=== simd_en_stack_flat ===
[src/rtl/en_stack_pkg.sv]
// Shared definitions for the per-lane SIMD enable stack.
// Holds the 3-bit op encoding used by the instruction decoder and by simd_en_stack.
package en_stack_pkg;

    typedef enum logic [2:0] {
        EN_NOP    = 3'd0,
        EN_ALLEN  = 3'd1,
        EN_PUSHEN = 3'd2,
        EN_POPEN  = 3'd3,
        EN_CLRIF  = 3'd4,
        EN_ELSE   = 3'd5,
        EN_PUSHIF = 3'd6,
        EN_RSVD   = 3'd7   // decodes as NOP, raises no flag
    } op_t;

endpackage

[src/rtl/simd_en_stack_if.sv]
// Op/status bundle between the stage-2 control logic and simd_en_stack.
// master (pipeline control): drives hold, op_valid, op_i, cond_i, clr_err;
//                            observes en_o, any_en_o, depth_o, ovf_o, unf_o.
// slave  (simd_en_stack):    the reverse.
interface simd_en_stack_if
    import en_stack_pkg::*;
#(
    parameter int unsigned NLANES = 8,
    parameter int unsigned DEPTH  = 32
);
    localparam int unsigned DW = $clog2(DEPTH);

    logic              hold;
    logic              op_valid;
    op_t               op_i;
    logic [NLANES-1:0] cond_i;
    logic              clr_err;
    logic [NLANES-1:0] en_o;
    logic              any_en_o;
    logic [DW-1:0]     depth_o;
    logic              ovf_o;
    logic              unf_o;

    modport master (
        output hold, op_valid, op_i, cond_i, clr_err,
        input  en_o, any_en_o, depth_o, ovf_o, unf_o
    );

    modport slave (
        input  hold, op_valid, op_i, cond_i, clr_err,
        output en_o, any_en_o, depth_o, ovf_o, unf_o
    );

endinterface

[src/rtl/en_lane_stack.sv]
// One lane's enable stack: DEPTH bits, bit 0 is the top of stack.
// Ports:
//   clk, reset   clock and synchronous active-high reset (all entries to 1)
//   push_i       shift down, top kept
//   pop_i        shift up, bottom entry duplicated
//   allen_i      top <= 1
//   clrif_i      top <= top & ~cond_i (may combine with push_i for PUSHIF)
//   else_i       top <= ~top & below_i
//   cond_i       this lane's "condition false" bit
//   below_i      entry under the top, or 1 when the stack is at its base
//   top_o        registered top entry
//   second_o     registered entry 1, used by the parent to form below_i
//   top_nxt_o    next-state top entry
// Strobes are already gated for hold and overflow/underflow by the parent.
module en_lane_stack #(
    parameter int unsigned DEPTH = 32
) (
    input  logic clk,
    input  logic reset,
    input  logic push_i,
    input  logic pop_i,
    input  logic allen_i,
    input  logic clrif_i,
    input  logic else_i,
    input  logic cond_i,
    input  logic below_i,
    output logic top_o,
    output logic second_o,
    output logic top_nxt_o
);

    logic [DEPTH-1:0] stk_q, stk_d;

    always_comb begin
        stk_d = stk_q;
        if (push_i) begin
            stk_d[DEPTH-1:1] = stk_q[DEPTH-2:0];
        end
        if (pop_i) begin
            stk_d = {stk_q[DEPTH-1], stk_q[DEPTH-1:1]};
        end
        // Top writes use the old top; a push leaves the top in place so
        // PUSHIF composes from push_i and clrif_i together.
        if (allen_i) begin
            stk_d[0] = 1'b1;
        end
        if (clrif_i) begin
            stk_d[0] = stk_q[0] & ~cond_i;
        end
        if (else_i) begin
            stk_d[0] = ~stk_q[0] & below_i;
        end
    end

    always_ff @(posedge clk) begin
        if (reset) begin
            stk_q <= '1;
        end else begin
            stk_q <= stk_d;
        end
    end

    assign top_o     = stk_q[0];
    assign second_o  = stk_q[1];
    assign top_nxt_o = stk_d[0];

endmodule

[src/rtl/simd_en_stack.sv]
// Per-lane predication enable stack beside pipeline stage 2.
// The top-of-stack mask gates writeback, store and trap per lane.
// Ports:
//   clk    clock
//   reset  synchronous active-high reset; dominates everything
//   bus    simd_en_stack_if slave: hold, op_valid, op_i, cond_i, clr_err in;
//          en_o, any_en_o, depth_o, ovf_o, unf_o out (all registered)
// Lanes share depth, flags and op; each lane holds its own stack.
module simd_en_stack
    import en_stack_pkg::*;
#(
    parameter int unsigned NLANES = 8,
    parameter int unsigned DEPTH  = 32
) (
    input  logic           clk,
    input  logic           reset,
    simd_en_stack_if.slave bus
);

    localparam int unsigned   DW       = $clog2(DEPTH);
    localparam logic [DW-1:0] DepthMax = DW'(DEPTH - 1);

    logic [DW-1:0]     depth_q;
    logic              ovf_q, unf_q, any_q;

    logic              accept, full, empty;
    logic              is_push, is_pop, is_pushif, is_clrif;
    logic              push_ok, pop_ok, allen, clrif, nelse;
    logic              ovf_ev, unf_ev;
    logic [NLANES-1:0] top, second, top_nxt, below;

    always_comb begin
        accept    = bus.op_valid & ~bus.hold;
        full      = (depth_q == DepthMax);
        empty     = (depth_q == '0);
        is_push   = 1'b0;
        is_pop    = 1'b0;
        is_pushif = 1'b0;
        is_clrif  = 1'b0;
        allen     = 1'b0;
        nelse     = 1'b0;
        if (accept) begin
            case (bus.op_i)
                EN_ALLEN:  allen = 1'b1;
                EN_PUSHEN: is_push = 1'b1;
                EN_POPEN:  is_pop = 1'b1;
                EN_CLRIF:  is_clrif = 1'b1;
                EN_ELSE:   nelse = 1'b1;
                EN_PUSHIF: begin
                    is_push   = 1'b1;
                    is_pushif = 1'b1;
                end
                default: ;
            endcase
        end
        push_ok = is_push & ~full;
        ovf_ev  = is_push & full;
        pop_ok  = is_pop & ~empty;
        unf_ev  = is_pop & empty;
        // An overflowing PUSHIF drops its conditional part as well.
        clrif   = is_clrif | (is_pushif & ~full);
        below   = empty ? '1 : second;
    end

    for (genvar l = 0; l < NLANES; l++) begin : g_lane
        en_lane_stack #(
            .DEPTH (DEPTH)
        ) u_lane (
            .clk       (clk),
            .reset     (reset),
            .push_i    (push_ok),
            .pop_i     (pop_ok),
            .allen_i   (allen),
            .clrif_i   (clrif),
            .else_i    (nelse),
            .cond_i    (bus.cond_i[l]),
            .below_i   (below[l]),
            .top_o     (top[l]),
            .second_o  (second[l]),
            .top_nxt_o (top_nxt[l])
        );
    end

    always_ff @(posedge clk) begin
        if (reset) begin
            depth_q <= '0;
            ovf_q   <= 1'b0;
            unf_q   <= 1'b0;
            any_q   <= 1'b1;
        end else if (!bus.hold) begin
            if (push_ok) begin
                depth_q <= depth_q + DW'(1);
            end else if (pop_ok) begin
                depth_q <= depth_q - DW'(1);
            end
            // A fresh error wins over a same-cycle clear.
            ovf_q <= (ovf_q & ~bus.clr_err) | ovf_ev;
            unf_q <= (unf_q & ~bus.clr_err) | unf_ev;
            any_q <= |top_nxt;
        end
    end

    assign bus.en_o     = top;
    assign bus.any_en_o = any_q;
    assign bus.depth_o  = depth_q;
    assign bus.ovf_o    = ovf_q;
    assign bus.unf_o    = unf_q;

endmodule

[src/flat_wrapper.sv]
// flat-port wrapper written by rule: the top's interface ports become plain ports
module simd_en_stack_flat import en_stack_pkg::*;
#(
    parameter int unsigned NLANES = 8,
    parameter int unsigned DEPTH  = 32
)
  (clk, reset, bus_hold, bus_op_valid, bus_op_i, bus_cond_i, bus_clr_err, bus_en_o, bus_any_en_o, bus_depth_o, bus_ovf_o, bus_unf_o);
  simd_en_stack_if #(.NLANES(NLANES), .DEPTH(DEPTH)) bus_i ();
  input  logic clk;
  input  logic reset;
  input wire logic [$bits(bus_i.hold)-1:0] bus_hold;
  input wire logic [$bits(bus_i.op_valid)-1:0] bus_op_valid;
  input wire logic [$bits(bus_i.op_i)-1:0] bus_op_i;
  input wire logic [$bits(bus_i.cond_i)-1:0] bus_cond_i;
  input wire logic [$bits(bus_i.clr_err)-1:0] bus_clr_err;
  output wire logic [$bits(bus_i.en_o)-1:0] bus_en_o;
  output wire logic [$bits(bus_i.any_en_o)-1:0] bus_any_en_o;
  output wire logic [$bits(bus_i.depth_o)-1:0] bus_depth_o;
  output wire logic [$bits(bus_i.ovf_o)-1:0] bus_ovf_o;
  output wire logic [$bits(bus_i.unf_o)-1:0] bus_unf_o;
  assign bus_i.hold = bus_hold;
  assign bus_i.op_valid = bus_op_valid;
  assign bus_i.op_i = bus_op_i;
  assign bus_i.cond_i = bus_cond_i;
  assign bus_i.clr_err = bus_clr_err;
  assign bus_en_o = bus_i.en_o;
  assign bus_any_en_o = bus_i.any_en_o;
  assign bus_depth_o = bus_i.depth_o;
  assign bus_ovf_o = bus_i.ovf_o;
  assign bus_unf_o = bus_i.unf_o;
  simd_en_stack #(.NLANES(NLANES), .DEPTH(DEPTH)) u_core (.clk(clk), .reset(reset), .bus(bus_i));
endmodule
[config.mk]
export PLATFORM = sky130hd
export DESIGN_NAME = simd_en_stack_flat
export DESIGN_NICKNAME = d
export VERILOG_FILES = /design/src/rtl/en_stack_pkg.sv /design/src/rtl/simd_en_stack_if.sv /design/src/rtl/en_lane_stack.sv /design/src/rtl/simd_en_stack.sv /design/src/flat_wrapper.sv
export SDC_FILE = /design/constraint.sdc
export NUM_CORES = 1
export LEC_CHECK = 0
export CAP_MARGIN = 5
export CORE_UTILIZATION = 28
export CTS_CLUSTER_SIZE = 10
export DETAILED_ROUTE_END_ITERATION = 6
export GPL_TIMING_DRIVEN = 0
export SKIP_LAST_GASP = 1
export SYNTH_ARGS = -nofsm -noshare
export SYNTH_HDL_FRONTEND = slang
export SYNTH_HIERARCHICAL = 1
export SYNTH_SLANG_ARGS = --single-unit
[constraint.sdc]
create_clock -name clk -period 5.2 [get_ports clk]
set_input_delay 1.04 -clock clk [delete_from_list [all_inputs] [get_ports clk]]
set_output_delay 1.04 -clock clk [all_outputs]
set_load 0.05 [all_outputs]
==> run summary <==
Worst-path cell chain: clkdlybuf4s50_1 > nand3b_1 > a211o_1 > inv_1 > clkbuf_1 > mux2_2 > o21ai_1 > nand2_1 > nor4_1 > nand3_1 > o21ai_0 > nand2b_1
Total core area: 47,700 µm²
Register area: 5290 µm²
Main synth FF type: dfxtp_1
Post-route design area: 15,500 µm²
Clock Skew: 0.0130 ns
Sequential cell count: 264
EDFF count, synth: 0
Diode count: 0
Chip area: 49,300 µm²
Synth logic family: multiplexers
Worst hold slack: 0.471 ns
Floorplan Nets: 1,245
DPL Wire Length: 17,500 µm
Root Buffer: clkbuf_16
Final setup margin: 0.966 ns
Final #Nets: 1,313
Status: finished clean
Post-Synth XOR/XNOR Area: 0.000646
Ratio of cells with drive above 1 in the final layout: 0.267
Internal power: 3.21 mW
Post-CTS setup buffer count: 0
Most numerous logic cells after layout: 264 x dfxtp_1, 248 x mux2_2, 244 x nand2b_1
Sink Count: 264
Pwr Total: 4.12 mW
Clock slew at reported path FFs: 0.05 ns
Fp util: 0.284
Biggest area cells: dfxtp_1 39%, mux2_2 21%, mux2i_1 18%, nand2b_1 11%, clkbuf_8 1.6%
RD Place Congestion: 0.761
# IOs: 32
Fig. 1: simd_en_stack_flat, power grid
Drawn at 2 px/µm. Pins as bars on the die edge.
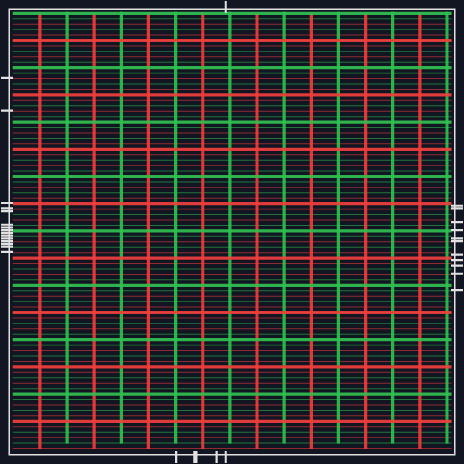
Red stands for VSS. Green stands for VDD.
16 straps on met5. The core has 80 rows. 32 signal pins sit on the boundary. 81 met1 rails follow the rows. 16 straps on met4.
Die Y: 222 µm
VDD IR max: 0.234 mV

Fig. 2: simd_en_stack_flat, met4 routing
Drawn at 1.5 px/µm.
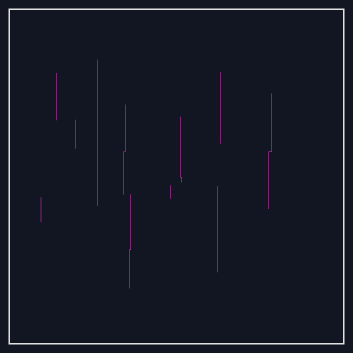
The longest straight run is 97.2 µm. The layer carries 525 µm of wire.
DR vias: 8,663
WL final: 25,900 µm


=== pmt_trigger_readout_flat ===
Fig. 3: pmt_trigger_readout_flat, cell area per tile
Drawn at 2 px/µm. 11 x 11 tiles, from white (low) to dark blue (high), 0 to 100% covered.
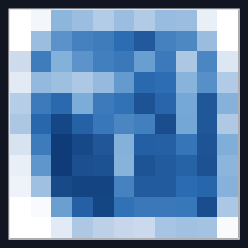
Fig. 4: pmt_trigger_readout_flat, power grid
Drawn at 4 px/µm. Pins as bars on the die edge.
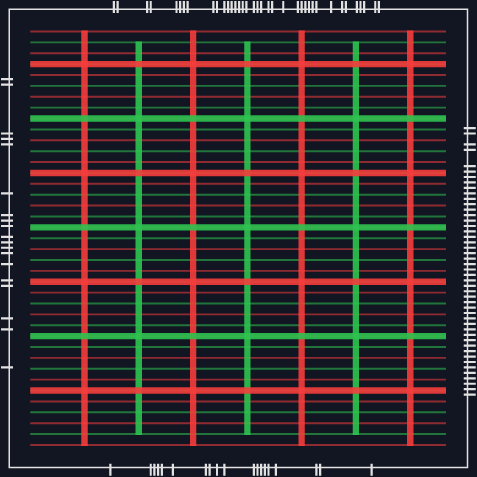
`src/rtl/pmt_trigger_readout_if.sv`:
```
// Window readout stream towards the event packer.
// Carries one ring buffer sample per valid/ready beat.
interface pmt_trigger_readout_if #(
  parameter int WIDTH = 14
);
  logic [WIDTH-1:0] out_data;
  logic             out_valid;
  logic             out_ready;
  logic             out_first;
  logic             out_last;

  modport master (
    output out_data, out_valid,
    output out_first, out_last,
    input  out_ready
  );

  modport slave (
    input  out_data, out_valid,
    input  out_first, out_last,
    output out_ready
  );
endinterface

```
`src/rtl/pmt_trigger_readout.sv`:
```
// PMT threshold trigger with pre/post window readout.
// Owns ring buffer write gating and read port.
module pmt_trigger_readout #(
  parameter int SIZE  = 12,
  parameter int WIDTH = 14,
  parameter int PRE   = 16,
  parameter int POST  = 48,
  parameter int CNTW  = 16
) (
  input  logic                sysclk,
  input  logic                rst,
  input  logic                adc_valid,
  input  logic [WIDTH-1:0]    adc_din,
  input  logic [WIDTH-1:0]    thresh,
  output logic                rb_wr_en,
  input  logic [SIZE-1:0]     rb_aout,
  output logic [SIZE-1:0]     rb_ain,
  output logic                rb_rd_en,
  input  logic [WIDTH-1:0]    rb_dout,
  pmt_trigger_readout_if.master out,
  output logic                busy,
  output logic [CNTW-1:0]     event_count,
  output logic [CNTW-1:0]     missed_count
);

  localparam int WIN = PRE + POST;
  localparam int FW  = $clog2(PRE + 1);
  localparam int PW  = $clog2(POST + 1);

  typedef enum logic [2:0] {
    S_IDLE,
    S_POST,
    S_FREEZE,
    S_RD_ADDR,
    S_RD_EN,
    S_OUT
  } state_t;

  state_t           state_q, state_d;
  logic [FW-1:0]    fill_q;
  logic [PW-1:0]    post_q;
  logic [SIZE-1:0]  base_q;
  logic [SIZE-1:0]  idx_q;
  logic [WIDTH-1:0] data_q;
  logic             valid_q;
  logic             first_q;
  logic             last_q;
  logic [CNTW-1:0]  event_q;
  logic [CNTW-1:0]  missed_q;

  logic armed;
  logic trig;
  logic accept;
  logic idx_last;
  logic post_done;

  assign armed     = (fill_q == FW'(PRE));
  assign trig      = rb_wr_en & (adc_din > thresh);
  assign accept    = valid_q & out.out_ready;
  assign idx_last  = (idx_q == SIZE'(WIN - 1));
  assign post_done = (post_q == PW'(POST - 1));

  assign out.out_data  = data_q;
  assign out.out_valid = valid_q;
  assign out.out_first = first_q;
  assign out.out_last  = last_q;
  assign event_count   = event_q;
  assign missed_count  = missed_q;

  // State register; reset drops any window in flight.
  always_ff @(posedge sysclk) begin
    if (rst) state_q <= S_IDLE;
    else     state_q <= state_d;
  end

  // Next state: arm, collect post samples, then walk the window.
  always_comb begin
    state_d = state_q;
    unique case (state_q)
      S_IDLE: begin
        if (trig && armed)
          state_d = (POST == 1) ? S_FREEZE : S_POST;
      end
      S_POST: begin
        if (rb_wr_en && post_done)
          state_d = S_FREEZE;
      end
      S_FREEZE:  state_d = S_RD_ADDR;
      S_RD_ADDR: state_d = S_RD_EN;
      S_RD_EN:   state_d = S_OUT;
      S_OUT: begin
        if (accept)
          state_d = idx_last ? S_IDLE : S_RD_ADDR;
      end
      default:   state_d = S_IDLE;
    endcase
  end

  // Ring buffer control: writes only while collecting samples.
  always_comb begin
    rb_wr_en = 1'b0;
    rb_rd_en = 1'b0;
    rb_ain   = '0;
    busy     = (state_q != S_IDLE);
    unique case (state_q)
      S_IDLE, S_POST: rb_wr_en = adc_valid & ~rst;
      S_RD_ADDR, S_OUT: rb_ain = base_q + idx_q;
      S_RD_EN: begin
        rb_ain   = base_q + idx_q;
        rb_rd_en = 1'b1;
      end
      default: ;
    endcase
  end

  // Counters, window base and the held output word.
  always_ff @(posedge sysclk) begin
    if (rst) begin
      fill_q   <= '0;
      post_q   <= '0;
      base_q   <= '0;
      idx_q    <= '0;
      data_q   <= '0;
      valid_q  <= 1'b0;
      first_q  <= 1'b0;
      last_q   <= 1'b0;
      event_q  <= '0;
      missed_q <= '0;
    end else begin
      if (state_q == S_OUT && accept && idx_last)
        fill_q <= '0;
      else if (rb_wr_en && !armed)
        fill_q <= fill_q + FW'(1);

      if (state_q == S_IDLE && trig && armed)
        post_q <= PW'(1);
      else if (state_q == S_POST && rb_wr_en)
        post_q <= post_q + PW'(1);

      if (trig && !(state_q == S_IDLE && armed)
          && missed_q != '1)
        missed_q <= missed_q + CNTW'(1);

      if (state_q == S_FREEZE) begin
        base_q <= rb_aout - SIZE'(WIN);
        idx_q  <= '0;
      end

      if (state_q == S_OUT) begin
        if (!valid_q) begin
          data_q  <= rb_dout;
          valid_q <= 1'b1;
          first_q <= (idx_q == '0);
          last_q  <= idx_last;
        end else if (out.out_ready) begin
          valid_q <= 1'b0;
          first_q <= 1'b0;
          last_q  <= 1'b0;
          if (idx_last) event_q <= event_q + CNTW'(1);
          else          idx_q   <= idx_q + SIZE'(1);
        end
      end
    end
  end

endmodule
```
`src/flat_wrapper.sv`:
```
// flat-port wrapper written by rule: the top's interface ports become plain ports
module pmt_trigger_readout_flat 
#(
  parameter int SIZE  = 12,
  parameter int WIDTH = 14,
  parameter int PRE   = 16,
  parameter int POST  = 48,
  parameter int CNTW  = 16
)
  (sysclk, rst, adc_valid, adc_din, thresh, rb_wr_en, rb_aout, rb_ain, rb_rd_en, rb_dout, busy, event_count, missed_count, out_out_data, out_out_valid, out_out_first, out_out_last, out_out_ready);
  pmt_trigger_readout_if #(.WIDTH(WIDTH)) out_i ();
  input  logic sysclk;
  input  logic rst;
  input  logic adc_valid;
  input  logic [WIDTH-1:0] adc_din;
  input  logic [WIDTH-1:0] thresh;
  output logic rb_wr_en;
  input  logic [SIZE-1:0] rb_aout;
  output logic [SIZE-1:0] rb_ain;
  output logic rb_rd_en;
  input  logic [WIDTH-1:0] rb_dout;
  output logic busy;
  output logic [CNTW-1:0] event_count;
  output logic [CNTW-1:0] missed_count;
  output wire logic [$bits(out_i.out_data)-1:0] out_out_data;
  output wire logic [$bits(out_i.out_valid)-1:0] out_out_valid;
  output wire logic [$bits(out_i.out_first)-1:0] out_out_first;
  output wire logic [$bits(out_i.out_last)-1:0] out_out_last;
  input wire logic [$bits(out_i.out_ready)-1:0] out_out_ready;
  assign out_out_data = out_i.out_data;
  assign out_out_valid = out_i.out_valid;
  assign out_out_first = out_i.out_first;
  assign out_out_last = out_i.out_last;
  assign out_i.out_ready = out_out_ready;
  pmt_trigger_readout #(.SIZE(SIZE), .WIDTH(WIDTH), .PRE(PRE), .POST(POST), .CNTW(CNTW)) u_core (.sysclk(sysclk), .rst(rst), .adc_valid(adc_valid), .adc_din(adc_din), .thresh(thresh), .rb_wr_en(rb_wr_en), .rb_aout(rb_aout), .rb_ain(rb_ain), .rb_rd_en(rb_rd_en), .rb_dout(rb_dout), .out(out_i), .busy(busy), .event_count(event_count), .missed_count(missed_count));
endmodule
```
`config.mk`:
```
export PLATFORM = sky130hd
export DESIGN_NAME = pmt_trigger_readout_flat
export DESIGN_NICKNAME = d
export VERILOG_FILES = /design/src/rtl/pmt_trigger_readout_if.sv /design/src/rtl/pmt_trigger_readout.sv /design/src/flat_wrapper.sv
export SDC_FILE = /design/constraint.sdc
export NUM_CORES = 1
export LEC_CHECK = 0
export CORE_MARGIN = 5
export CORE_UTILIZATION = 45
export DETAILED_ROUTE_END_ITERATION = 10
export MAX_ROUTING_LAYER = met4
export PLACE_DENSITY = 0.76
export REMOVE_ABC_BUFFERS = 1
export SYNTH_ARGS = -nofsm -noshare
export SYNTH_HDL_FRONTEND = slang
export SYNTH_SLANG_ARGS = --single-unit
```
`constraint.sdc`:
```
create_clock -name sysclk -period 2.4 [get_ports sysclk]
set_input_delay 0.48 -clock sysclk [delete_from_list [all_inputs] [get_ports sysclk]]
set_output_delay 0.48 -clock sysclk [all_outputs]
set_load 0.005 [all_outputs]
```
==> run summary <==
Status: finished, violations left
Failing checks: negative setup slack
Gate Area: 3340 µm²
Kind of critical path: reg2out
Sequential cell count: 87
DPL Wire Length: 9770 µm
Most numerous logic cells after layout: 95 x clkdlybuf4s50_1, 76 x nand2_1, 74 x dfxtp_1
Internal power: 2.10 mW
Levels on crit path: 11
Crit-path max FO: 2
# Taps: 140
Final Setup Violations: 8
Worst setup startpoint: u_core.idx_q[0]
Post-route design area: 7230 µm²
Seq pwr share: 0.514
Post-synthesis mux area share: 0.0136
Sequential share of cell area: 0.243
Reg2Reg Capture Point: u_core.missed_count[7]
Setup TNS: -1.74 ns
Final setup margin: -0.357 ns
Vias in the first global route: 4,874
Port bufs: 121
Hold-fix buffers, CTS: 0
## Picture notes: Fig. 3
The densest ninth of the die: center. 30% of the tiles are over 75% full. The mean over all tiles is 54%. 5.8% of the tiles are nearly empty. The fullest tile reaches 95%.
total core area: 10,700 µm²
fp util: 0.454
final cell utilization of the core: 0.673

## Picture notes: Fig. 4
Red stands for VSS. Green stands for VDD.
The core has 38 rows. 7 straps on met5. 122 signal pins sit on the boundary. 7 straps on met4. 39 met1 rails follow the rows.
Die Y: 114 µm
Die Width: 114 µm
VDD IR max: 0.249 mV


=== sccb_arbiter ===
==> config.mk <==
export PLATFORM = sky130hd
export DESIGN_NAME = sccb_arbiter
export DESIGN_NICKNAME = d
export VERILOG_FILES = /design/src/rtl/sccb_pkg.sv /design/src/rtl/sccb_arbiter.sv
export SDC_FILE = /design/constraint.sdc
export NUM_CORES = 1
export LEC_CHECK = 0
export ABC_AREA = 1
export CORE_AREA = 4 4 88 90
export CTS_CLUSTER_SIZE = 40
export DETAILED_ROUTE_END_ITERATION = 6
export DIE_AREA = 0 0 92 94
export SLEW_MARGIN = 20
export SYNTH_ARGS = -nofsm -noshare
export SYNTH_HDL_FRONTEND = slang
export SYNTH_SLANG_ARGS = --single-unit
==> constraint.sdc <==
create_clock -name clk -period 1.6 [get_ports clk]
set_input_delay 0.16 -clock clk [delete_from_list [all_inputs] [get_ports clk]]
set_output_delay 0.16 -clock clk [all_outputs]
set_load 0.01 [all_outputs]
==> src/rtl/sccb_pkg.sv <==
// Types and constants shared by the SCCB arbiter and anything that
// drives or observes it.
package sccb_pkg;

    typedef enum logic [1:0] {
        ST_IDLE      = 2'd0,
        ST_ISSUE     = 2'd1,
        ST_WAIT_DONE = 2'd2,
        ST_RELEASE   = 2'd3
    } arb_state_t;

    localparam logic [7:0] SCCB_DEV_ID_DEFAULT = 8'h42;

    typedef enum logic {
        CAM_FRONT = 1'b0,
        CAM_REAR  = 1'b1
    } cam_sel_t;

endpackage

==> src/rtl/sccb_arbiter.sv <==
// Two-port round-robin arbiter in front of a single SCCB transaction engine
// shared by the front and rear cameras.
module sccb_arbiter
    import sccb_pkg::*;
#(
    parameter int unsigned TIMEOUT_CYCLES = 4096,
    parameter logic [7:0]  DEV_ID         = SCCB_DEV_ID_DEFAULT
) (
    input  logic        clk,
    input  logic        reset,
    input  logic        req0,
    input  logic [7:0]  req0_reg,
    input  logic [7:0]  req0_data,
    input  logic        req0_cam,
    input  logic        req1,
    input  logic [7:0]  req1_reg,
    input  logic [7:0]  req1_data,
    input  logic        req1_cam,
    output logic        ack0,
    output logic        ack1,
    output logic        done0,
    output logic        done1,
    output logic        err0,
    output logic        err1,
    output logic        eng_start,
    output logic [23:0] eng_indata,
    output logic        eng_cam_sel,
    input  logic        eng_done,
    output logic        busy
);

    localparam int unsigned      CNT_W    = $clog2(TIMEOUT_CYCLES) + 1;
    localparam logic [CNT_W-1:0] CNT_LAST = CNT_W'(TIMEOUT_CYCLES - 1);
    localparam logic [CNT_W-1:0] CNT_SAT  = '1;

    arb_state_t       state_q, state_d;
    logic             last_grant_q, last_grant_d;
    logic             grant_q, grant_d;
    logic [CNT_W-1:0] cnt_q, cnt_d;
    logic [23:0]      indata_q, indata_d;
    cam_sel_t         cam_q, cam_d;

    logic             pick;
    logic [1:0]       ack_v;
    logic [1:0]       done_v;
    logic [1:0]       err_v;
    logic             start_v;

    // A lone requester always wins; on a tie the port not served last wins.
    always_comb begin : rr_pick
        if (req0 && req1) begin
            pick = ~last_grant_q;
        end else begin
            pick = req1;
        end
    end

    always_comb begin
        state_d      = state_q;
        last_grant_d = last_grant_q;
        grant_d      = grant_q;
        cnt_d        = cnt_q;
        indata_d     = indata_q;
        cam_d        = cam_q;
        ack_v        = 2'b00;
        done_v       = 2'b00;
        err_v        = 2'b00;
        start_v      = 1'b0;

        unique case (state_q)
            ST_IDLE: begin
                if (req0 || req1) begin
                    grant_d     = pick;
                    ack_v[pick] = 1'b1;
                    indata_d    = pick ? {DEV_ID, req1_reg, req1_data}
                                       : {DEV_ID, req0_reg, req0_data};
                    cam_d       = pick ? cam_sel_t'(req1_cam) : cam_sel_t'(req0_cam);
                    state_d     = ST_ISSUE;
                end
            end
            ST_ISSUE: begin
                start_v = 1'b1;
                cnt_d   = '0;
                state_d = ST_WAIT_DONE;
            end
            ST_WAIT_DONE: begin
                // Completion is checked before the timeout so a late done still counts.
                if (eng_done) begin
                    done_v[grant_q] = 1'b1;
                    state_d         = ST_RELEASE;
                end else if (cnt_q == CNT_LAST) begin
                    err_v[grant_q] = 1'b1;
                    state_d        = ST_RELEASE;
                end else if (cnt_q != CNT_SAT) begin
                    cnt_d = cnt_q + CNT_W'(1);
                end
            end
            ST_RELEASE: begin
                last_grant_d = grant_q;
                state_d      = ST_IDLE;
            end
            default: begin
                state_d = ST_IDLE;
            end
        endcase
    end

    always_ff @(posedge clk or posedge reset) begin
        if (reset) begin
            state_q      <= ST_IDLE;
            last_grant_q <= 1'b1;
            grant_q      <= 1'b0;
            cnt_q        <= '0;
            indata_q     <= '0;
            cam_q        <= CAM_FRONT;
        end else begin
            state_q      <= state_d;
            last_grant_q <= last_grant_d;
            grant_q      <= grant_d;
            cnt_q        <= cnt_d;
            indata_q     <= indata_d;
            cam_q        <= cam_d;
        end
    end

    // Pulses are decoded from the state, so they are masked while reset is
    // held to keep a waiting requester from seeing an ack during reset.
    assign ack0        = ack_v[0]  & ~reset;
    assign ack1        = ack_v[1]  & ~reset;
    assign done0       = done_v[0] & ~reset;
    assign done1       = done_v[1] & ~reset;
    assign err0        = err_v[0]  & ~reset;
    assign err1        = err_v[1]  & ~reset;
    assign eng_start   = start_v   & ~reset;
    assign busy        = (state_q != ST_IDLE) & ~reset;
    assign eng_indata  = indata_q;
    assign eng_cam_sel = cam_q;

endmodule

Fig. 5: sccb_arbiter, routed metal, one color a layer
Drawn at 6 px/µm. Two of the layers only.
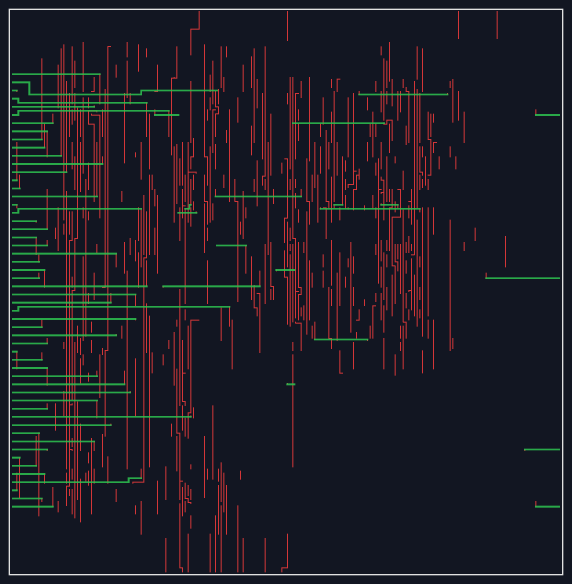
Green stands for metal 3, wire length 734 µm. Red stands for metal 2, wire length 2,860 µm.
drt wl/cell: 12.4 µm
GRT Util Overall: 0.146

Fig. 6: sccb_arbiter, track usage over the die
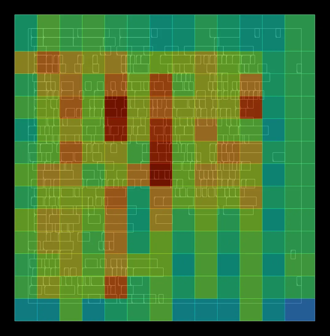
met3 GRT Util: 0.0761
met1 GRT Util: 0.154
final cell utilization of the core: 0.455
M2 GR Usage: 0.256

==> run summary <==
Status: finished, violations left
Failing checks: negative setup slack
Top Consumer: combinational cells
Clock share of power: 0.156
FF+latch count, synth: 35
EDFF count, synth: 0
Comb area share: 0.351
Final Setup Violations: 3
Global-route wire length before repair: 10,100 µm
Post-route design area: 3210 µm²
Post-synthesis mux area share: 0
PD cells: 1360 nW/µm²
Comb pwr: 2.33 mW
Root Buffer: clkbuf_8
Worst hold slack: 0.388 ns
Iteration-0 DRC Markers: 61
Startpoint types: register
Initial antenna violation count: 0
#MultiIn Comb: 220
R2R cell count: 8
Die Y: 94 µm
Fillers: 746
Final setup margin: -0.113 ns
Post-synth ARST share: 1.00
Post-CTS setup buffer count: 1

=== multi_operand_adder_pipe ===
`config.mk`:
```
export PLATFORM = sky130hd
export DESIGN_NAME = multi_operand_adder_pipe
export DESIGN_NICKNAME = d
export VERILOG_FILES = /design/src/rtl/multi_operand_adder_pipe.sv
export SDC_FILE = /design/constraint.sdc
export NUM_CORES = 1
export LEC_CHECK = 0
export CORE_ASPECT_RATIO = 1.2
export CORE_MARGIN = 4
export CORE_UTILIZATION = 55
export CTS_CLUSTER_SIZE = 8
export DETAILED_ROUTE_END_ITERATION = 8
export HOLD_SLACK_MARGIN = 0.15
export PLACE_DENSITY = 0.84
export SLEW_MARGIN = 20
export SYNTH_ARGS = -nofsm -noshare
export SYNTH_HDL_FRONTEND = slang
export SYNTH_SLANG_ARGS = --single-unit
```
`constraint.sdc`:
```
create_clock -name clk -period 4.31 [get_ports clk]
set_input_delay 0.862 -clock clk [delete_from_list [all_inputs] [get_ports clk]]
set_output_delay 0.862 -clock clk [all_outputs]
set_load 0.02 [all_outputs]
```
`src/rtl/multi_operand_adder_pipe.sv`:
```
// Pipelined sum of NUM_IN unsigned operands plus a constant OFFSET through a registered
// binary adder tree, with valid/ready backpressure and wrap or saturate overflow handling.
module multi_operand_adder_pipe #(
  parameter int unsigned WIDTH     = 19,
  parameter int unsigned NUM_IN    = 3,
  parameter int unsigned OFFSET    = 102,
  parameter int unsigned OUT_WIDTH = 20,
  parameter bit          SAT       = 1'b0
) (
  input  logic                    clk,
  input  logic                    rst,
  input  logic [NUM_IN*WIDTH-1:0] in_data,
  input  logic                    in_valid,
  output logic                    in_ready,
  output logic [OUT_WIDTH-1:0]    out_data,
  output logic                    out_ovf,
  output logic                    out_valid,
  input  logic                    out_ready
);

  localparam int unsigned M      = NUM_IN + 1;
  localparam int unsigned LEVELS = $clog2(M);
  localparam int unsigned IW     = WIDTH + LEVELS;
  // Twice the operand count so pair reads at 2j+1 never index past the array.
  localparam int unsigned SLOTS  = 2 * M;

  function automatic int unsigned level_cnt(input int unsigned k);
    int unsigned n;
    n = M;
    for (int unsigned i = 0; i < k; i++) n = (n + 1) / 2;
    return n;
  endfunction

  logic [IW-1:0]        opnd   [SLOTS];
  logic [IW-1:0]        src    [LEVELS][SLOTS];
  logic [IW-1:0]        tree_d [LEVELS][SLOTS];
  logic [IW-1:0]        tree_q [LEVELS][SLOTS];
  logic [LEVELS-1:0]    vld_q;
  logic [LEVELS-1:0]    vld_in;
  logic                 advance;
  logic [IW-1:0]        true_sum;
  logic [OUT_WIDTH-1:0] res;
  logic                 ovf;
  logic [OUT_WIDTH-1:0] out_data_q;
  logic                 out_ovf_q;
  logic                 out_valid_q;

  assign advance   = !out_valid_q || out_ready;
  assign in_ready  = advance;
  assign vld_in    = {vld_q[LEVELS-2:0], in_valid};
  assign out_data  = out_data_q;
  assign out_ovf   = out_ovf_q;
  assign out_valid = out_valid_q;

  always_comb begin : p_operands
    for (int unsigned i = 0; i < SLOTS; i++) opnd[i] = '0;
    for (int unsigned i = 0; i < NUM_IN; i++) opnd[i] = IW'(in_data[i*WIDTH +: WIDTH]);
    opnd[NUM_IN] = IW'(OFFSET);
  end

  always_comb begin : p_tree
    src[0] = opnd;
    for (int unsigned k = 1; k < LEVELS; k++) src[k] = tree_q[k-1];
    for (int unsigned k = 0; k < LEVELS; k++) begin
      for (int unsigned j = 0; j < SLOTS; j++) tree_d[k][j] = '0;
      for (int unsigned j = 0; j < M; j++) begin
        if (2 * j + 1 < level_cnt(k)) begin
          tree_d[k][j] = src[k][2*j] + src[k][2*j+1];
        end else if (2 * j < level_cnt(k)) begin
          tree_d[k][j] = src[k][2*j];
        end
      end
    end
  end

  // Data of a stage only loads alongside a valid token, so bubbles leave it untouched.
  always_ff @(posedge clk or posedge rst) begin : p_tree_regs
    if (rst) begin
      vld_q <= '0;
      for (int unsigned k = 0; k < LEVELS; k++) begin
        for (int unsigned j = 0; j < SLOTS; j++) tree_q[k][j] <= '0;
      end
    end else if (advance) begin
      vld_q <= vld_in;
      for (int unsigned k = 0; k < LEVELS; k++) begin
        if (vld_in[k]) tree_q[k] <= tree_d[k];
      end
    end
  end

  assign true_sum = tree_q[LEVELS-1][0];

  if (IW > OUT_WIDTH) begin : g_ovf
    always_comb begin
      ovf = |true_sum[IW-1:OUT_WIDTH];
      res = true_sum[OUT_WIDTH-1:0];
      if (ovf && SAT) res = '1;
    end
  end else begin : g_no_ovf
    always_comb begin
      ovf = 1'b0;
      res = OUT_WIDTH'(true_sum);
    end
  end

  always_ff @(posedge clk or posedge rst) begin : p_out_regs
    if (rst) begin
      out_valid_q <= 1'b0;
      out_data_q  <= '0;
      out_ovf_q   <= 1'b0;
    end else if (advance) begin
      out_valid_q <= vld_q[LEVELS-1];
      if (vld_q[LEVELS-1]) begin
        out_data_q <= res;
        out_ovf_q  <= ovf;
      end
    end
  end

endmodule

```
Fig. 7: multi_operand_adder_pipe, track usage over the die
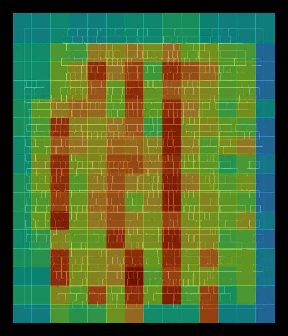
met3 GRT Util: 0.0250
M2 GR Usage: 0.369
met1 GRT Util: 0.220

Fig. 8: multi_operand_adder_pipe, met4 routing
Drawn at 3 px/µm.
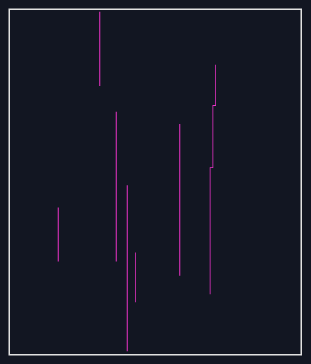
The wires run mostly vertical. The longest straight run is 55.1 µm. The layer holds 2.8% of the routed length.
DR vias: 4,253
WL final: 10,600 µm

==> run summary <==
Status: finished clean
Nonclk inv count: 16
Crit-path max FO: 10
RD Place Congestion: 0.932
Fmax: 311 MHz
Clock Latency Late Sink: 0.36 ns
Sequential cell count: 85
CTS tree: yes
Reg2Reg Capture Point: true_sum[18]
Post-CTS setup buffer count: 0
CP Data Required Time: 3.45 ns
Metal-1 WL: 4350 µm
Fin crit share: 0.747
R2R setup slack: 1.69 ns
Gate Area: 2950 µm²
Signal buffers: 86
Comb pwr: 1.71 mW
Post-route design area: 6370 µm²
Placed insts: 736
Signal buffers share of area: 0.136
DRT Pass-1 Iters: 5
Root Buffer: clkbuf_8
Internal power: 2.22 mW
Net Sw Frac: 0.379
Leading area contributor after synthesis: dfrtp_1
Max-cap viol count: 0
DPL Wire Length: 8380 µm
FF+latch count, synth: 85
Top routing layer in use: met4
Most frequent cell after synthesis: dfrtp_1
Chip area: 11,100 µm²
Post-synth ARST share: 1.00
Synth cell count leaders: 85 x dfrtp_1, 81 x nand2_1, 68 x o21ai_0
Yosys stat chip area: 5210 µm²
Least-Margin Pin Slew: 0.874 ns
Htree depth: 3
Site Rows: 38
Kind of critical path: in2out
Max clock buf depth: 2
Total CTS buffers: 9
GRT Util Overall: 0.197
PD cells: 560 nW/µm²
Final #Nets: 730
Startpoint types: input pin

=== riscv_wb_stage ===
Fig. 9: riscv_wb_stage, cell area per tile
Drawn at 2 px/µm. 11 x 11 tiles, from white (low) to dark blue (high), 0 to 100% covered.
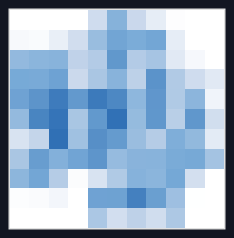
**src/rtl/riscv_defines.sv**
```systemverilog
// Shared core definitions: load data types and
// write-back FSM encoding.
package riscv_defines;

  localparam logic [1:0] DT_WORD = 2'b00;
  localparam logic [1:0] DT_HALF = 2'b01;
  localparam logic [1:0] DT_BYTE = 2'b10;

  typedef enum logic {
    WB_IDLE       = 1'b0,
    WB_WAIT_RVALID = 1'b1
  } wb_state_e;

endpackage

```
**src/rtl/riscv_load_align.sv**
```systemverilog
// Load data alignment and sign/zero extension
// of a word-aligned LSU read.
module riscv_load_align
  import riscv_defines::*;
(
  input  logic [1:0]  i_type,
  input  logic        i_sign,
  input  logic [1:0]  i_offset,
  input  logic [31:0] i_rdata,
  output logic [31:0] o_wdata
);

  logic [15:0] w_half;
  logic [7:0]  w_byte;

  always_comb begin
    w_half = i_offset[1] ? i_rdata[31:16]
                         : i_rdata[15:0];
    w_byte = i_rdata[7:0];
    unique case (i_offset)
      2'd0: w_byte = i_rdata[7:0];
      2'd1: w_byte = i_rdata[15:8];
      2'd2: w_byte = i_rdata[23:16];
      2'd3: w_byte = i_rdata[31:24];
      default: w_byte = i_rdata[7:0];
    endcase
  end

  always_comb begin
    o_wdata = i_rdata;
    unique case (1'b1)
      (i_type == DT_WORD): o_wdata = i_rdata;
      (i_type == DT_HALF):
        o_wdata = {{16{i_sign & w_half[15]}},
                   w_half};
      default:
        o_wdata = {{24{i_sign & w_byte[7]}},
                   w_byte};
    endcase
  end

endmodule

```
**src/rtl/riscv_wb_stage.sv**
```systemverilog
// Write-back stage: single outstanding load,
// aligned register-file write with DIFT tag.
module riscv_wb_stage
  import riscv_defines::*;
#(
  parameter bit TAG_EN = 1'b1
) (
  input  logic        clk,
  input  logic        rst_n,
  input  logic        ex_valid_i,
  input  logic        regfile_we_i,
  input  logic [4:0]  regfile_waddr_i,
  input  logic [1:0]  data_type_i,
  input  logic        data_sign_ext_i,
  input  logic [1:0]  data_addr_offset_i,
  input  logic        data_rvalid_i,
  input  logic [31:0] data_rdata_i,
  input  logic        data_rdata_tag_i,
  output logic        wb_ready_o,
  output logic        regfile_we_o,
  output logic [4:0]  regfile_waddr_o,
  output logic [31:0] regfile_wdata_o,
  output logic        regfile_wdata_tag_o,
  output logic        wb_busy_o,
  output logic [4:0]  wb_busy_waddr_o,
  output logic        err_o
);

  wb_state_e   r_state;
  wb_state_e   w_state_nxt;
  logic [4:0]  r_waddr;
  logic [1:0]  r_type;
  logic        r_sign;
  logic [1:0]  r_off;
  logic        r_we;
  logic [4:0]  r_waddr_o;
  logic [31:0] r_wdata;
  logic        r_tag;
  logic        r_err;
  logic        w_ready;
  logic        w_done;
  logic        w_cap;
  logic        w_spur;
  logic [31:0] w_aligned;

  riscv_load_align u_align (
    .i_type   (r_type),
    .i_sign   (r_sign),
    .i_offset (r_off),
    .i_rdata  (data_rdata_i),
    .o_wdata  (w_aligned)
  );

  always_comb begin
    w_state_nxt = r_state;
    w_ready     = 1'b1;
    w_done      = 1'b0;
    w_spur      = 1'b0;
    unique case (r_state)
      WB_IDLE: begin
        w_spur = data_rvalid_i;
        if (ex_valid_i && regfile_we_i)
          w_state_nxt = WB_WAIT_RVALID;
      end
      WB_WAIT_RVALID: begin
        // Ready follows rvalid so a new load can
        // enter in the same cycle the old one retires.
        w_ready = data_rvalid_i;
        w_done  = data_rvalid_i;
        if (data_rvalid_i &&
            !(ex_valid_i && regfile_we_i))
          w_state_nxt = WB_IDLE;
      end
      default: w_state_nxt = WB_IDLE;
    endcase
    w_cap = w_ready & ex_valid_i & regfile_we_i;
  end

  always_ff @(posedge clk or negedge rst_n) begin
    if (!rst_n) begin
      r_state <= WB_IDLE;
      r_waddr <= '0;
      r_type  <= '0;
      r_sign  <= 1'b0;
      r_off   <= '0;
    end else begin
      r_state <= w_state_nxt;
      if (w_cap) begin
        r_waddr <= regfile_waddr_i;
        r_type  <= data_type_i;
        r_sign  <= data_sign_ext_i;
        r_off   <= data_addr_offset_i;
      end
    end
  end

  always_ff @(posedge clk or negedge rst_n) begin
    if (!rst_n) begin
      r_we      <= 1'b0;
      r_waddr_o <= '0;
      r_wdata   <= '0;
      r_tag     <= 1'b0;
      r_err     <= 1'b0;
    end else begin
      r_we <= w_done & (r_waddr != 5'd0);
      if (w_done) begin
        r_waddr_o <= r_waddr;
        r_wdata   <= w_aligned;
        r_tag     <= TAG_EN & data_rdata_tag_i;
      end
      if (w_spur)
        r_err <= 1'b1;
    end
  end

  assign wb_ready_o          = w_ready;
  assign regfile_we_o        = r_we;
  assign regfile_waddr_o     = r_waddr_o;
  assign regfile_wdata_o     = r_wdata;
  assign regfile_wdata_tag_o = TAG_EN ? r_tag : 1'b0;
  assign wb_busy_o           = (r_state == WB_WAIT_RVALID);
  assign wb_busy_waddr_o     = r_waddr;
  assign err_o               = r_err;

endmodule

```
**config.mk**
```make
export PLATFORM = sky130hd
export DESIGN_NAME = riscv_wb_stage
export DESIGN_NICKNAME = d
export VERILOG_FILES = /design/src/rtl/riscv_defines.sv /design/src/rtl/riscv_load_align.sv /design/src/rtl/riscv_wb_stage.sv
export SDC_FILE = /design/constraint.sdc
export NUM_CORES = 1
export LEC_CHECK = 0
export CORE_AREA = 2 2 105 107
export CTS_CLUSTER_SIZE = 8
export DETAILED_ROUTE_END_ITERATION = 8
export DIE_AREA = 0 0 107 109
export HOLD_SLACK_MARGIN = 0.03
export PLACE_DENSITY = 0.5
export SETUP_SLACK_MARGIN = 0.5
export SYNTH_ARGS = -nofsm -noshare
export SYNTH_HDL_FRONTEND = slang
export SYNTH_SLANG_ARGS = --single-unit
export TNS_END_PERCENT = 100
```
**constraint.sdc**
```tcl
create_clock -name clk -period 1.7 [get_ports clk]
set_input_delay 0.17 -clock clk [delete_from_list [all_inputs] [get_ports clk]]
set_output_delay 0.17 -clock clk [all_outputs]
set_load 0.05 [all_outputs]
```
==> run summary <==
Status: finished clean
Top routing layer in use: met4
PD cells: 1340 nW/µm²
Site Rows: 38
Comb pwr: 2.69 mW
CP peak stage delay: 0.47 ns
WHS Endpoint: err_o
Gr ovfl total: 0
PostCTS Resize Cnt: 64
Mapped Area: 2550 µm²
Post-synth ARST share: 1.00
Diode count: 0
Final Setup Violations: 0
Net Sw Frac: 0.452
Ys cells: 246
Wire length on met3: 495 µm
CP arrival: 1.64 ns
Max-cap viol count: 0
Worst hold slack: 0.300 ns
Synth cell types: 38
Worst setup startpoint: r_off[1]
Pwr Total: 5.28 mW
Worst setup endpoint: regfile_wdata_o[11]
Setup repair after global routing missed its margin: true
Worst-path cell chain: mux2_4 > a32oi_4 > buf_12 > a41oi_2
Post-synthesis mux area share: 0.0911
Htree depth: 2
Notes on Fig. 9 above:
18% of the tiles are nearly empty. The mean over all tiles is 32%. The fullest tile reaches 74%. The emptiest ninth of the die: upper right.
final cell utilization of the core: 0.372
total core area: 10,600 µm²
fp util: 0.241


=== apb_reg_slave ===
Fig. 10: apb_reg_slave, track usage over the die
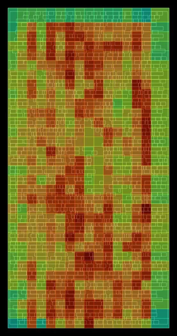
Fig. 11: apb_reg_slave, met4 routing
Drawn at 2 px/µm.
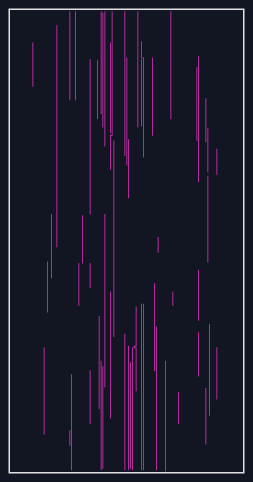
Fig. 12: apb_reg_slave, power grid
Drawn at 3 px/µm. Pins as bars on the die edge.
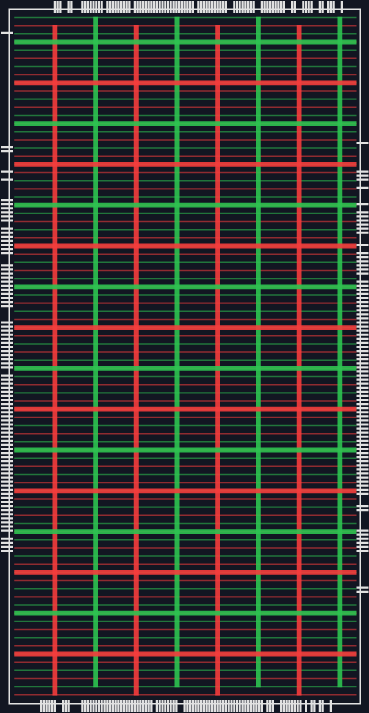
File: config.mk
export PLATFORM = sky130hd
export DESIGN_NAME = apb_reg_slave
export DESIGN_NICKNAME = d
export VERILOG_FILES = /design/src/rtl/apb_reg_slave.sv
export SDC_FILE = /design/constraint.sdc
export NUM_CORES = 1
export LEC_CHECK = 0
export CORE_ASPECT_RATIO = 2
export CORE_UTILIZATION = 54
export CTS_CLUSTER_DIAMETER = 150
export DETAILED_ROUTE_END_ITERATION = 8
export PLACE_DENSITY_LB_ADDON = 0.08
export SETUP_SLACK_MARGIN = 0.02
export SLEW_MARGIN = 20
export SYNTH_ARGS = -nofsm -noshare
export SYNTH_HDL_FRONTEND = slang
export SYNTH_SLANG_ARGS = --single-unit
File: constraint.sdc
create_clock -name clk_i -period 28.9 [get_ports clk_i]
set_clock_uncertainty 0.05 [all_clocks]
set_input_delay 5.78 -clock clk_i [delete_from_list [all_inputs] [get_ports clk_i]]
set_output_delay 5.78 -clock clk_i [all_outputs]
set_load 0.05 [all_outputs]
File: src/rtl/apb_reg_slave.sv
// APB register bank: NUM_REGS read/write words plus a read-only transfer counter,
// with a fixed number of access-phase wait states and an error response for bad accesses.
//
// state  | meaning
// -------+-----------------------------------------------
// IDLE   | no transfer in its access phase
// ACCESS | access phase running, counting wait states

module apb_reg_slave #(
    parameter int APB_ADDR_WIDTH = 12,
    parameter int NUM_REGS       = 8,
    parameter int WAIT_CYCLES    = 2
) (
    input  logic                      clk_i,
    input  logic                      rst_i,
    input  logic [APB_ADDR_WIDTH-1:0] paddr_i,
    input  logic [31:0]               pwdata_i,
    input  logic                      pwrite_i,
    input  logic                      psel_i,
    input  logic                      penable_i,
    output logic [31:0]               prdata_o,
    output logic                      pready_o,
    output logic                      pslverr_o,
    output logic [32*NUM_REGS-1:0]    regs_o
);

    localparam int IDX_W = APB_ADDR_WIDTH - 2;

    typedef enum logic {
        IDLE,
        ACCESS
    } state_t;

    state_t            state;
    state_t            state_nxt;
    logic [3:0]        wcnt;
    logic [31:0]       xfer_cnt;
    logic [31:0]       regs [NUM_REGS];

    logic [IDX_W-1:0]  idx;
    logic              is_reg;
    logic              is_cnt;
    logic              misaligned;
    logic              bad_access;
    logic              access;
    logic              ready;
    logic [31:0]       rd_word;

    assign idx        = paddr_i[APB_ADDR_WIDTH-1:2];
    assign is_reg     = idx < IDX_W'(NUM_REGS);
    assign is_cnt     = idx == IDX_W'(NUM_REGS);
    assign misaligned = |paddr_i[1:0];
    assign bad_access = misaligned | (!is_reg & !is_cnt) | (pwrite_i & is_cnt);
    assign access     = psel_i & penable_i;

    // Gated by rst_i so the handshake drops the moment reset is asserted.
    assign ready      = !rst_i & access & (wcnt == 4'(WAIT_CYCLES));

    assign pready_o   = ready;
    assign pslverr_o  = ready & bad_access;

    always_comb begin
        rd_word = '0;
        if (is_cnt) begin
            rd_word = xfer_cnt;
        end else begin
            for (int k = 0; k < NUM_REGS; k++) begin
                if (idx == IDX_W'(k)) begin
                    rd_word = regs[k];
                end
            end
        end
    end

    assign prdata_o = (ready & !pwrite_i & !bad_access) ? rd_word : 32'h0;

    always_ff @(posedge clk_i or posedge rst_i) begin
        if (rst_i) begin
            state <= IDLE;
        end else begin
            state <= state_nxt;
        end
    end

    always_comb begin
        state_nxt = state;
        case (state)
            IDLE: begin
                if (access & !ready) begin
                    state_nxt = ACCESS;
                end
            end
            ACCESS: begin
                if (ready | !psel_i) begin
                    state_nxt = IDLE;
                end
            end
            default: state_nxt = IDLE;
        endcase
    end

    // An aborted access (psel dropped early) clears the count so the next one waits in full.
    always_ff @(posedge clk_i or posedge rst_i) begin
        if (rst_i) begin
            wcnt <= '0;
        end else if (ready | !psel_i) begin
            wcnt <= '0;
        end else if (access) begin
            wcnt <= wcnt + 4'd1;
        end
    end

    always_ff @(posedge clk_i or posedge rst_i) begin
        if (rst_i) begin
            xfer_cnt <= '0;
        end else if (ready) begin
            xfer_cnt <= xfer_cnt + 32'd1;
        end
    end

    always_ff @(posedge clk_i or posedge rst_i) begin
        if (rst_i) begin
            for (int k = 0; k < NUM_REGS; k++) begin
                regs[k] <= '0;
            end
        end else if (ready & pwrite_i & !bad_access) begin
            for (int k = 0; k < NUM_REGS; k++) begin
                if (idx == IDX_W'(k)) begin
                    regs[k] <= pwdata_i;
                end
            end
        end
    end

    for (genvar g = 0; g < NUM_REGS; g++) begin : g_flat
        assign regs_o[32*g +: 32] = regs[g];
    end

endmodule

==> run summary <==
Status: finished clean
Hold Crit Start: regs_o[153]
Pin count of the biggest net entering global routing: 111
Leading cell kind: flip-flops and latches
Drt drc: 0
Vias/cell: 6.06
Fp util: 0.550
Post-CTS setup buffer count: 0
Clock slew at reported path FFs: 0.06 ns
Final non-filler cell total: 1,713
PostCTS Resize Cnt: 0
VDD IR max: 0.0525 mV
Port bufs: 338
# Taps: 340
Comb pwr: 0.0440 mW
R2R cell count: 7
Gr ovfl total: 0
CP peak stage delay: 0.90 ns
Top routing layer in use: met4
Cells after synthesis: 1,030
Sink Count: 292
Yosys adder share: 0.00265
Most frequent cell after synthesis: dfrtp_1
Worst-path cell chain: clkdlybuf4s50_1 > nor4_4 > nand4_1 > nor4_4 > buf_4 > o221a_2 > clkdlybuf4s50_1
Sw Pwr: 0.194 mW
Vias in the first global route: 10,900
Sequential share of cell area: 0.390
Dominant logic cell type in the layout: clkdlybuf4s50_1
Synth logic family: multiplexers
Floorplan Nets: 1,082
Yosys stat chip area: 14,200 µm²
Area leader share: 0.516
Synth cell types: 49
Number of routed nets with antenna violations: 0
Reg2Reg Capture Point: regs_o[127]
Max-cap viol count: 0
Hold Crit Depth: 1
Worst setup startpoint: paddr_i[11]
GRT busiest layer: met2
Mapped Area: 14,200 µm²
Final setup margin: 13.69 ns
Notes on Fig. 10 above:
GRT Util Overall: 0.326
M2 GR Usage: 0.566
drt wl/cell: 25.1 µm

Notes on Fig. 11 above:
The wires run mostly vertical. The layer holds 6.2% of the routed length. 41 nets have wire on it. The layer carries 2,660 µm of wire. The longest straight run is 111 µm.
DR vias: 10,400
WL final: 43,100 µm

Notes on Fig. 12 above:
Green stands for VDD. Red stands for VSS.
84 met1 rails follow the rows. 339 signal pins sit on the boundary. 16 straps on met5. 8 straps on met4. The core has 83 rows.
total core area: 25,800 µm²
Die Width: 116 µm


=== shift_reg_universal_flat ===
Fig. 13: shift_reg_universal_flat, routed clock nets over the placement
Drawn at 10 px/µm.
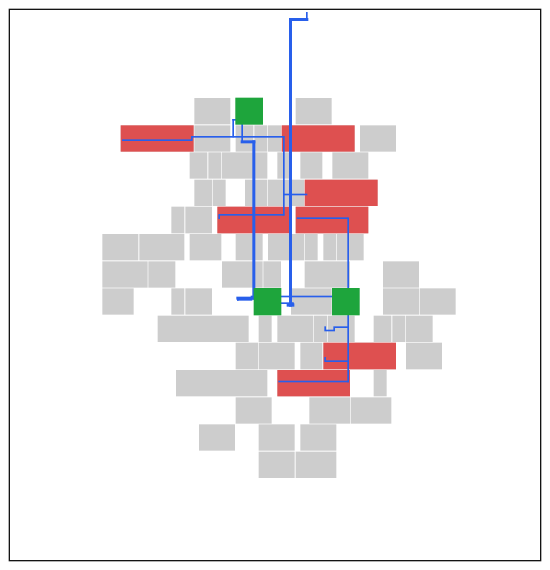
Fig. 14: shift_reg_universal_flat, track usage over the die
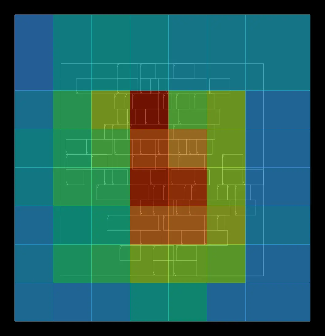
### src/rtl/shift_reg_universal_if.sv
`default_nettype none
// ============================================================================
//  Module   : shift_reg_universal_if
//  Purpose  : Control, data and status bundle for shift_reg_universal.
//  Revision : 1.0  initial release
// ============================================================================
interface shift_reg_universal_if #(
    parameter int WIDTH = 4
);
    localparam int CNT_W = $clog2(WIDTH);

    logic             en;
    logic [1:0]       mode;
    logic             d_sin;
    logic [WIDTH-1:0] d_pin;
    logic [WIDTH-1:0] q;
    logic             d_sout;
    logic [CNT_W-1:0] bit_cnt;
    logic             frame_valid;

    modport master (
        output en, mode, d_sin, d_pin,
        input  q, d_sout, bit_cnt, frame_valid
    );

    modport slave (
        input  en, mode, d_sin, d_pin,
        output q, d_sout, bit_cnt, frame_valid
    );
endinterface
`default_nettype wire

### src/rtl/shift_reg_universal.sv
`default_nettype none
// ============================================================================
//  Module   : shift_reg_universal
//  Purpose  : Universal shift register (SIPO/PISO, both directions, load,
//             hold) with frame bit counter and one-cycle frame_valid strobe.
//  Revision : 1.0  initial release
// ============================================================================
module shift_reg_universal #(
    parameter int WIDTH = 4
) (
    input  wire logic            clk,
    input  wire logic            rst,
    shift_reg_universal_if.slave bus
);
    localparam int CNT_W = $clog2(WIDTH);

    localparam logic [1:0]       c_MODE_RIGHT = 2'b01;
    localparam logic [1:0]       c_MODE_LEFT  = 2'b10;
    localparam logic [1:0]       c_MODE_LOAD  = 2'b11;
    localparam logic [CNT_W-1:0] c_CNT_LAST   = CNT_W'(WIDTH - 1);

    logic [WIDTH-1:0] r_q;
    logic [CNT_W-1:0] r_bit_cnt;
    logic             r_frame_valid;

    logic             w_load;
    logic             w_shift;
    logic [WIDTH-1:0] w_shift_q;
    logic             w_frame_done;

    // Mode 00 and the load mode fall through to "no shift"; load is decoded separately.
    always_comb begin
        w_shift   = 1'b0;
        w_shift_q = r_q;
        case (bus.mode)
            c_MODE_RIGHT: begin
                w_shift   = bus.en;
                w_shift_q = {bus.d_sin, r_q[WIDTH-1:1]};
            end
            c_MODE_LEFT: begin
                w_shift   = bus.en;
                w_shift_q = {r_q[WIDTH-2:0], bus.d_sin};
            end
            default: begin
                w_shift   = 1'b0;
                w_shift_q = r_q;
            end
        endcase
    end

    assign w_load       = (bus.mode == c_MODE_LOAD);
    assign w_frame_done = w_shift && (r_bit_cnt == c_CNT_LAST);

    always_ff @(posedge clk) begin
        if (!rst) begin
            r_q           <= '0;
            r_bit_cnt     <= '0;
            r_frame_valid <= 1'b0;
        end else if (w_load) begin
            r_q           <= bus.d_pin;
            r_bit_cnt     <= '0;
            r_frame_valid <= 1'b0;
        end else if (w_shift) begin
            r_q           <= w_shift_q;
            r_bit_cnt     <= w_frame_done ? '0 : r_bit_cnt + CNT_W'(1);
            r_frame_valid <= w_frame_done;
        end else begin
            r_frame_valid <= 1'b0;
        end
    end

    // Serial out is the bit that leaves on the next shift edge in the selected direction.
    assign bus.d_sout      = (bus.mode == c_MODE_LEFT) ? r_q[WIDTH-1] : r_q[0];
    assign bus.q           = r_q;
    assign bus.bit_cnt     = r_bit_cnt;
    assign bus.frame_valid = r_frame_valid;

endmodule
`default_nettype wire

### src/flat_wrapper.sv
// flat-port wrapper written by rule: the top's interface ports become plain ports
module shift_reg_universal_flat 
#(
    parameter int WIDTH = 4
)
  (clk, rst, bus_en, bus_mode, bus_d_sin, bus_d_pin, bus_q, bus_d_sout, bus_bit_cnt, bus_frame_valid);
  shift_reg_universal_if #(.WIDTH(WIDTH)) bus_i ();
  input  wire logic clk;
  input  wire logic rst;
  input wire logic [$bits(bus_i.en)-1:0] bus_en;
  input wire logic [$bits(bus_i.mode)-1:0] bus_mode;
  input wire logic [$bits(bus_i.d_sin)-1:0] bus_d_sin;
  input wire logic [$bits(bus_i.d_pin)-1:0] bus_d_pin;
  output wire logic [$bits(bus_i.q)-1:0] bus_q;
  output wire logic [$bits(bus_i.d_sout)-1:0] bus_d_sout;
  output wire logic [$bits(bus_i.bit_cnt)-1:0] bus_bit_cnt;
  output wire logic [$bits(bus_i.frame_valid)-1:0] bus_frame_valid;
  assign bus_i.en = bus_en;
  assign bus_i.mode = bus_mode;
  assign bus_i.d_sin = bus_d_sin;
  assign bus_i.d_pin = bus_d_pin;
  assign bus_q = bus_i.q;
  assign bus_d_sout = bus_i.d_sout;
  assign bus_bit_cnt = bus_i.bit_cnt;
  assign bus_frame_valid = bus_i.frame_valid;
  shift_reg_universal #(.WIDTH(WIDTH)) u_core (.clk(clk), .rst(rst), .bus(bus_i));
endmodule
### config.mk
export PLATFORM = sky130hd
export DESIGN_NAME = shift_reg_universal_flat
export DESIGN_NICKNAME = d
export VERILOG_FILES = /design/src/rtl/shift_reg_universal_if.sv /design/src/rtl/shift_reg_universal.sv /design/src/flat_wrapper.sv
export SDC_FILE = /design/constraint.sdc
export NUM_CORES = 1
export LEC_CHECK = 0
export CORE_AREA = 8 8 45 47
export DETAILED_ROUTE_END_ITERATION = 12
export DIE_AREA = 0 0 53 55
export PLACE_DENSITY = 0.72
export SYNTH_ARGS = -nofsm -noshare
export SYNTH_HDL_FRONTEND = slang
export SYNTH_SLANG_ARGS = --single-unit
### constraint.sdc
create_clock -name clk -period 1.71 [get_ports clk]
set_input_delay 0.342 -clock clk [delete_from_list [all_inputs] [get_ports clk]]
set_output_delay 0.342 -clock clk [all_outputs]
set_load 0.02 [all_outputs]
==> run summary <==
Post-synth ARST share: 0
Ratio of cells with drive above 1 in the final layout: 0.268
Htree depth: 1
CP Data Required Time: 1.37 ns
EDFF count, synth: 0
Setup WS pre-CTS: -0.522 ns
Post-route design area: 698 µm²
Signal buffers share of area: 0.306
Comb area share: 0.394
Worst hold slack: 0.478 ns
# Taps: 16
Ys cells: 45
Biggest area cells: dfxtp_1 34%, ha_1 12%, mux2i_1 12%, mux2_2 11%, o22ai_1 6.0%
OpenROAD warnings: 28
Status: finished clean
Leading cell kind: combinational gates
Area growth syn-to-layout: 67.1%
Top routing layer in use: met4
CLK BUF: 4
Notes on Fig. 13 above:
Red stands for flip-flops, count 7. Blue stands for clock wires, length 138 µm. Green stands for clock drivers, count 3.
There are 4 routed clock nets.
Clock Skew: 0.000158 ns
clk pwr: 0.157 mW
clock share of power: 0.341

Notes on Fig. 14 above:
met3 GRT Util: 0.0241
final cell utilization of the core: 0.505
GRT Util Overall: 0.0909
met1 GRT Util: 0.0885


=== bitfield_extract_sched ===
[config.mk]
export PLATFORM = sky130hd
export DESIGN_NAME = bitfield_extract_sched
export DESIGN_NICKNAME = d
export VERILOG_FILES = /design/src/rtl/bitfield_extract_sched.sv
export SDC_FILE = /design/constraint.sdc
export NUM_CORES = 1
export LEC_CHECK = 0
export CAP_MARGIN = 20
export CORE_MARGIN = 3
export CORE_UTILIZATION = 35
export CTS_BUF_LIST = sky130_fd_sc_hd__clkbuf_4 sky130_fd_sc_hd__clkbuf_8
export CTS_CLUSTER_DIAMETER = 120
export CTS_CLUSTER_SIZE = 8
export DETAILED_ROUTE_END_ITERATION = 6
export HOLD_SLACK_MARGIN = 0.1
export PLACE_DENSITY_LB_ADDON = 0.25
export SKIP_CTS_REPAIR_TIMING = 1
export SLEW_MARGIN = 20
export SYNTH_ARGS = -nofsm -noshare
export SYNTH_HDL_FRONTEND = slang
export SYNTH_SLANG_ARGS = --single-unit
[constraint.sdc]
create_clock -name clock -period 4.8 [get_ports clock]
set_input_delay 0.96 -clock clock [delete_from_list [all_inputs] [get_ports clock]]
set_output_delay 0.96 -clock clock [all_outputs]
set_load 0.01 [all_outputs]
[src/rtl/bitfield_extract_sched.sv]
// Field-table driven bit-slice sequencer: holds one input word and emits its enabled fields one per cycle.
// Optional range checking of table writes (adds cfg_err) is enabled by BITFIELD_EXTRACT_SCHED_RANGE_CHK_EN.
module bitfield_extract_sched #(
  parameter int DATA_W  = 16,
  parameter int NFIELDS = 4,
  parameter int FIELD_W = 8,
  localparam int IDX_W  = $clog2(NFIELDS),
  localparam int LSB_W  = $clog2(DATA_W),
  localparam int LEN_W  = $clog2(FIELD_W) + 1
) (
  input  logic               clock,
  input  logic               reset,
  input  logic               cfg_we,
  input  logic [IDX_W-1:0]   cfg_idx,
  input  logic [LSB_W-1:0]   cfg_lsb,
  input  logic [LEN_W-1:0]   cfg_len,
  output logic               cfg_busy,
`ifdef BITFIELD_EXTRACT_SCHED_RANGE_CHK_EN
  output logic               cfg_err,
`endif
  input  logic               in_valid,
  output logic               in_ready,
  input  logic [DATA_W-1:0]  in_data,
  output logic               out_valid,
  input  logic               out_ready,
  output logic [FIELD_W-1:0] out_data,
  output logic [IDX_W-1:0]   out_idx,
  output logic               out_last,
  output logic [15:0]        field_cnt
);

  // Handshakes: a transfer happens on a rising edge where valid && ready.
  // out_data/out_idx/out_last stay stable while out_valid && !out_ready.
  typedef enum logic {IDLE = 1'b0, EMIT = 1'b1} state_t;

  state_t             state, state_n;
  logic [IDX_W-1:0]   cur, cur_n;
  logic [DATA_W-1:0]  hold;
  logic [LSB_W-1:0]   lsb_tab [NFIELDS];
  logic [LEN_W-1:0]   len_tab [NFIELDS];

  logic               any_en, has_next;
  logic [IDX_W-1:0]   first_idx, next_idx;
  logic               accept, handoff, cfg_ok;
  logic [LEN_W-1:0]   len_eff;
  logic [FIELD_W-1:0] mask;
  logic [DATA_W+FIELD_W-1:0] wide;

  // Priority scans: lowest enabled entry overall, and lowest enabled entry above cur.
  always_comb begin
    any_en    = 1'b0;
    first_idx = '0;
    has_next  = 1'b0;
    next_idx  = '0;
    for (int i = NFIELDS - 1; i >= 0; i--) begin
      if (len_tab[i] != '0) begin
        any_en    = 1'b1;
        first_idx = IDX_W'(i);
        if (i > int'(cur)) begin
          has_next = 1'b1;
          next_idx = IDX_W'(i);
        end
      end
    end
  end

  // Zero-padding above the word makes bit positions >= DATA_W read as 0.
  always_comb begin
    wide    = {{FIELD_W{1'b0}}, hold} >> lsb_tab[cur];
    len_eff = (len_tab[cur] > LEN_W'(FIELD_W)) ? LEN_W'(FIELD_W) : len_tab[cur];
    mask    = '0;
    for (int i = 0; i < FIELD_W; i++) begin
      mask[i] = (LEN_W'(i) < len_eff);
    end
  end

  assign cfg_busy  = (state == EMIT);
  assign out_valid = (state == EMIT);
  assign out_last  = (state == EMIT) && !has_next;
  assign out_idx   = (state == EMIT) ? cur : '0;
  assign out_data  = (state == EMIT) ? (wide[FIELD_W-1:0] & mask) : '0;
  assign in_ready  = (state == IDLE) || ((state == EMIT) && out_ready && out_last);
  assign accept    = in_valid && in_ready;
  assign handoff   = out_valid && out_ready;

`ifdef BITFIELD_EXTRACT_SCHED_RANGE_CHK_EN
  assign cfg_ok = ((int'(cfg_lsb) + int'(cfg_len)) <= DATA_W) && (int'(cfg_len) <= FIELD_W);
`else
  assign cfg_ok = 1'b1;
`endif

  always_comb begin
    state_n = state;
    cur_n   = cur;
    case (state)
      IDLE: begin
        if (accept && any_en) begin
          state_n = EMIT;
          cur_n   = first_idx;
        end
      end
      EMIT: begin
        if (handoff) begin
          if (!out_last) begin
            cur_n = next_idx;
          end else if (accept && any_en) begin
            cur_n = first_idx;
          end else begin
            state_n = IDLE;
            cur_n   = '0;
          end
        end
      end
      default: state_n = IDLE;
    endcase
  end

  always_ff @(posedge clock) begin
    if (!reset) begin
      state     <= IDLE;
      cur       <= '0;
      hold      <= '0;
      field_cnt <= '0;
      for (int i = 0; i < NFIELDS; i++) begin
        lsb_tab[i] <= '0;
        len_tab[i] <= '0;
      end
    end else begin
      state <= state_n;
      cur   <= cur_n;
      if (accept) hold <= in_data;
      if (handoff) field_cnt <= field_cnt + 16'd1;
      if (cfg_we && (state == IDLE) && cfg_ok) begin
        lsb_tab[cfg_idx] <= cfg_lsb;
        len_tab[cfg_idx] <= cfg_len;
      end
    end
  end

`ifdef BITFIELD_EXTRACT_SCHED_RANGE_CHK_EN
  always_ff @(posedge clock) begin
    if (!reset) cfg_err <= 1'b0;
    else if (cfg_we && (state == IDLE) && !cfg_ok) cfg_err <= 1'b1;
  end
`endif

endmodule

Fig. 15: bitfield_extract_sched, cell area per tile
Drawn at 2 px/µm. 11 x 11 tiles, from white (low) to dark blue (high), 0 to 100% covered.
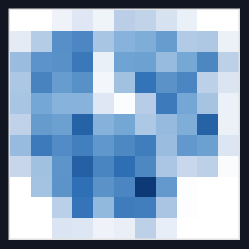
3.3% of the tiles are over 75% full. 16% of the tiles are nearly empty. The emptiest ninth of the die: lower right. The mean over all tiles is 37%.
total core area: 11,100 µm²
fp util: 0.369

==> run summary <==
P_leak: 1.83 nW
Ys cells: 409
Chip area: 13,100 µm²
Seq group: 0.681 mW
Final cell utilization of the core: 0.447
Max clock buf depth: 2
Worst setup endpoint: out_data[5]
Most frequent cell after synthesis: mux2i_1
Internal power: 1.06 mW
Post-synthesis mux area share: 0.186
Main synth FF type: dfxtp_1
Sequential share of cell area: 0.342
Seq share, synth: 0.415
Status: finished clean
Number of routed nets with antenna violations: 0
Met1 GRT Util: 0.212
Gate Area: 2250 µm²
GRT Util Overall: 0.156
Global-route wire length before repair: 16,400 µm

=== key_note_tracker_flat ===
Fig. 16: key_note_tracker_flat, met4 routing
Drawn at 4 px/µm.
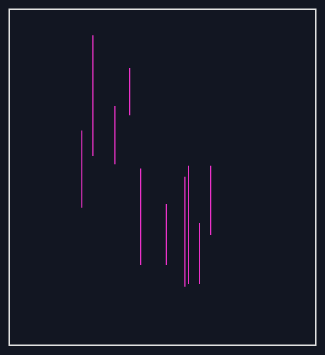
Fig. 17: key_note_tracker_flat, track usage over the die
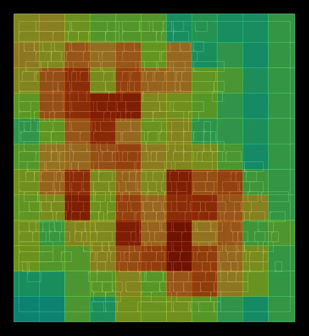
--- src/rtl/key_note_tracker_pkg.sv ---
// Shared constants and FSM state encoding for the PS/2 keyboard note tracker.
package key_note_tracker_pkg;

  localparam logic [5:0] SILENT_CODE = 6'd48;
  localparam logic [7:0] BRK_PREFIX  = 8'hF0;
  localparam logic [7:0] EXT_PREFIX  = 8'hE0;

  typedef enum logic [1:0] {
    IDLE,
    BRK,
    EXT,
    EXT_BRK
  } kbd_state_t;

endpackage

--- src/rtl/key_note_tracker_if.sv ---
// Scan-byte input strobe and note/gate outputs of the keyboard note tracker.
interface key_note_tracker_if;

  logic [7:0] scan_code;
  logic       scan_valid;
  logic [5:0] freq_code;
  logic       gate;
  logic       note_strobe;
  logic [2:0] stack_depth;

  modport master (
    output scan_code, scan_valid,
    input  freq_code, gate, note_strobe, stack_depth
  );

  modport slave (
    input  scan_code, scan_valid,
    output freq_code, gate, note_strobe, stack_depth
  );

endinterface

--- src/rtl/key_note_tracker_key_to_code.sv ---
// Combinational PS/2 set-2 make code to note code (0..47) lookup; four keyboard rows of 12.
module key_to_code #(
  parameter logic [5:0] SILENT_CODE = key_note_tracker_pkg::SILENT_CODE
) (
  input  logic [7:0] scan_code,
  output logic [5:0] note_code
);

  always_comb begin
    note_code = SILENT_CODE;
    case (scan_code)
      8'h0E: note_code = 6'd0;   8'h16: note_code = 6'd1;   8'h1E: note_code = 6'd2;
      8'h26: note_code = 6'd3;   8'h25: note_code = 6'd4;   8'h2E: note_code = 6'd5;
      8'h36: note_code = 6'd6;   8'h3D: note_code = 6'd7;   8'h3E: note_code = 6'd8;
      8'h46: note_code = 6'd9;   8'h45: note_code = 6'd10;  8'h4E: note_code = 6'd11;
      8'h0D: note_code = 6'd12;  8'h15: note_code = 6'd13;  8'h1D: note_code = 6'd14;
      8'h24: note_code = 6'd15;  8'h2D: note_code = 6'd16;  8'h2C: note_code = 6'd17;
      8'h35: note_code = 6'd18;  8'h3C: note_code = 6'd19;  8'h43: note_code = 6'd20;
      8'h44: note_code = 6'd21;  8'h4D: note_code = 6'd22;  8'h54: note_code = 6'd23;
      8'h58: note_code = 6'd24;  8'h1C: note_code = 6'd25;  8'h1B: note_code = 6'd26;
      8'h23: note_code = 6'd27;  8'h2B: note_code = 6'd28;  8'h34: note_code = 6'd29;
      8'h33: note_code = 6'd30;  8'h3B: note_code = 6'd31;  8'h42: note_code = 6'd32;
      8'h4B: note_code = 6'd33;  8'h4C: note_code = 6'd34;  8'h52: note_code = 6'd35;
      8'h12: note_code = 6'd36;  8'h1A: note_code = 6'd37;  8'h22: note_code = 6'd38;
      8'h21: note_code = 6'd39;  8'h2A: note_code = 6'd40;  8'h32: note_code = 6'd41;
      8'h31: note_code = 6'd42;  8'h3A: note_code = 6'd43;  8'h41: note_code = 6'd44;
      8'h49: note_code = 6'd45;  8'h4A: note_code = 6'd46;  8'h59: note_code = 6'd47;
      default: note_code = SILENT_CODE;
    endcase
  end

endmodule

--- src/rtl/key_note_tracker.sv ---
// PS/2 keyboard note tracker: held-note stack (multi-slot with KEY_NOTE_STACK_EN, else one slot),
// outputs registered on the edge that samples scan_valid; no backpressure, every strobed byte is consumed.
module key_note_tracker #(
  parameter int         STACK_DEPTH = 4,
  parameter logic [5:0] SILENT_CODE = key_note_tracker_pkg::SILENT_CODE
) (
  input logic               CLOCK_50,
  input logic               AUD_DACLRCK,
  key_note_tracker_if.slave bus
);
  import key_note_tracker_pkg::*;

`ifdef KEY_NOTE_STACK_EN
  localparam int DEPTH = STACK_DEPTH;
`else
  // STACK_DEPTH has no effect in the single-slot build.
  localparam int DEPTH = 1 + 0 * STACK_DEPTH;
`endif

  logic [1:0]  rst_sync;
  logic        rst_n;
  kbd_state_t  state;
  logic        make_evt, brk_evt, is_note, held, found;
  logic [5:0]  note;
  logic [5:0]  stk_q [DEPTH];
  logic [5:0]  stk_n [DEPTH];
  logic [2:0]  cnt_q, cnt_n;
  logic [5:0]  freq_q, freq_n;
  logic        gate_q, gate_n, strobe_q;

  // Assert asynchronously, release two edges later on CLOCK_50.
  always_ff @(posedge CLOCK_50 or negedge AUD_DACLRCK) begin
    if (!AUD_DACLRCK) rst_sync <= 2'b00;
    else              rst_sync <= {rst_sync[0], 1'b1};
  end
  assign rst_n = rst_sync[1];

  always_ff @(posedge CLOCK_50 or negedge rst_n) begin
    if (!rst_n) begin
      state <= IDLE;
    end else if (bus.scan_valid) begin
      case (state)
        IDLE:    state <= (bus.scan_code == BRK_PREFIX) ? BRK :
                          (bus.scan_code == EXT_PREFIX) ? EXT : IDLE;
        EXT:     state <= (bus.scan_code == BRK_PREFIX) ? EXT_BRK : IDLE;
        default: state <= IDLE;
      endcase
    end
  end

  assign make_evt = bus.scan_valid && (state == IDLE) &&
                    (bus.scan_code != BRK_PREFIX) && (bus.scan_code != EXT_PREFIX);
  assign brk_evt  = bus.scan_valid && (state == BRK);

  key_to_code #(.SILENT_CODE(SILENT_CODE)) u_key_to_code (
    .scan_code (bus.scan_code),
    .note_code (note)
  );
  assign is_note = (note != SILENT_CODE);

  // Slot 0 is the oldest note, slot cnt-1 the most recent; notes are unique in the stack.
  always_comb begin
    stk_n = stk_q;
    cnt_n = cnt_q;
    held  = 1'b0;
    found = 1'b0;
    for (int i = 0; i < DEPTH; i++)
      if ((3'(i) < cnt_q) && (stk_q[i] == note)) held = 1'b1;
    if (make_evt && is_note && !held) begin
      if (cnt_q < 3'(DEPTH)) begin
        for (int i = 0; i < DEPTH; i++)
          if (3'(i) == cnt_q) stk_n[i] = note;
        cnt_n = cnt_q + 3'd1;
      end else begin
        for (int i = 0; i < DEPTH - 1; i++) stk_n[i] = stk_q[i + 1];
        stk_n[DEPTH - 1] = note;
      end
    end else if (brk_evt && is_note && held) begin
      for (int i = 0; i < DEPTH - 1; i++) begin
        if ((3'(i) < cnt_q) && (stk_q[i] == note)) found = 1'b1;
        if (found) stk_n[i] = stk_q[i + 1];
      end
      cnt_n = cnt_q - 3'd1;
    end
    freq_n = SILENT_CODE;
    for (int i = 0; i < DEPTH; i++)
      if (3'(i + 1) == cnt_n) freq_n = stk_n[i];
    gate_n = (cnt_n != 3'd0);
  end

  always_ff @(posedge CLOCK_50 or negedge rst_n) begin
    if (!rst_n) begin
      for (int i = 0; i < DEPTH; i++) stk_q[i] <= '0;
      cnt_q    <= 3'd0;
      freq_q   <= SILENT_CODE;
      gate_q   <= 1'b0;
      strobe_q <= 1'b0;
    end else begin
      stk_q    <= stk_n;
      cnt_q    <= cnt_n;
      freq_q   <= freq_n;
      gate_q   <= gate_n;
      strobe_q <= (freq_n != freq_q) || (gate_n != gate_q);
    end
  end

  assign bus.freq_code   = freq_q;
  assign bus.gate        = gate_q;
  assign bus.note_strobe = strobe_q;
  assign bus.stack_depth = cnt_q;

endmodule

--- src/flat_wrapper.sv ---
// flat-port wrapper written by rule: the top's interface ports become plain ports
module key_note_tracker_flat import key_note_tracker_pkg::*;
#(
  parameter int         STACK_DEPTH = 4,
  parameter logic [5:0] SILENT_CODE = key_note_tracker_pkg::SILENT_CODE
)
  (CLOCK_50, AUD_DACLRCK, bus_scan_code, bus_scan_valid, bus_freq_code, bus_gate, bus_note_strobe, bus_stack_depth);
  key_note_tracker_if bus_i ();
  input logic CLOCK_50;
  input logic AUD_DACLRCK;
  input wire logic [$bits(bus_i.scan_code)-1:0] bus_scan_code;
  input wire logic [$bits(bus_i.scan_valid)-1:0] bus_scan_valid;
  output wire logic [$bits(bus_i.freq_code)-1:0] bus_freq_code;
  output wire logic [$bits(bus_i.gate)-1:0] bus_gate;
  output wire logic [$bits(bus_i.note_strobe)-1:0] bus_note_strobe;
  output wire logic [$bits(bus_i.stack_depth)-1:0] bus_stack_depth;
  assign bus_i.scan_code = bus_scan_code;
  assign bus_i.scan_valid = bus_scan_valid;
  assign bus_freq_code = bus_i.freq_code;
  assign bus_gate = bus_i.gate;
  assign bus_note_strobe = bus_i.note_strobe;
  assign bus_stack_depth = bus_i.stack_depth;
  key_note_tracker #(.STACK_DEPTH(STACK_DEPTH), .SILENT_CODE(SILENT_CODE)) u_core (.CLOCK_50(CLOCK_50), .AUD_DACLRCK(AUD_DACLRCK), .bus(bus_i));
endmodule
--- config.mk ---
export PLATFORM = sky130hd
export DESIGN_NAME = key_note_tracker_flat
export DESIGN_NICKNAME = d
export VERILOG_FILES = /design/src/rtl/key_note_tracker_pkg.sv /design/src/rtl/key_note_tracker_if.sv /design/src/rtl/key_note_tracker_key_to_code.sv /design/src/rtl/key_note_tracker.sv /design/src/flat_wrapper.sv
export SDC_FILE = /design/constraint.sdc
export NUM_CORES = 1
export LEC_CHECK = 0
export CORE_ASPECT_RATIO = 1.1
export CORE_UTILIZATION = 35
export CTS_BUF_LIST = sky130_fd_sc_hd__clkbuf_2
export CTS_CLUSTER_DIAMETER = 80
export DETAILED_ROUTE_END_ITERATION = 8
export HOLD_SLACK_MARGIN = 0.05
export SYNTH_ARGS = -nofsm -noshare
export SYNTH_HDL_FRONTEND = slang
export SYNTH_SLANG_ARGS = --single-unit
--- constraint.sdc ---
create_clock -name CLOCK_50 -period 1.5 [get_ports CLOCK_50]
set_input_delay 0.225 -clock CLOCK_50 [delete_from_list [all_inputs] [get_ports CLOCK_50]]
set_output_delay 0.225 -clock CLOCK_50 [all_outputs]
set_load 0.01 [all_outputs]
==> run summary <==
Top routing layer in use: met4
Chip area: 6380 µm²
Die Width: 76.2 µm
Comb pwr: 3.33 mW
CP peak stage delay: 0.41 ns
Top Consumer: combinational cells
Final setup margin: -1.81 ns
Vias/cell: 5.53
Worst setup endpoint: u_core.bus.note_strobe
Worst setup startpoint: bus_scan_code[1]
Failing checks: negative setup slack
Area leader share: 0.224
Clock share of power: 0.057
Most numerous logic cells after layout: 97 x buf_4, 25 x buf_6, 17 x dfrtp_1
Clock slew at reported path FFs: 0.22 ns
Vias in the first global route: 2,544
Max-cap viol count: 0
Internal power: 2.63 mW
Biggest area cells: dfrtp_1 22%, ha_1 7.7%, mux2i_1 6.1%, inv_1 3.2%, mux2_2 3.2%
Die Y: 83.6 µm
Fmax: 302 MHz
Fp util: 0.365
Root Buffer: clkbuf_2
Ratio of cells with drive above 1 in the final layout: 0.538
EDFF count, synth: 0
Slowest-stage cell, CP: a221o_1
Startpoint types: input pin
Final cell utilization of the core: 0.658
DRT Pass-1 Iters: 5
Main synth FF type: dfrtp_1
Final Setup Violations: 17
Setup repair after global routing missed its margin: true
CP arrival: 3.56 ns
Placed Instance Area: 3130 µm²
Status: finished, violations left
Initial antenna violation count: 0
Gr ovfl total: 0
Seq share, synth: 0.249
Yosys adder share: 0.0767
Most frequent cell after synthesis: dfrtp_1
Worst-path cell chain: buf_8 > clkinvlp_4 > buf_6 > ha_4 > nand2_4 > mux2_4 > o221a_4 > o32ai_4 > xor2_2 > nor4_4 > buf_4 > nand4_4 > a221o_1 > or2_4 > nor3_2 > nor2_1 > a2111o_1
M2 GR Usage: 0.399
Simple share: 0.245
Synth cell count leaders: 19 x dfrtp_1, 18 x inv_1, 17 x nand2_1
Max clock buf depth: 2
## Picture notes: Fig. 16
10 nets have wire on it. The layer holds 2.7% of the routed length. The wires run mostly vertical.
DR vias: 2,543
WL final: 7400 µm

## Picture notes: Fig. 17
drt wl/cell: 16.1 µm
GRT Util Overall: 0.227
GRT busiest layer: met2
met1 GRT Util: 0.290


=== lv_owt_req_arb ===
Fig. 18: lv_owt_req_arb, cell area per tile
Drawn at 4 px/µm. 7 x 7 tiles, from white (low) to dark blue (high), 0 to 100% covered.
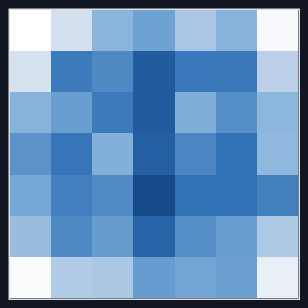
Fig. 19: lv_owt_req_arb, routed clock nets over the placement
Drawn at 8 px/µm.
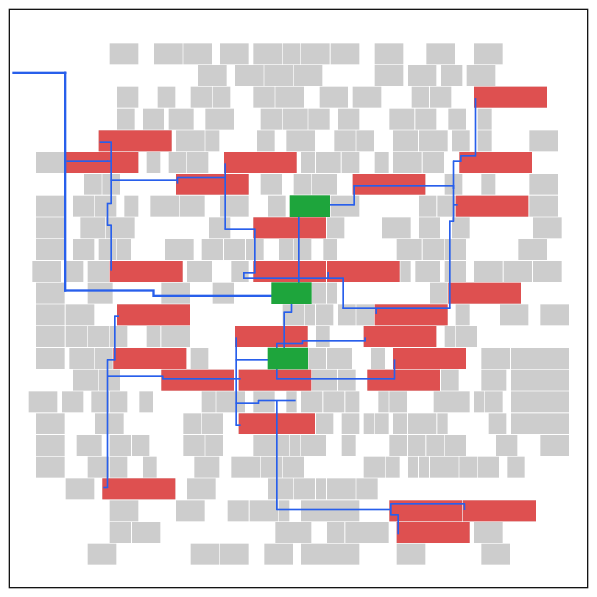
Fig. 20: lv_owt_req_arb, power grid
Drawn at 6 px/µm. Pins as bars on the die edge.
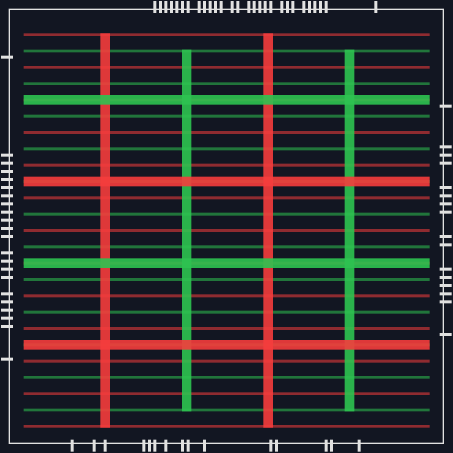
==> src/rtl/lv_owt_arb_pkg.sv <==
// rtl/lv_owt_arb_pkg.sv - shared widths, op codes and FSM states for the OWT TX request arbiter
package lv_owt_arb_pkg;

  localparam int REG_AW = 7;
  localparam int REG_DW = 8;

  localparam logic RD_OP = 1'b0;
  localparam logic WR_OP = 1'b1;

  typedef enum logic [1:0] {
    ST_IDLE,
    ST_REQ,
    ST_GAP,
    ST_DONE
  } arb_state_e;

endpackage

==> src/rtl/lv_owt_rr_pick.sv <==
// rtl/lv_owt_rr_pick.sv - round-robin finder over low-priority slots 1..REQ_NUM-1, starting at ptr
module lv_owt_rr_pick #(
  parameter int REQ_NUM = 3,
  parameter int REQ_IDW = $clog2(REQ_NUM)
) (
  input  logic [REQ_NUM-1:0] req,
  input  logic [REQ_IDW-1:0] ptr,
  output logic               found,
  output logic [REQ_IDW-1:0] idx
);

  // Walk offsets from the far end so the nearest pending slot to ptr is the last write.
  always_comb begin
    int cand;
    found = 1'b0;
    idx   = '0;
    for (int k = REQ_NUM - 2; k >= 0; k--) begin
      cand = int'(ptr) + k;
      if (cand >= REQ_NUM) cand = cand - (REQ_NUM - 1);
      if (req[cand]) begin
        found = 1'b1;
        idx   = cand[REQ_IDW-1:0];
      end
    end
  end

endmodule

==> src/rtl/lv_owt_req_arb.sv <==
// rtl/lv_owt_req_arb.sv - arbitrates register requesters onto the single OWT TX request port
// Optional anti-starvation of low slots under LV_OWT_ARB_STARVE_EN.
module lv_owt_req_arb
  import lv_owt_arb_pkg::*;
#(
  parameter int REQ_NUM    = 3,
  parameter int MAX_RETRY  = 2,
  parameter int GAP_CYC    = 2,
  parameter int STARVE_LMT = 4,
  parameter int REQ_IDW    = $clog2(REQ_NUM)
) (
  input  logic                      i_clk,
  input  logic                      i_rst_n,
  input  logic [REQ_NUM-1:0]        i_req,
  input  logic [REQ_NUM-1:0]        i_req_rw,
  input  logic [REQ_NUM*REG_AW-1:0] i_req_addr,
  input  logic [REQ_NUM*REG_DW-1:0] i_req_data,
  output logic [REQ_NUM-1:0]        o_req_ack,
  output logic [REQ_NUM-1:0]        o_req_err,
  output logic                      o_tx_wr_req,
  output logic                      o_tx_rd_req,
  output logic [REG_AW-1:0]         o_tx_addr,
  output logic [REG_DW-1:0]         o_tx_data,
  input  logic                      i_tx_ack,
  input  logic                      i_tx_rsp_err,
  output logic [REQ_IDW-1:0]        o_grant_id,
  output logic                      o_busy
);

  localparam int GAP_W = (GAP_CYC > 1) ? $clog2(GAP_CYC) : 1;
  localparam int RTY_W = (MAX_RETRY > 0) ? $clog2(MAX_RETRY + 1) : 1;

  arb_state_e          state_q, state_d;
  logic                rw_q;
  logic [REG_AW-1:0]   addr_q;
  logic [REG_DW-1:0]   data_q;
  logic [REQ_IDW-1:0]  id_q;
  logic [REQ_IDW-1:0]  rr_ptr_q;
  logic                err_q;
  logic                drop_q;
  logic [GAP_W-1:0]    gap_cnt_q;
  logic [RTY_W-1:0]    retry_cnt_q;

  logic                rr_found;
  logic [REQ_IDW-1:0]  rr_idx;
  logic                force_low;
  logic                grant_en;
  logic [REQ_IDW-1:0]  grant_idx;
  logic                gap_last;
  logic                do_retry;
  logic                ack_fire;

  lv_owt_rr_pick #(
    .REQ_NUM (REQ_NUM),
    .REQ_IDW (REQ_IDW)
  ) u_rr_pick (
    .req   (i_req),
    .ptr   (rr_ptr_q),
    .found (rr_found),
    .idx   (rr_idx)
  );

`ifdef LV_OWT_ARB_STARVE_EN
  localparam int STV_W = $clog2(STARVE_LMT + 1);
  logic [STV_W-1:0] starve_cnt_q;

  // Saturates at the limit; only the >= comparison matters.
  always_ff @(posedge i_clk or negedge i_rst_n) begin
    if (!i_rst_n) begin
      starve_cnt_q <= '0;
    end else if (state_q == ST_DONE) begin
      if (id_q != '0) starve_cnt_q <= '0;
      else if (starve_cnt_q < STV_W'(STARVE_LMT)) starve_cnt_q <= starve_cnt_q + 1'b1;
    end
  end

  assign force_low = (starve_cnt_q >= STV_W'(STARVE_LMT)) && rr_found;
`else
  assign force_low = 1'b0;
`endif

  always_comb begin
    grant_en  = 1'b0;
    grant_idx = '0;
    if (i_req[0] && !force_low) begin
      grant_en = 1'b1;
    end else if (rr_found) begin
      grant_en  = 1'b1;
      grant_idx = rr_idx;
    end
  end

  assign gap_last = (gap_cnt_q == GAP_W'(GAP_CYC - 1));
  assign do_retry = err_q && (retry_cnt_q < RTY_W'(MAX_RETRY));

  always_ff @(posedge i_clk or negedge i_rst_n) begin
    if (!i_rst_n) state_q <= ST_IDLE;
    else          state_q <= state_d;
  end

  always_comb begin
    state_d = state_q;
    case (state_q)
      ST_IDLE: if (grant_en) state_d = ST_REQ;
      ST_REQ:  if (i_tx_ack) state_d = ST_GAP;
      ST_GAP:  if (gap_last) state_d = do_retry ? ST_REQ : ST_DONE;
      ST_DONE: state_d = ST_IDLE;
      default: state_d = ST_IDLE;
    endcase
  end

  always_ff @(posedge i_clk or negedge i_rst_n) begin
    if (!i_rst_n) begin
      rw_q        <= 1'b0;
      addr_q      <= '0;
      data_q      <= '0;
      id_q        <= '0;
      rr_ptr_q    <= REQ_IDW'(1);
      err_q       <= 1'b0;
      drop_q      <= 1'b0;
      gap_cnt_q   <= '0;
      retry_cnt_q <= '0;
    end else begin
      case (state_q)
        ST_IDLE: if (grant_en) begin
          rw_q        <= i_req_rw[grant_idx];
          addr_q      <= i_req_addr[int'(grant_idx)*REG_AW +: REG_AW];
          data_q      <= i_req_data[int'(grant_idx)*REG_DW +: REG_DW];
          id_q        <= grant_idx;
          err_q       <= 1'b0;
          drop_q      <= 1'b0;
          retry_cnt_q <= '0;
        end
        ST_REQ: if (i_tx_ack) begin
          err_q     <= i_tx_rsp_err;
          gap_cnt_q <= '0;
        end
        ST_GAP: begin
          if (!gap_last)     gap_cnt_q   <= gap_cnt_q + 1'b1;
          else if (do_retry) retry_cnt_q <= retry_cnt_q + 1'b1;
        end
        ST_DONE: begin
          retry_cnt_q <= '0;
          if (id_q != '0)
            rr_ptr_q <= (id_q == REQ_IDW'(REQ_NUM - 1)) ? REQ_IDW'(1) : id_q + 1'b1;
        end
        default: ;
      endcase
      // A requester that lets go mid-transaction forfeits its completion pulse.
      if (state_q != ST_IDLE && !i_req[id_q]) drop_q <= 1'b1;
    end
  end

  assign ack_fire = (state_q == ST_DONE) && !drop_q && i_req[id_q];

  always_comb begin
    o_req_ack = '0;
    o_req_err = '0;
    if (ack_fire) begin
      o_req_ack[id_q] = 1'b1;
      o_req_err[id_q] = err_q;
    end
  end

  assign o_tx_wr_req = (state_q == ST_REQ) && (rw_q == WR_OP);
  assign o_tx_rd_req = (state_q == ST_REQ) && (rw_q == RD_OP);
  assign o_tx_addr   = addr_q;
  assign o_tx_data   = data_q;
  assign o_grant_id  = id_q;
  assign o_busy      = (state_q != ST_IDLE);

endmodule

==> config.mk <==
export PLATFORM = sky130hd
export DESIGN_NAME = lv_owt_req_arb
export DESIGN_NICKNAME = d
export VERILOG_FILES = /design/src/rtl/lv_owt_arb_pkg.sv /design/src/rtl/lv_owt_rr_pick.sv /design/src/rtl/lv_owt_req_arb.sv
export SDC_FILE = /design/constraint.sdc
export NUM_CORES = 1
export LEC_CHECK = 0
export CAP_MARGIN = 5
export CORE_MARGIN = 2
export CORE_UTILIZATION = 40
export CTS_CLUSTER_DIAMETER = 200
export DETAILED_ROUTE_END_ITERATION = 10
export GPL_ROUTABILITY_DRIVEN = 1
export PLACE_DENSITY_LB_ADDON = 0.3
export SYNTH_ARGS = -nofsm -noshare
export SYNTH_HDL_FRONTEND = slang
export SYNTH_HIERARCHICAL = 1
export SYNTH_SLANG_ARGS = --single-unit
==> constraint.sdc <==
create_clock -name i_clk -period 4.45 [get_ports i_clk]
set_input_delay 1.335 -clock i_clk [delete_from_list [all_inputs] [get_ports i_clk]]
set_output_delay 1.335 -clock i_clk [all_outputs]
set_load 0.05 [all_outputs]
==> run summary <==
Status: finished clean
Hold Crit Start: rr_ptr_q[0]
Comb pwr share: 0.626
Cells after synthesis: 207
#MultiIn Comb: 153
Final Setup Violations: 0
Most numerous logic cells after layout: 74 x clkdlybuf4s50_1, 26 x dfrtp_1, 20 x a31oi_1
P_leak: 1.08 nW
Placed insts: 326
CP Data Required Time: 3.12 ns
DR vias: 1,932
Post-Synth XOR/XNOR Area: 0.00472
Hold Crit Depth: 2
Port bufs: 80
Reg2reg start: rr_ptr_q[0]
Fmax: 248 MHz
CTS tree: yes
PostCTS Resize Cnt: 0
Clock period minus worst slack: 4.03 ns
Synth cell count leaders: 26 x dfrtp_1, 20 x a31oi_1, 18 x a21oi_1, 18 x nand2b_1, 17 x a22oi_1
Dominant logic cell type in the layout: clkdlybuf4s50_1
WP buf/inv: 2
Net Sw Frac: 0.511
CP peak stage delay: 0.54 ns
Iteration-0 DRC Markers: 155
Leading cell kind: combinational gates
CP arrival: 2.70 ns
Total CTS buffers: 3
FF+latch count, synth: 27
Wire length on met3: 313 µm
Root Buffer: clkbuf_8
About Fig. 18:
The mean over all tiles is 52%. 4.1% of the tiles are nearly empty. 10% of the tiles are over 75% full. The emptiest ninth of the die: upper left. The fullest tile reaches 89%. The densest ninth of the die: center.
final cell utilization of the core: 0.631
total core area: 4410 µm²

About Fig. 19:
Red stands for flip-flops, count 27. Blue stands for clock wires, length 364 µm. Green stands for clock drivers, count 3.
There are 4 routed clock nets.
Clock Skew: 0.00319 ns
Clock Latency Late Sink: 0.27 ns
clk pwr: 0.142 mW
clock share of power: 0.082

About Fig. 20:
Red stands for VSS. Green stands for VDD.
4 straps on met4. The core has 24 rows. 25 met1 rails follow the rows. 4 straps on met5. 81 signal pins sit on the boundary.
Die Y: 72.1 µm
Die Width: 72.1 µm
VDD IR max: 0.289 mV


=== limp_executor ===
Fig. 21: limp_executor, routed metal, one color a layer
Drawn at 8 px/µm. Two of the layers only.
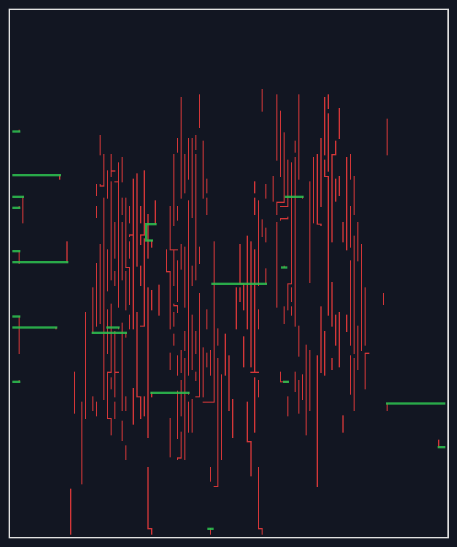
## config.mk

```make
export PLATFORM = sky130hd
export DESIGN_NAME = limp_executor
export DESIGN_NICKNAME = d
export VERILOG_FILES = /design/src/rtl/limp_executor.sv
export SDC_FILE = /design/constraint.sdc
export NUM_CORES = 1
export LEC_CHECK = 0
export CORE_ASPECT_RATIO = 1.25
export CORE_MARGIN = 5
export CORE_UTILIZATION = 40
export CTS_CLUSTER_DIAMETER = 60
export DETAILED_ROUTE_END_ITERATION = 10
export RECOVER_POWER = 25
export SLEW_MARGIN = 5
export SYNTH_ARGS = -nofsm -noshare
export SYNTH_HDL_FRONTEND = slang
export SYNTH_SLANG_ARGS = --single-unit
```

## constraint.sdc

```tcl
create_clock -name clock_i -period 4.1 [get_ports clock_i]
set_input_delay 0.615 -clock clock_i [delete_from_list [all_inputs] [get_ports clock_i]]
set_output_delay 0.615 -clock clock_i [all_outputs]
set_load 0.03 [all_outputs]
```

## src/rtl/limp_executor.sv

```systemverilog
// Cleaning-state actuator sequencer: turns the NADA/ADB/LIMP code into timed fill/flush/drain valve commands.
// Optional build macro LIMP_EXEC_CYCLE_COUNT_EN adds a saturating completed-cycle counter output.
//
// state | meaning
// IDLE  | valves closed, waiting for a cleaning request
// FILL  | supply valve open until tank no longer low (or timeout)
// FLUSH | cleaning valve open for FLUSH_CYCLES
// DRAIN | cleaning valve open for DRAIN_CYCLES
// DONE  | one-cycle completion pulse
// HOLD  | request served, waiting for cmd to return to NADA
// FAULT | sticky fault, valves closed
module limp_executor #(
  parameter int FILL_MAX     = 16,
  parameter int FLUSH_CYCLES = 8,
  parameter int DRAIN_CYCLES = 4,
  parameter int CNT_W        = 8
) (
  input  logic       clock_i,
  input  logic       reset_ni,
  input  logic [1:0] cmd_i,
  input  logic       low_i,
  input  logic       critico_i,
  input  logic       rega_i,
  output logic       adb_o,
  output logic       ve_o,
  output logic       busy_o,
  output logic       done_o,
  output logic       fault_o,
`ifdef LIMP_EXEC_CYCLE_COUNT_EN
  output logic [7:0] cycles_done_o,
`endif
  output logic [2:0] phase_o
);

  typedef enum logic [2:0] {
    IDLE  = 3'd0,
    FILL  = 3'd1,
    FLUSH = 3'd2,
    DRAIN = 3'd3,
    DONE  = 3'd4,
    HOLD  = 3'd5,
    FAULT = 3'd6
  } state_t;

  localparam logic [1:0] CMD_NADA = 2'b00;
  localparam logic [1:0] CMD_ADB  = 2'b01;
  localparam logic [1:0] CMD_LIMP = 2'b10;
  localparam logic [1:0] CMD_BAD  = 2'b11;

  localparam logic [CNT_W-1:0] FILL_LAST  = CNT_W'(FILL_MAX - 1);
  localparam logic [CNT_W-1:0] FLUSH_LAST = CNT_W'(FLUSH_CYCLES - 1);
  localparam logic [CNT_W-1:0] DRAIN_LAST = CNT_W'(DRAIN_CYCLES - 1);

  state_t           state_q, state_d;
  logic [CNT_W-1:0] cnt_q, cnt_d;
  logic             active;

  assign active = (state_q == FILL) || (state_q == FLUSH) || (state_q == DRAIN);

  always_comb begin
    state_d = state_q;
    if (critico_i && state_q != FAULT) begin
      state_d = FAULT;
    end else if (active && cmd_i == CMD_BAD) begin
      state_d = FAULT;
    end else if (active && cmd_i == CMD_NADA) begin
      state_d = IDLE;
    end else begin
      case (state_q)
        IDLE: begin
          if (!rega_i) begin
            if (cmd_i == CMD_ADB)       state_d = FILL;
            else if (cmd_i == CMD_LIMP) state_d = low_i ? FILL : FLUSH;
          end
        end
        // Level clearing takes precedence over the timeout in the same cycle.
        FILL: begin
          if (!low_i && cmd_i == CMD_LIMP)     state_d = FLUSH;
          else if (!low_i && cmd_i == CMD_ADB) state_d = DONE;
          else if (cnt_q == FILL_LAST)         state_d = FAULT;
        end
        FLUSH: if (cnt_q == FLUSH_LAST) state_d = DRAIN;
        DRAIN: if (cnt_q == DRAIN_LAST) state_d = DONE;
        DONE:  state_d = HOLD;
        HOLD:  if (cmd_i == CMD_NADA) state_d = IDLE;
        FAULT: if (cmd_i == CMD_NADA && !critico_i) state_d = IDLE;
        default: state_d = IDLE;
      endcase
    end
  end

  always_comb begin
    cnt_d = cnt_q;
    if (state_d != state_q) cnt_d = '0;
    else if (active)        cnt_d = cnt_q + 1'b1;
  end

  always_ff @(posedge clock_i or negedge reset_ni) begin
    if (!reset_ni) begin
      state_q <= IDLE;
      cnt_q   <= '0;
    end else begin
      state_q <= state_d;
      cnt_q   <= cnt_d;
    end
  end

  assign adb_o   = (state_q == FILL);
  assign ve_o    = (state_q == FLUSH) || (state_q == DRAIN);
  assign busy_o  = active;
  assign done_o  = (state_q == DONE);
  assign fault_o = (state_q == FAULT);
  assign phase_o = state_q;

`ifdef LIMP_EXEC_CYCLE_COUNT_EN
  logic [7:0] cycles_q, cycles_d;

  always_comb begin
    cycles_d = cycles_q;
    if (state_q == FAULT && state_d == IDLE)
      cycles_d = '0;
    else if (state_d == DONE && state_q != DONE && cycles_q != 8'hFF)
      cycles_d = cycles_q + 8'd1;
  end

  always_ff @(posedge clock_i or negedge reset_ni) begin
    if (!reset_ni) cycles_q <= '0;
    else           cycles_q <= cycles_d;
  end

  assign cycles_done_o = cycles_q;
`endif

endmodule
```

==> run summary <==
Status: finished clean
Global-route wire length before repair: 4000 µm
Root Buffer: clkbuf_4
Total core area: 2430 µm²
Max reg flops: 8
PD cells: 615 nW/µm²
Iteration-0 DRC Markers: 15
Met1 GRT Util: 0.186
Yosys stat chip area: 998 µm²
Post-synthesis mux area share: 0.0100
Drt drc: 0
CTS tree: yes
Clock share of power: 0.107
DPL Wire Length: 1740 µm
Floorplan Nets: 124
Mapped Area: 998 µm²
Final Setup Violations: 0
Post-Syn Area per Cell: 8.61 µm²
Dominant logic cell type in the layout: clkdlybuf4s50_1
Fp util: 0.411
Clk pwr: 0.0752 mW
Critical path endpoint category: register
Reg2Reg Capture Point: cnt_q[6]
Pin count of the biggest net entering global routing: 22
Ys cells: 116
P_leak: 0.442 nW
About Fig. 21:
Green stands for metal 3, wire length 53.6 µm. Red stands for metal 2, wire length 1,180 µm.
GRT Util Overall: 0.150
WL final: 2320 µm
drt wl/cell: 14.6 µm
DR vias: 940


=== pfu_pfmem_sched ===
Fig. 22: pfu_pfmem_sched, power grid
Drawn at 8 px/µm. Pins as bars on the die edge.
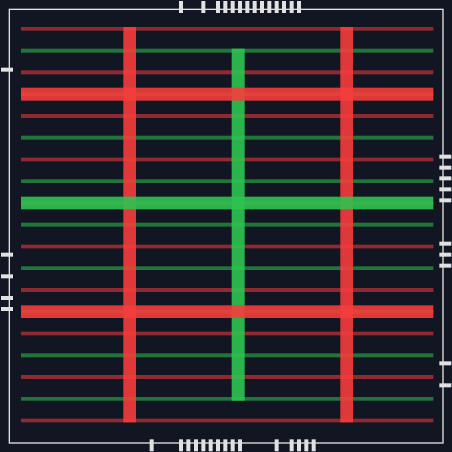
Fig. 23: pfu_pfmem_sched, routed clock nets over the placement
Drawn at 12 px/µm.
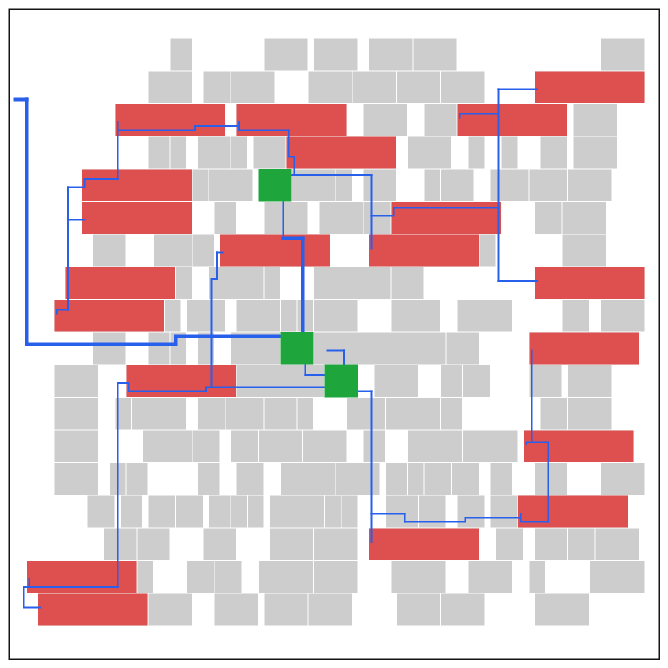
**src/rtl/pfu_pfmem_sched.sv**
```systemverilog
// Read-modify-write scheduler for the PFU Pauli-frame memory: arbitrates update and
// error-correction requests onto one read and one write port, with same-address forwarding.
module pfu_pfmem_sched #(
  parameter int unsigned ADDR_BW    = 6,
  parameter int unsigned DATA_BW    = 2,
  parameter int unsigned STARVE_LIM = 4
) (
  input  logic               clk,
  input  logic               rst_n,
  input  logic               upd_valid,
  output logic               upd_ready,
  input  logic [ADDR_BW-1:0] upd_addr,
  input  logic [DATA_BW-1:0] upd_mask,
  input  logic               upd_last,
  input  logic               err_valid,
  output logic               err_ready,
  input  logic [ADDR_BW-1:0] err_addr,
  input  logic [DATA_BW-1:0] err_mask,
  input  logic               mem_stall,
  output logic               mem_rden,
  output logic [ADDR_BW-1:0] mem_raddr,
  input  logic [DATA_BW-1:0] mem_rdata,
  output logic               mem_wren,
  output logic [ADDR_BW-1:0] mem_waddr,
  output logic [DATA_BW-1:0] mem_wdata,
  output logic               upd_done,
  output logic               busy
);

  localparam int unsigned CNT_BW = $clog2(STARVE_LIM + 1);
  localparam logic [CNT_BW-1:0] LIM_C = CNT_BW'(STARVE_LIM);

  typedef enum logic [1:0] {
    IDLE  = 2'd0,
    UPD   = 2'd1,
    DRAIN = 2'd2
  } state_t;

  state_t              state_r, state_nxt_s;
  logic [CNT_BW-1:0]   starve_cnt_r, starve_nxt_s;
  logic                gnt_upd_s, gnt_err_s, gnt_s;
  logic [ADDR_BW-1:0]  gnt_addr_s;
  logic [DATA_BW-1:0]  gnt_mask_s;
  logic                s1_valid_r, s1_src_upd_r, s1_last_r;
  logic [ADDR_BW-1:0]  s1_addr_r;
  logic [DATA_BW-1:0]  s1_mask_r;
  logic                fwd_hit_r, fwd_hit_nxt_s;
  logic [DATA_BW-1:0]  fwd_data_r;
  logic [DATA_BW-1:0]  base_s;
  logic                s1_done_s;
  logic                upd_done_r;

  // Grant arbitration: errors first unless the update stream has waited STARVE_LIM grants.
  // Grants are also held off while reset is asserted so every port idles at zero.
  always_comb begin
    gnt_upd_s = 1'b0;
    gnt_err_s = 1'b0;
    if (rst_n && !mem_stall) begin
      if (upd_valid && ((starve_cnt_r == LIM_C) || !err_valid)) begin
        gnt_upd_s = 1'b1;
      end else if (err_valid) begin
        gnt_err_s = 1'b1;
      end else begin
        gnt_upd_s = 1'b0;
        gnt_err_s = 1'b0;
      end
    end else begin
      gnt_upd_s = 1'b0;
      gnt_err_s = 1'b0;
    end
  end

  // Granted request payload and read-port drive.
  always_comb begin
    gnt_s      = gnt_upd_s | gnt_err_s;
    gnt_addr_s = {ADDR_BW{1'b0}};
    gnt_mask_s = {DATA_BW{1'b0}};
    if (gnt_upd_s) begin
      gnt_addr_s = upd_addr;
      gnt_mask_s = upd_mask;
    end else if (gnt_err_s) begin
      gnt_addr_s = err_addr;
      gnt_mask_s = err_mask;
    end else begin
      gnt_addr_s = {ADDR_BW{1'b0}};
      gnt_mask_s = {DATA_BW{1'b0}};
    end
  end

  assign upd_ready = gnt_upd_s;
  assign err_ready = gnt_err_s;
  assign mem_rden  = gnt_s;
  assign mem_raddr = gnt_addr_s;

  // Write stage: the memory returns stale data when the previous write hit the same word,
  // so the forwarded value replaces the read data in that case.
  always_comb begin
    base_s        = fwd_hit_r ? fwd_data_r : mem_rdata;
    mem_wren      = s1_valid_r;
    mem_waddr     = {ADDR_BW{1'b0}};
    mem_wdata     = {DATA_BW{1'b0}};
    if (s1_valid_r) begin
      mem_waddr = s1_addr_r;
      mem_wdata = base_s ^ s1_mask_r;
    end else begin
      mem_waddr = {ADDR_BW{1'b0}};
      mem_wdata = {DATA_BW{1'b0}};
    end
    fwd_hit_nxt_s = gnt_s & s1_valid_r & (gnt_addr_s == s1_addr_r);
    s1_done_s     = s1_valid_r & s1_src_upd_r & s1_last_r;
  end

  // Starvation counter next value.
  always_comb begin
    starve_nxt_s = starve_cnt_r;
    if (!upd_valid || gnt_upd_s) begin
      starve_nxt_s = {CNT_BW{1'b0}};
    end else if (gnt_err_s && (starve_cnt_r != LIM_C)) begin
      starve_nxt_s = starve_cnt_r + CNT_BW'(1);
    end else begin
      starve_nxt_s = starve_cnt_r;
    end
  end

  // Batch FSM next state; a new batch may start in the same cycle the previous one drains.
  always_comb begin
    state_nxt_s = state_r;
    case (state_r)
      IDLE: begin
        if (gnt_upd_s) state_nxt_s = upd_last ? DRAIN : UPD;
        else           state_nxt_s = IDLE;
      end
      UPD: begin
        if (gnt_upd_s && upd_last) state_nxt_s = DRAIN;
        else                       state_nxt_s = UPD;
      end
      DRAIN: begin
        if (s1_done_s) begin
          if (gnt_upd_s) state_nxt_s = upd_last ? DRAIN : UPD;
          else           state_nxt_s = IDLE;
        end else begin
          state_nxt_s = DRAIN;
        end
      end
      default: state_nxt_s = IDLE;
    endcase
  end

  // Control state registers.
  always_ff @(posedge clk or negedge rst_n) begin
    if (!rst_n) begin
      state_r      <= IDLE;
      starve_cnt_r <= {CNT_BW{1'b0}};
      upd_done_r   <= 1'b0;
    end else begin
      state_r      <= state_nxt_s;
      starve_cnt_r <= starve_nxt_s;
      upd_done_r   <= s1_done_s;
    end
  end

  // Stage-1 request register and forwarding capture.
  always_ff @(posedge clk or negedge rst_n) begin
    if (!rst_n) begin
      s1_valid_r   <= 1'b0;
      s1_addr_r    <= {ADDR_BW{1'b0}};
      s1_mask_r    <= {DATA_BW{1'b0}};
      s1_src_upd_r <= 1'b0;
      s1_last_r    <= 1'b0;
      fwd_hit_r    <= 1'b0;
      fwd_data_r   <= {DATA_BW{1'b0}};
    end else begin
      s1_valid_r <= gnt_s;
      fwd_hit_r  <= fwd_hit_nxt_s;
      fwd_data_r <= mem_wdata;
      if (gnt_s) begin
        s1_addr_r    <= gnt_addr_s;
        s1_mask_r    <= gnt_mask_s;
        s1_src_upd_r <= gnt_upd_s;
        s1_last_r    <= gnt_upd_s & upd_last;
      end
    end
  end

  assign upd_done = upd_done_r;
  assign busy     = (state_r != IDLE) | s1_valid_r;

endmodule

```
**config.mk**
```make
export PLATFORM = sky130hd
export DESIGN_NAME = pfu_pfmem_sched
export DESIGN_NICKNAME = d
export VERILOG_FILES = /design/src/rtl/pfu_pfmem_sched.sv
export SDC_FILE = /design/constraint.sdc
export NUM_CORES = 1
export LEC_CHECK = 0
export CAP_MARGIN = 10
export CORE_UTILIZATION = 45
export CTS_BUF_LIST = sky130_fd_sc_hd__clkbuf_2 sky130_fd_sc_hd__clkbuf_4 sky130_fd_sc_hd__clkbuf_8
export CTS_CLUSTER_SIZE = 10
export DETAILED_ROUTE_END_ITERATION = 10
export PLACE_DENSITY = 0.79
export SYNTH_ARGS = -nofsm -noshare
export SYNTH_HDL_FRONTEND = slang
export SYNTH_SLANG_ARGS = --single-unit
```
**constraint.sdc**
```tcl
create_clock -name clk -period 5.4 [get_ports clk]
set_clock_uncertainty 0.15 [all_clocks]
set_input_delay 1.62 -clock clk [delete_from_list [all_inputs] [get_ports clk]]
set_output_delay 1.62 -clock clk [all_outputs]
set_load 0.02 [all_outputs]
```
==> run summary <==
Status: finished clean
Drt wl/cell: 14.1 µm
Fin crit share: 0.980
Gr ovfl total: 0
Met3 GRT Util: 0.0254
# IOs: 44
DR vias: 1,085
Yosys adder share: 0.0205
Largest Register: s1_addr_r
Floorplan Nets: 151
Rel. slew slack: 0.765
Most numerous logic cells after layout: 39 x clkdlybuf4s50_1, 20 x dfrtp_1, 13 x nand2_1
Top routing layer in use: met4
Slowest-stage cell, CP: clkdlybuf4s50_1
Port bufs: 43
Chip area: 2920 µm²
CP peak stage delay: 0.68 ns
Htree depth: 1
Site Rows: 18
Hold Crit Start: state_r[0]
P_leak: 0.872 nW
Iteration-0 DRC Markers: 16
Placed Instance Area: 1690 µm²
Synthesis Warnings: 0
Post-Synth XOR/XNOR Area: 0.0216
Worst setup startpoint: upd_valid
Final hold viol count: 0
Least-Margin Pin Slew: 0.352 ns
PD cells: 242 nW/µm²
Slew Viols, Final: 0
WHS Endpoint: state_r[1]
Top Consumer: registers
Vias/cell: 5.34
Yosys stat chip area: 1220 µm²
Worst setup endpoint: mem_raddr[2]
Met2 WL: 1510 µm
Synth cell types: 39
WP buf/inv: 2
Fp util: 0.483
EDFF count, synth: 0
Leading cell kind: combinational gates
Pin count of the biggest net entering global routing: 16
About Fig. 22:
Green stands for VDD. Red stands for VSS.
3 straps on met4. 3 straps on met5. 44 signal pins sit on the boundary. 19 met1 rails follow the rows. The core has 18 rows.
Die Width: 54.0 µm
Die Y: 54.0 µm
total core area: 2520 µm²
VDD IR max: 0.170 mV

About Fig. 23:
Red stands for flip-flops, count 20. Blue stands for clock wires, length 274 µm. Green stands for clock drivers, count 3.
Position of the flops: all over the die. There are 4 routed clock nets.
clk pwr: 0.125 mW
Clock Latency Late Sink: 0.31 ns


=== phy_mdio_init ===
### src/rtl/phy_init_pkg.sv
// Shared types and constants for the PHY MDIO init sequencer: state encoding,
// clause-22 frame fields and the fixed register write table.
package phy_init_pkg;

  typedef enum logic [2:0] {
    RST_ASSERT,
    RST_WAIT,
    LOAD,
    SHIFT,
    GAP,
    DONE
  } init_state_e;

  localparam int         NUM_WRITES = 3;
  localparam logic [1:0] ST         = 2'b01;
  localparam logic [1:0] OP_WRITE   = 2'b01;
  localparam logic [1:0] TA         = 2'b10;

  typedef struct packed {
    logic [4:0]  regad;
    logic [15:0] data;
  } mdio_write_t;

  function automatic mdio_write_t write_entry(input logic [1:0] idx);
    mdio_write_t w;
    case (idx)
      2'd0:    w = '{regad: 5'h00, data: 16'h1140};
      2'd1:    w = '{regad: 5'h04, data: 16'h01E1};
      default: w = '{regad: 5'h09, data: 16'h0200};
    endcase
    return w;
  endfunction

  // 32-bit preamble of ones, then ST, OP, PHYAD, REGAD, TA, DATA, MSB first.
  function automatic logic [63:0] build_frame(input logic [4:0] phy, input mdio_write_t w);
    return {32'hFFFF_FFFF, ST, OP_WRITE, phy, w.regad, TA, w.data};
  endfunction

endpackage

### src/rtl/mdio_frame_tx.sv
// MDC divider and 64-bit MDIO shifter; emits one write frame per start pulse.
module mdio_frame_tx #(
  parameter int MDC_DIV = 25
) (
  input  logic        clock,
  input  logic        resetn,
  input  logic        start,
  input  logic        abort,
  input  logic [63:0] frame,
  output logic        busy,
  output logic        mdio_scl,
  output logic        mdio_sda,
  output logic        last
);

  logic [7:0]  div_cnt;
  logic [5:0]  bit_cnt;
  logic [63:0] shreg;
  logic        half_hi;
  logic        half_end;

  assign half_end = (div_cnt == 8'(MDC_DIV - 1));
  // High on the final clock of the frame, so the sequencer leaves SHIFT as busy drops.
  assign last     = busy & half_end & half_hi & (bit_cnt == 6'd63);

  always_ff @(posedge clock or negedge resetn) begin
    if (!resetn) begin
      busy     <= 1'b0;
      mdio_scl <= 1'b0;
      mdio_sda <= 1'b1;
      div_cnt  <= '0;
      bit_cnt  <= '0;
      shreg    <= '0;
      half_hi  <= 1'b0;
    end else if (abort) begin
      busy     <= 1'b0;
      mdio_scl <= 1'b0;
      mdio_sda <= 1'b1;
      div_cnt  <= '0;
      bit_cnt  <= '0;
      half_hi  <= 1'b0;
    end else if (start) begin
      busy     <= 1'b1;
      mdio_scl <= 1'b0;
      mdio_sda <= frame[63];
      shreg    <= {frame[62:0], 1'b0};
      div_cnt  <= '0;
      bit_cnt  <= '0;
      half_hi  <= 1'b0;
    end else if (busy) begin
      if (!half_end) begin
        div_cnt <= div_cnt + 1'b1;
      end else begin
        div_cnt <= '0;
        if (!half_hi) begin
          half_hi  <= 1'b1;
          mdio_scl <= 1'b1;
        end else if (bit_cnt == 6'd63) begin
          busy     <= 1'b0;
          half_hi  <= 1'b0;
          mdio_scl <= 1'b0;
          mdio_sda <= 1'b1;
        end else begin
          // Data moves on the falling MDC edge, stable through the high half.
          half_hi  <= 1'b0;
          mdio_scl <= 1'b0;
          mdio_sda <= shreg[63];
          shreg    <= {shreg[62:0], 1'b0};
          bit_cnt  <= bit_cnt + 1'b1;
        end
      end
    end
  end

endmodule

### src/rtl/phy_mdio_init.sv
// PHY bring-up sequencer: hardware reset pulse, settle wait, then a fixed
// table of MDIO register writes; flags completion to gate the MAC reset.
module phy_mdio_init
  import phy_init_pkg::*;
#(
  parameter int         MDC_DIV      = 25,
  parameter int         RESET_CYCLES = 1250000,
  parameter int         WAIT_CYCLES  = 2500000,
  parameter logic [4:0] PHY_ADDR     = 5'd0
) (
  input  logic clock,
  input  logic resetn,
  input  logic restart,
  output logic phy_resetn,
  output logic mdio_scl,
  output logic mdio_sda,
  output logic phy_init_done,
  output logic busy
);

  localparam int MAX_RW  = (RESET_CYCLES > WAIT_CYCLES) ? RESET_CYCLES : WAIT_CYCLES;
  localparam int MAX_ALL = (MAX_RW > 2 * MDC_DIV) ? MAX_RW : 2 * MDC_DIV;
  localparam int CW      = $clog2(MAX_ALL + 1);

  localparam logic [CW-1:0] R_LAST   = CW'(RESET_CYCLES - 1);
  localparam logic [CW-1:0] W_LAST   = CW'(WAIT_CYCLES - 1);
  localparam logic [CW-1:0] GAP_LAST = CW'(2 * MDC_DIV - 1);
  // Between frames the LOAD clock is the last idle clock of the gap.
  localparam logic [CW-1:0] GAP_PRE  = CW'(2 * MDC_DIV - 2);
  localparam logic [1:0]    LAST_IDX = 2'(NUM_WRITES - 1);

  init_state_e   state, state_n;
  logic [CW-1:0] cnt, cnt_n;
  logic [1:0]    idx, idx_n;
  logic          tx_start;
  logic          tx_last;
  logic [63:0]   frame;

  assign frame = build_frame(PHY_ADDR, write_entry(idx));

  always_ff @(posedge clock or negedge resetn) begin
    if (!resetn) begin
      state <= RST_ASSERT;
      cnt   <= '0;
      idx   <= '0;
    end else begin
      state <= state_n;
      cnt   <= cnt_n;
      idx   <= idx_n;
    end
  end

  always_comb begin
    state_n  = state;
    cnt_n    = cnt + 1'b1;
    idx_n    = idx;
    tx_start = 1'b0;
    if (restart) begin
      state_n = RST_ASSERT;
      cnt_n   = '0;
      idx_n   = '0;
    end else begin
      case (state)
        RST_ASSERT: if (cnt == R_LAST) begin
          state_n = RST_WAIT;
          cnt_n   = '0;
        end
        RST_WAIT: if (cnt == W_LAST) begin
          state_n = LOAD;
          cnt_n   = '0;
          idx_n   = '0;
        end
        LOAD: begin
          tx_start = 1'b1;
          state_n  = SHIFT;
          cnt_n    = '0;
        end
        SHIFT: begin
          cnt_n = '0;
          if (tx_last) state_n = GAP;
        end
        GAP: begin
          if (idx == LAST_IDX) begin
            if (cnt == GAP_LAST) begin
              state_n = DONE;
              cnt_n   = '0;
            end
          end else if (cnt == GAP_PRE) begin
            state_n = LOAD;
            cnt_n   = '0;
            idx_n   = idx + 1'b1;
          end
        end
        DONE:    cnt_n = '0;
        default: begin
          state_n = RST_ASSERT;
          cnt_n   = '0;
          idx_n   = '0;
        end
      endcase
    end
  end

  assign phy_resetn    = (state != RST_ASSERT);
  assign phy_init_done = (state == DONE);

  mdio_frame_tx #(.MDC_DIV(MDC_DIV)) u_tx (
    .clock   (clock),
    .resetn  (resetn),
    .start   (tx_start),
    .abort   (restart),
    .frame   (frame),
    .busy    (busy),
    .mdio_scl(mdio_scl),
    .mdio_sda(mdio_sda),
    .last    (tx_last)
  );

endmodule

### config.mk
export PLATFORM = sky130hd
export DESIGN_NAME = phy_mdio_init
export DESIGN_NICKNAME = d
export VERILOG_FILES = /design/src/rtl/phy_init_pkg.sv /design/src/rtl/mdio_frame_tx.sv /design/src/rtl/phy_mdio_init.sv
export SDC_FILE = /design/constraint.sdc
export NUM_CORES = 1
export LEC_CHECK = 0
export CORE_AREA = 2 2 125 91
export DETAILED_ROUTE_END_ITERATION = 10
export DIE_AREA = 0 0 127 93
export GPL_TIMING_DRIVEN = 0
export PLACE_DENSITY_LB_ADDON = 0.05
export SYNTH_ARGS = -nofsm -noshare
export SYNTH_HDL_FRONTEND = slang
export SYNTH_SLANG_ARGS = --single-unit
### constraint.sdc
create_clock -name clock -period 3.1 [get_ports clock]
set_input_delay 0.93 -clock clock [delete_from_list [all_inputs] [get_ports clock]]
set_output_delay 0.93 -clock clock [all_outputs]
set_load 0.05 [all_outputs]
==> run summary <==
Status: finished clean
CLK BUF: 9
Most frequent cell after synthesis: nand2_1
Final non-filler cell total: 693
Clock Skew: 0.00782 ns
Post-CTS setup buffer count: 0
Comb pwr share: 0.049
Floorplan Nets: 546
#MultiIn Comb: 381
Synthesis Warnings: 0
Yosys adder share: 0.0217
Diode count: 0
Seq pwr share: 0.528
Synth cell count leaders: 108 x nand2_1, 106 x dfrtp_1, 49 x nand3_1
Final cell utilization of the core: 0.542
FF+latch count, synth: 107
Fig. 24: phy_mdio_init, routed metal, one color a layer
Drawn at 4 px/µm. Two of the layers only.
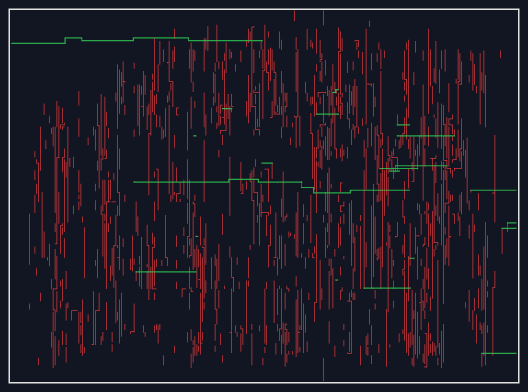
Green stands for metal 3, wire length 246 µm. Red stands for metal 2, wire length 4,560 µm.
DR vias: 3,846
WL final: 10,900 µm

Fig. 25: phy_mdio_init, power grid
Drawn at 4 px/µm. Pins as bars on the die edge.
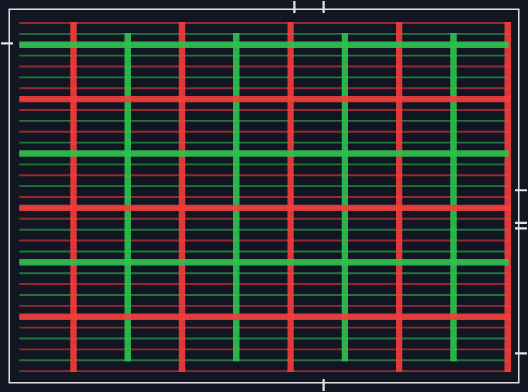
Red stands for VSS. Green stands for VDD.
9 straps on met4. 33 met1 rails follow the rows.
total core area: 10,700 µm²
VDD IR max: 0.323 mV



==> notes/layouts.md <==
Pictures saved along the way, in no particular order.

Routed clock nets over the placement.
panel A
Drawn at 4 px/µm.
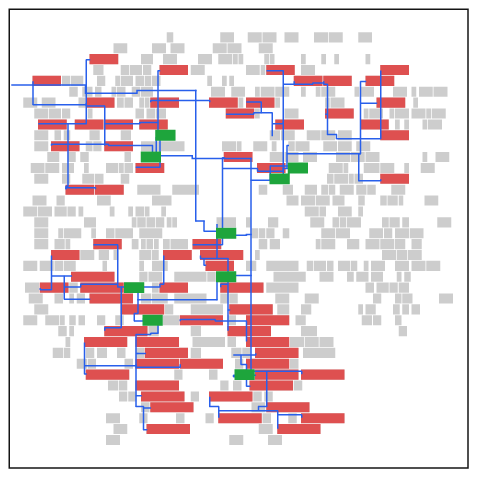
panel B
Drawn at 2 px/µm.
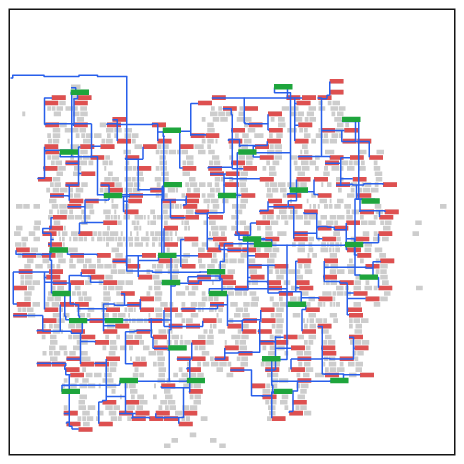
panel C
Drawn at 4 px/µm.
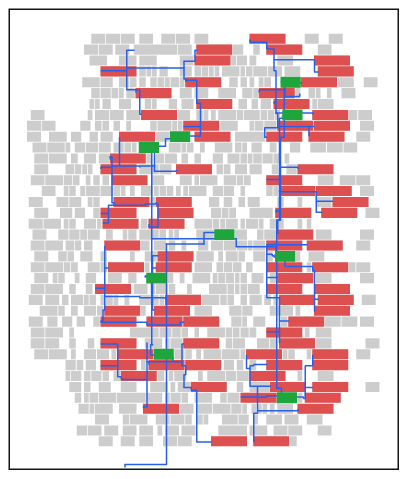
panel D
Drawn at 4 px/µm.
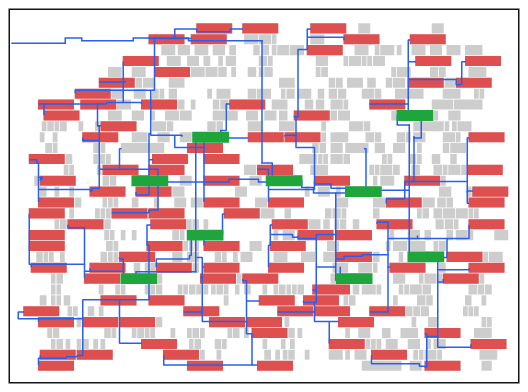
panel E
Drawn at 4 px/µm.
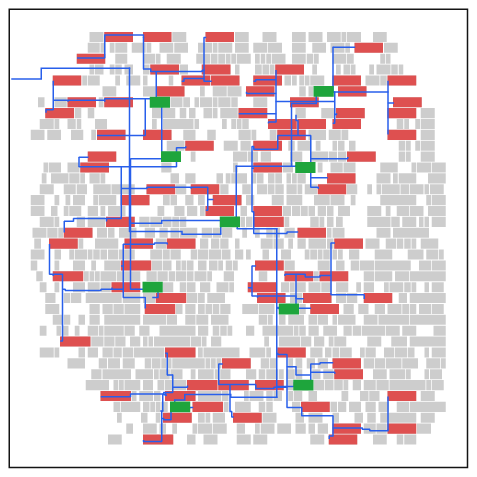
panel F
Drawn at 8 px/µm.
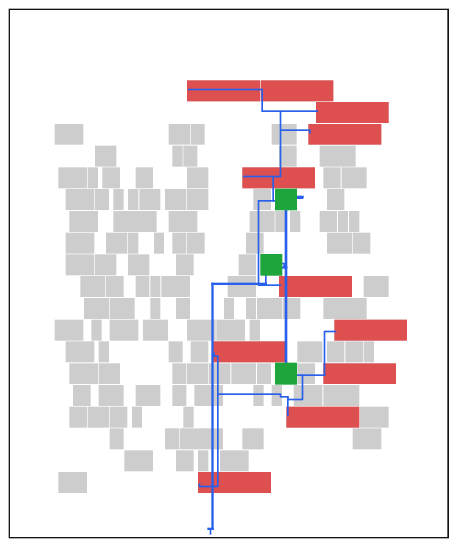
Panel C comes from multi_operand_adder_pipe.
Panel E comes from pmt_trigger_readout_flat.
Panel B comes from simd_en_stack_flat.
Panel A comes from bitfield_extract_sched.
Panel D comes from phy_mdio_init.
Panel F comes from limp_executor.
The one with the fewest sequential cells is panel F.
The one with the most sequential cells is panel B.


==> notes/layouts.md <==
Pictures saved along the way, in no particular order.

Power grid.
image #1
Drawn at 6 px/µm. Pins as bars on the die edge.
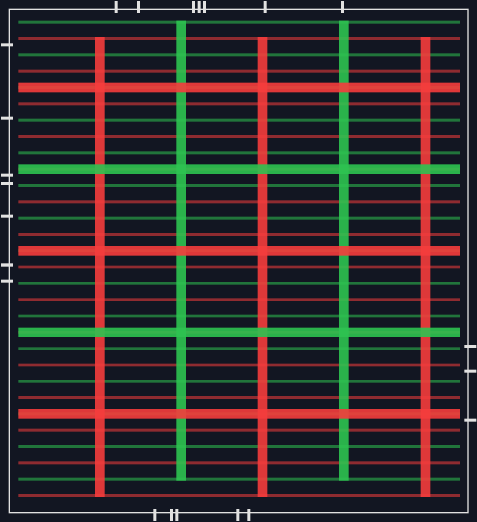
image #2
Drawn at 4 px/µm. Pins as bars on the die edge.
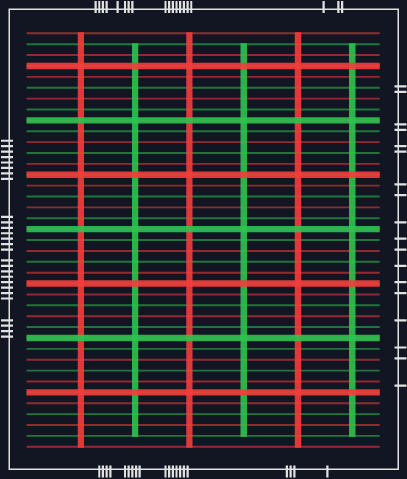
image #3
Drawn at 4 px/µm. Pins as bars on the die edge.
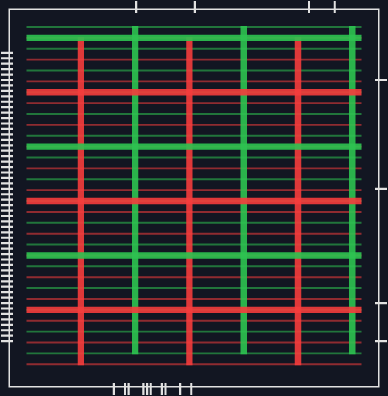
image #4
Drawn at 4 px/µm. Pins as bars on the die edge.
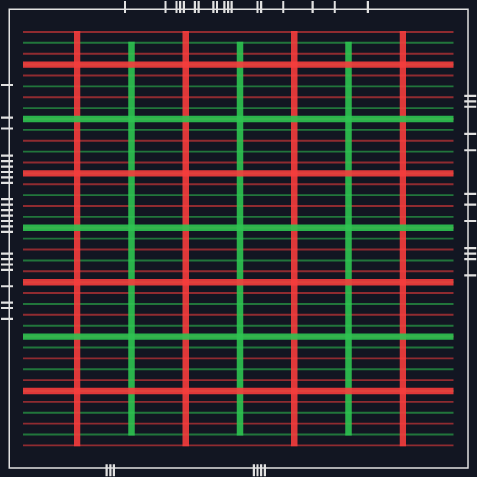
image #5
Drawn at 4 px/µm. Pins as bars on the die edge.
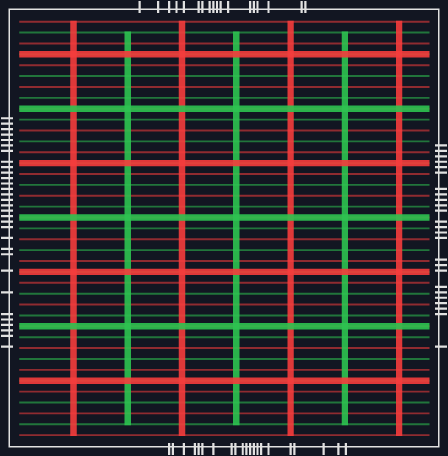
image #6
Drawn at 8 px/µm. Pins as bars on the die edge.
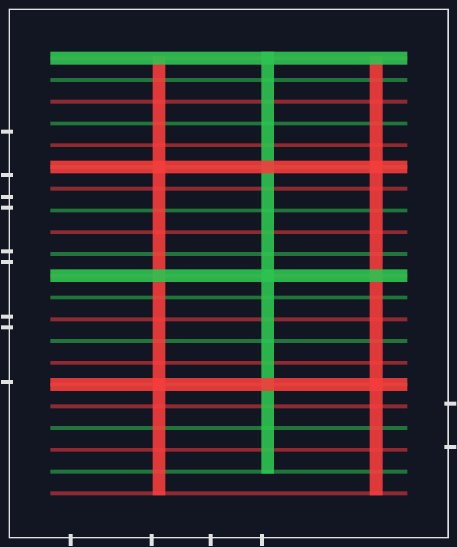
- image #3 = sccb_arbiter
- image #4 = bitfield_extract_sched
- image #1 = key_note_tracker_flat
- image #2 = multi_operand_adder_pipe
- image #6 = limp_executor
- image #5 = riscv_wb_stage

Key to image #6:
Red stands for VSS. Green stands for VDD.
15 signal pins sit on the boundary. 3 straps on met4. The core has 20 rows. 4 straps on met5.

Power is estimated from default activity; no workload was simulated.
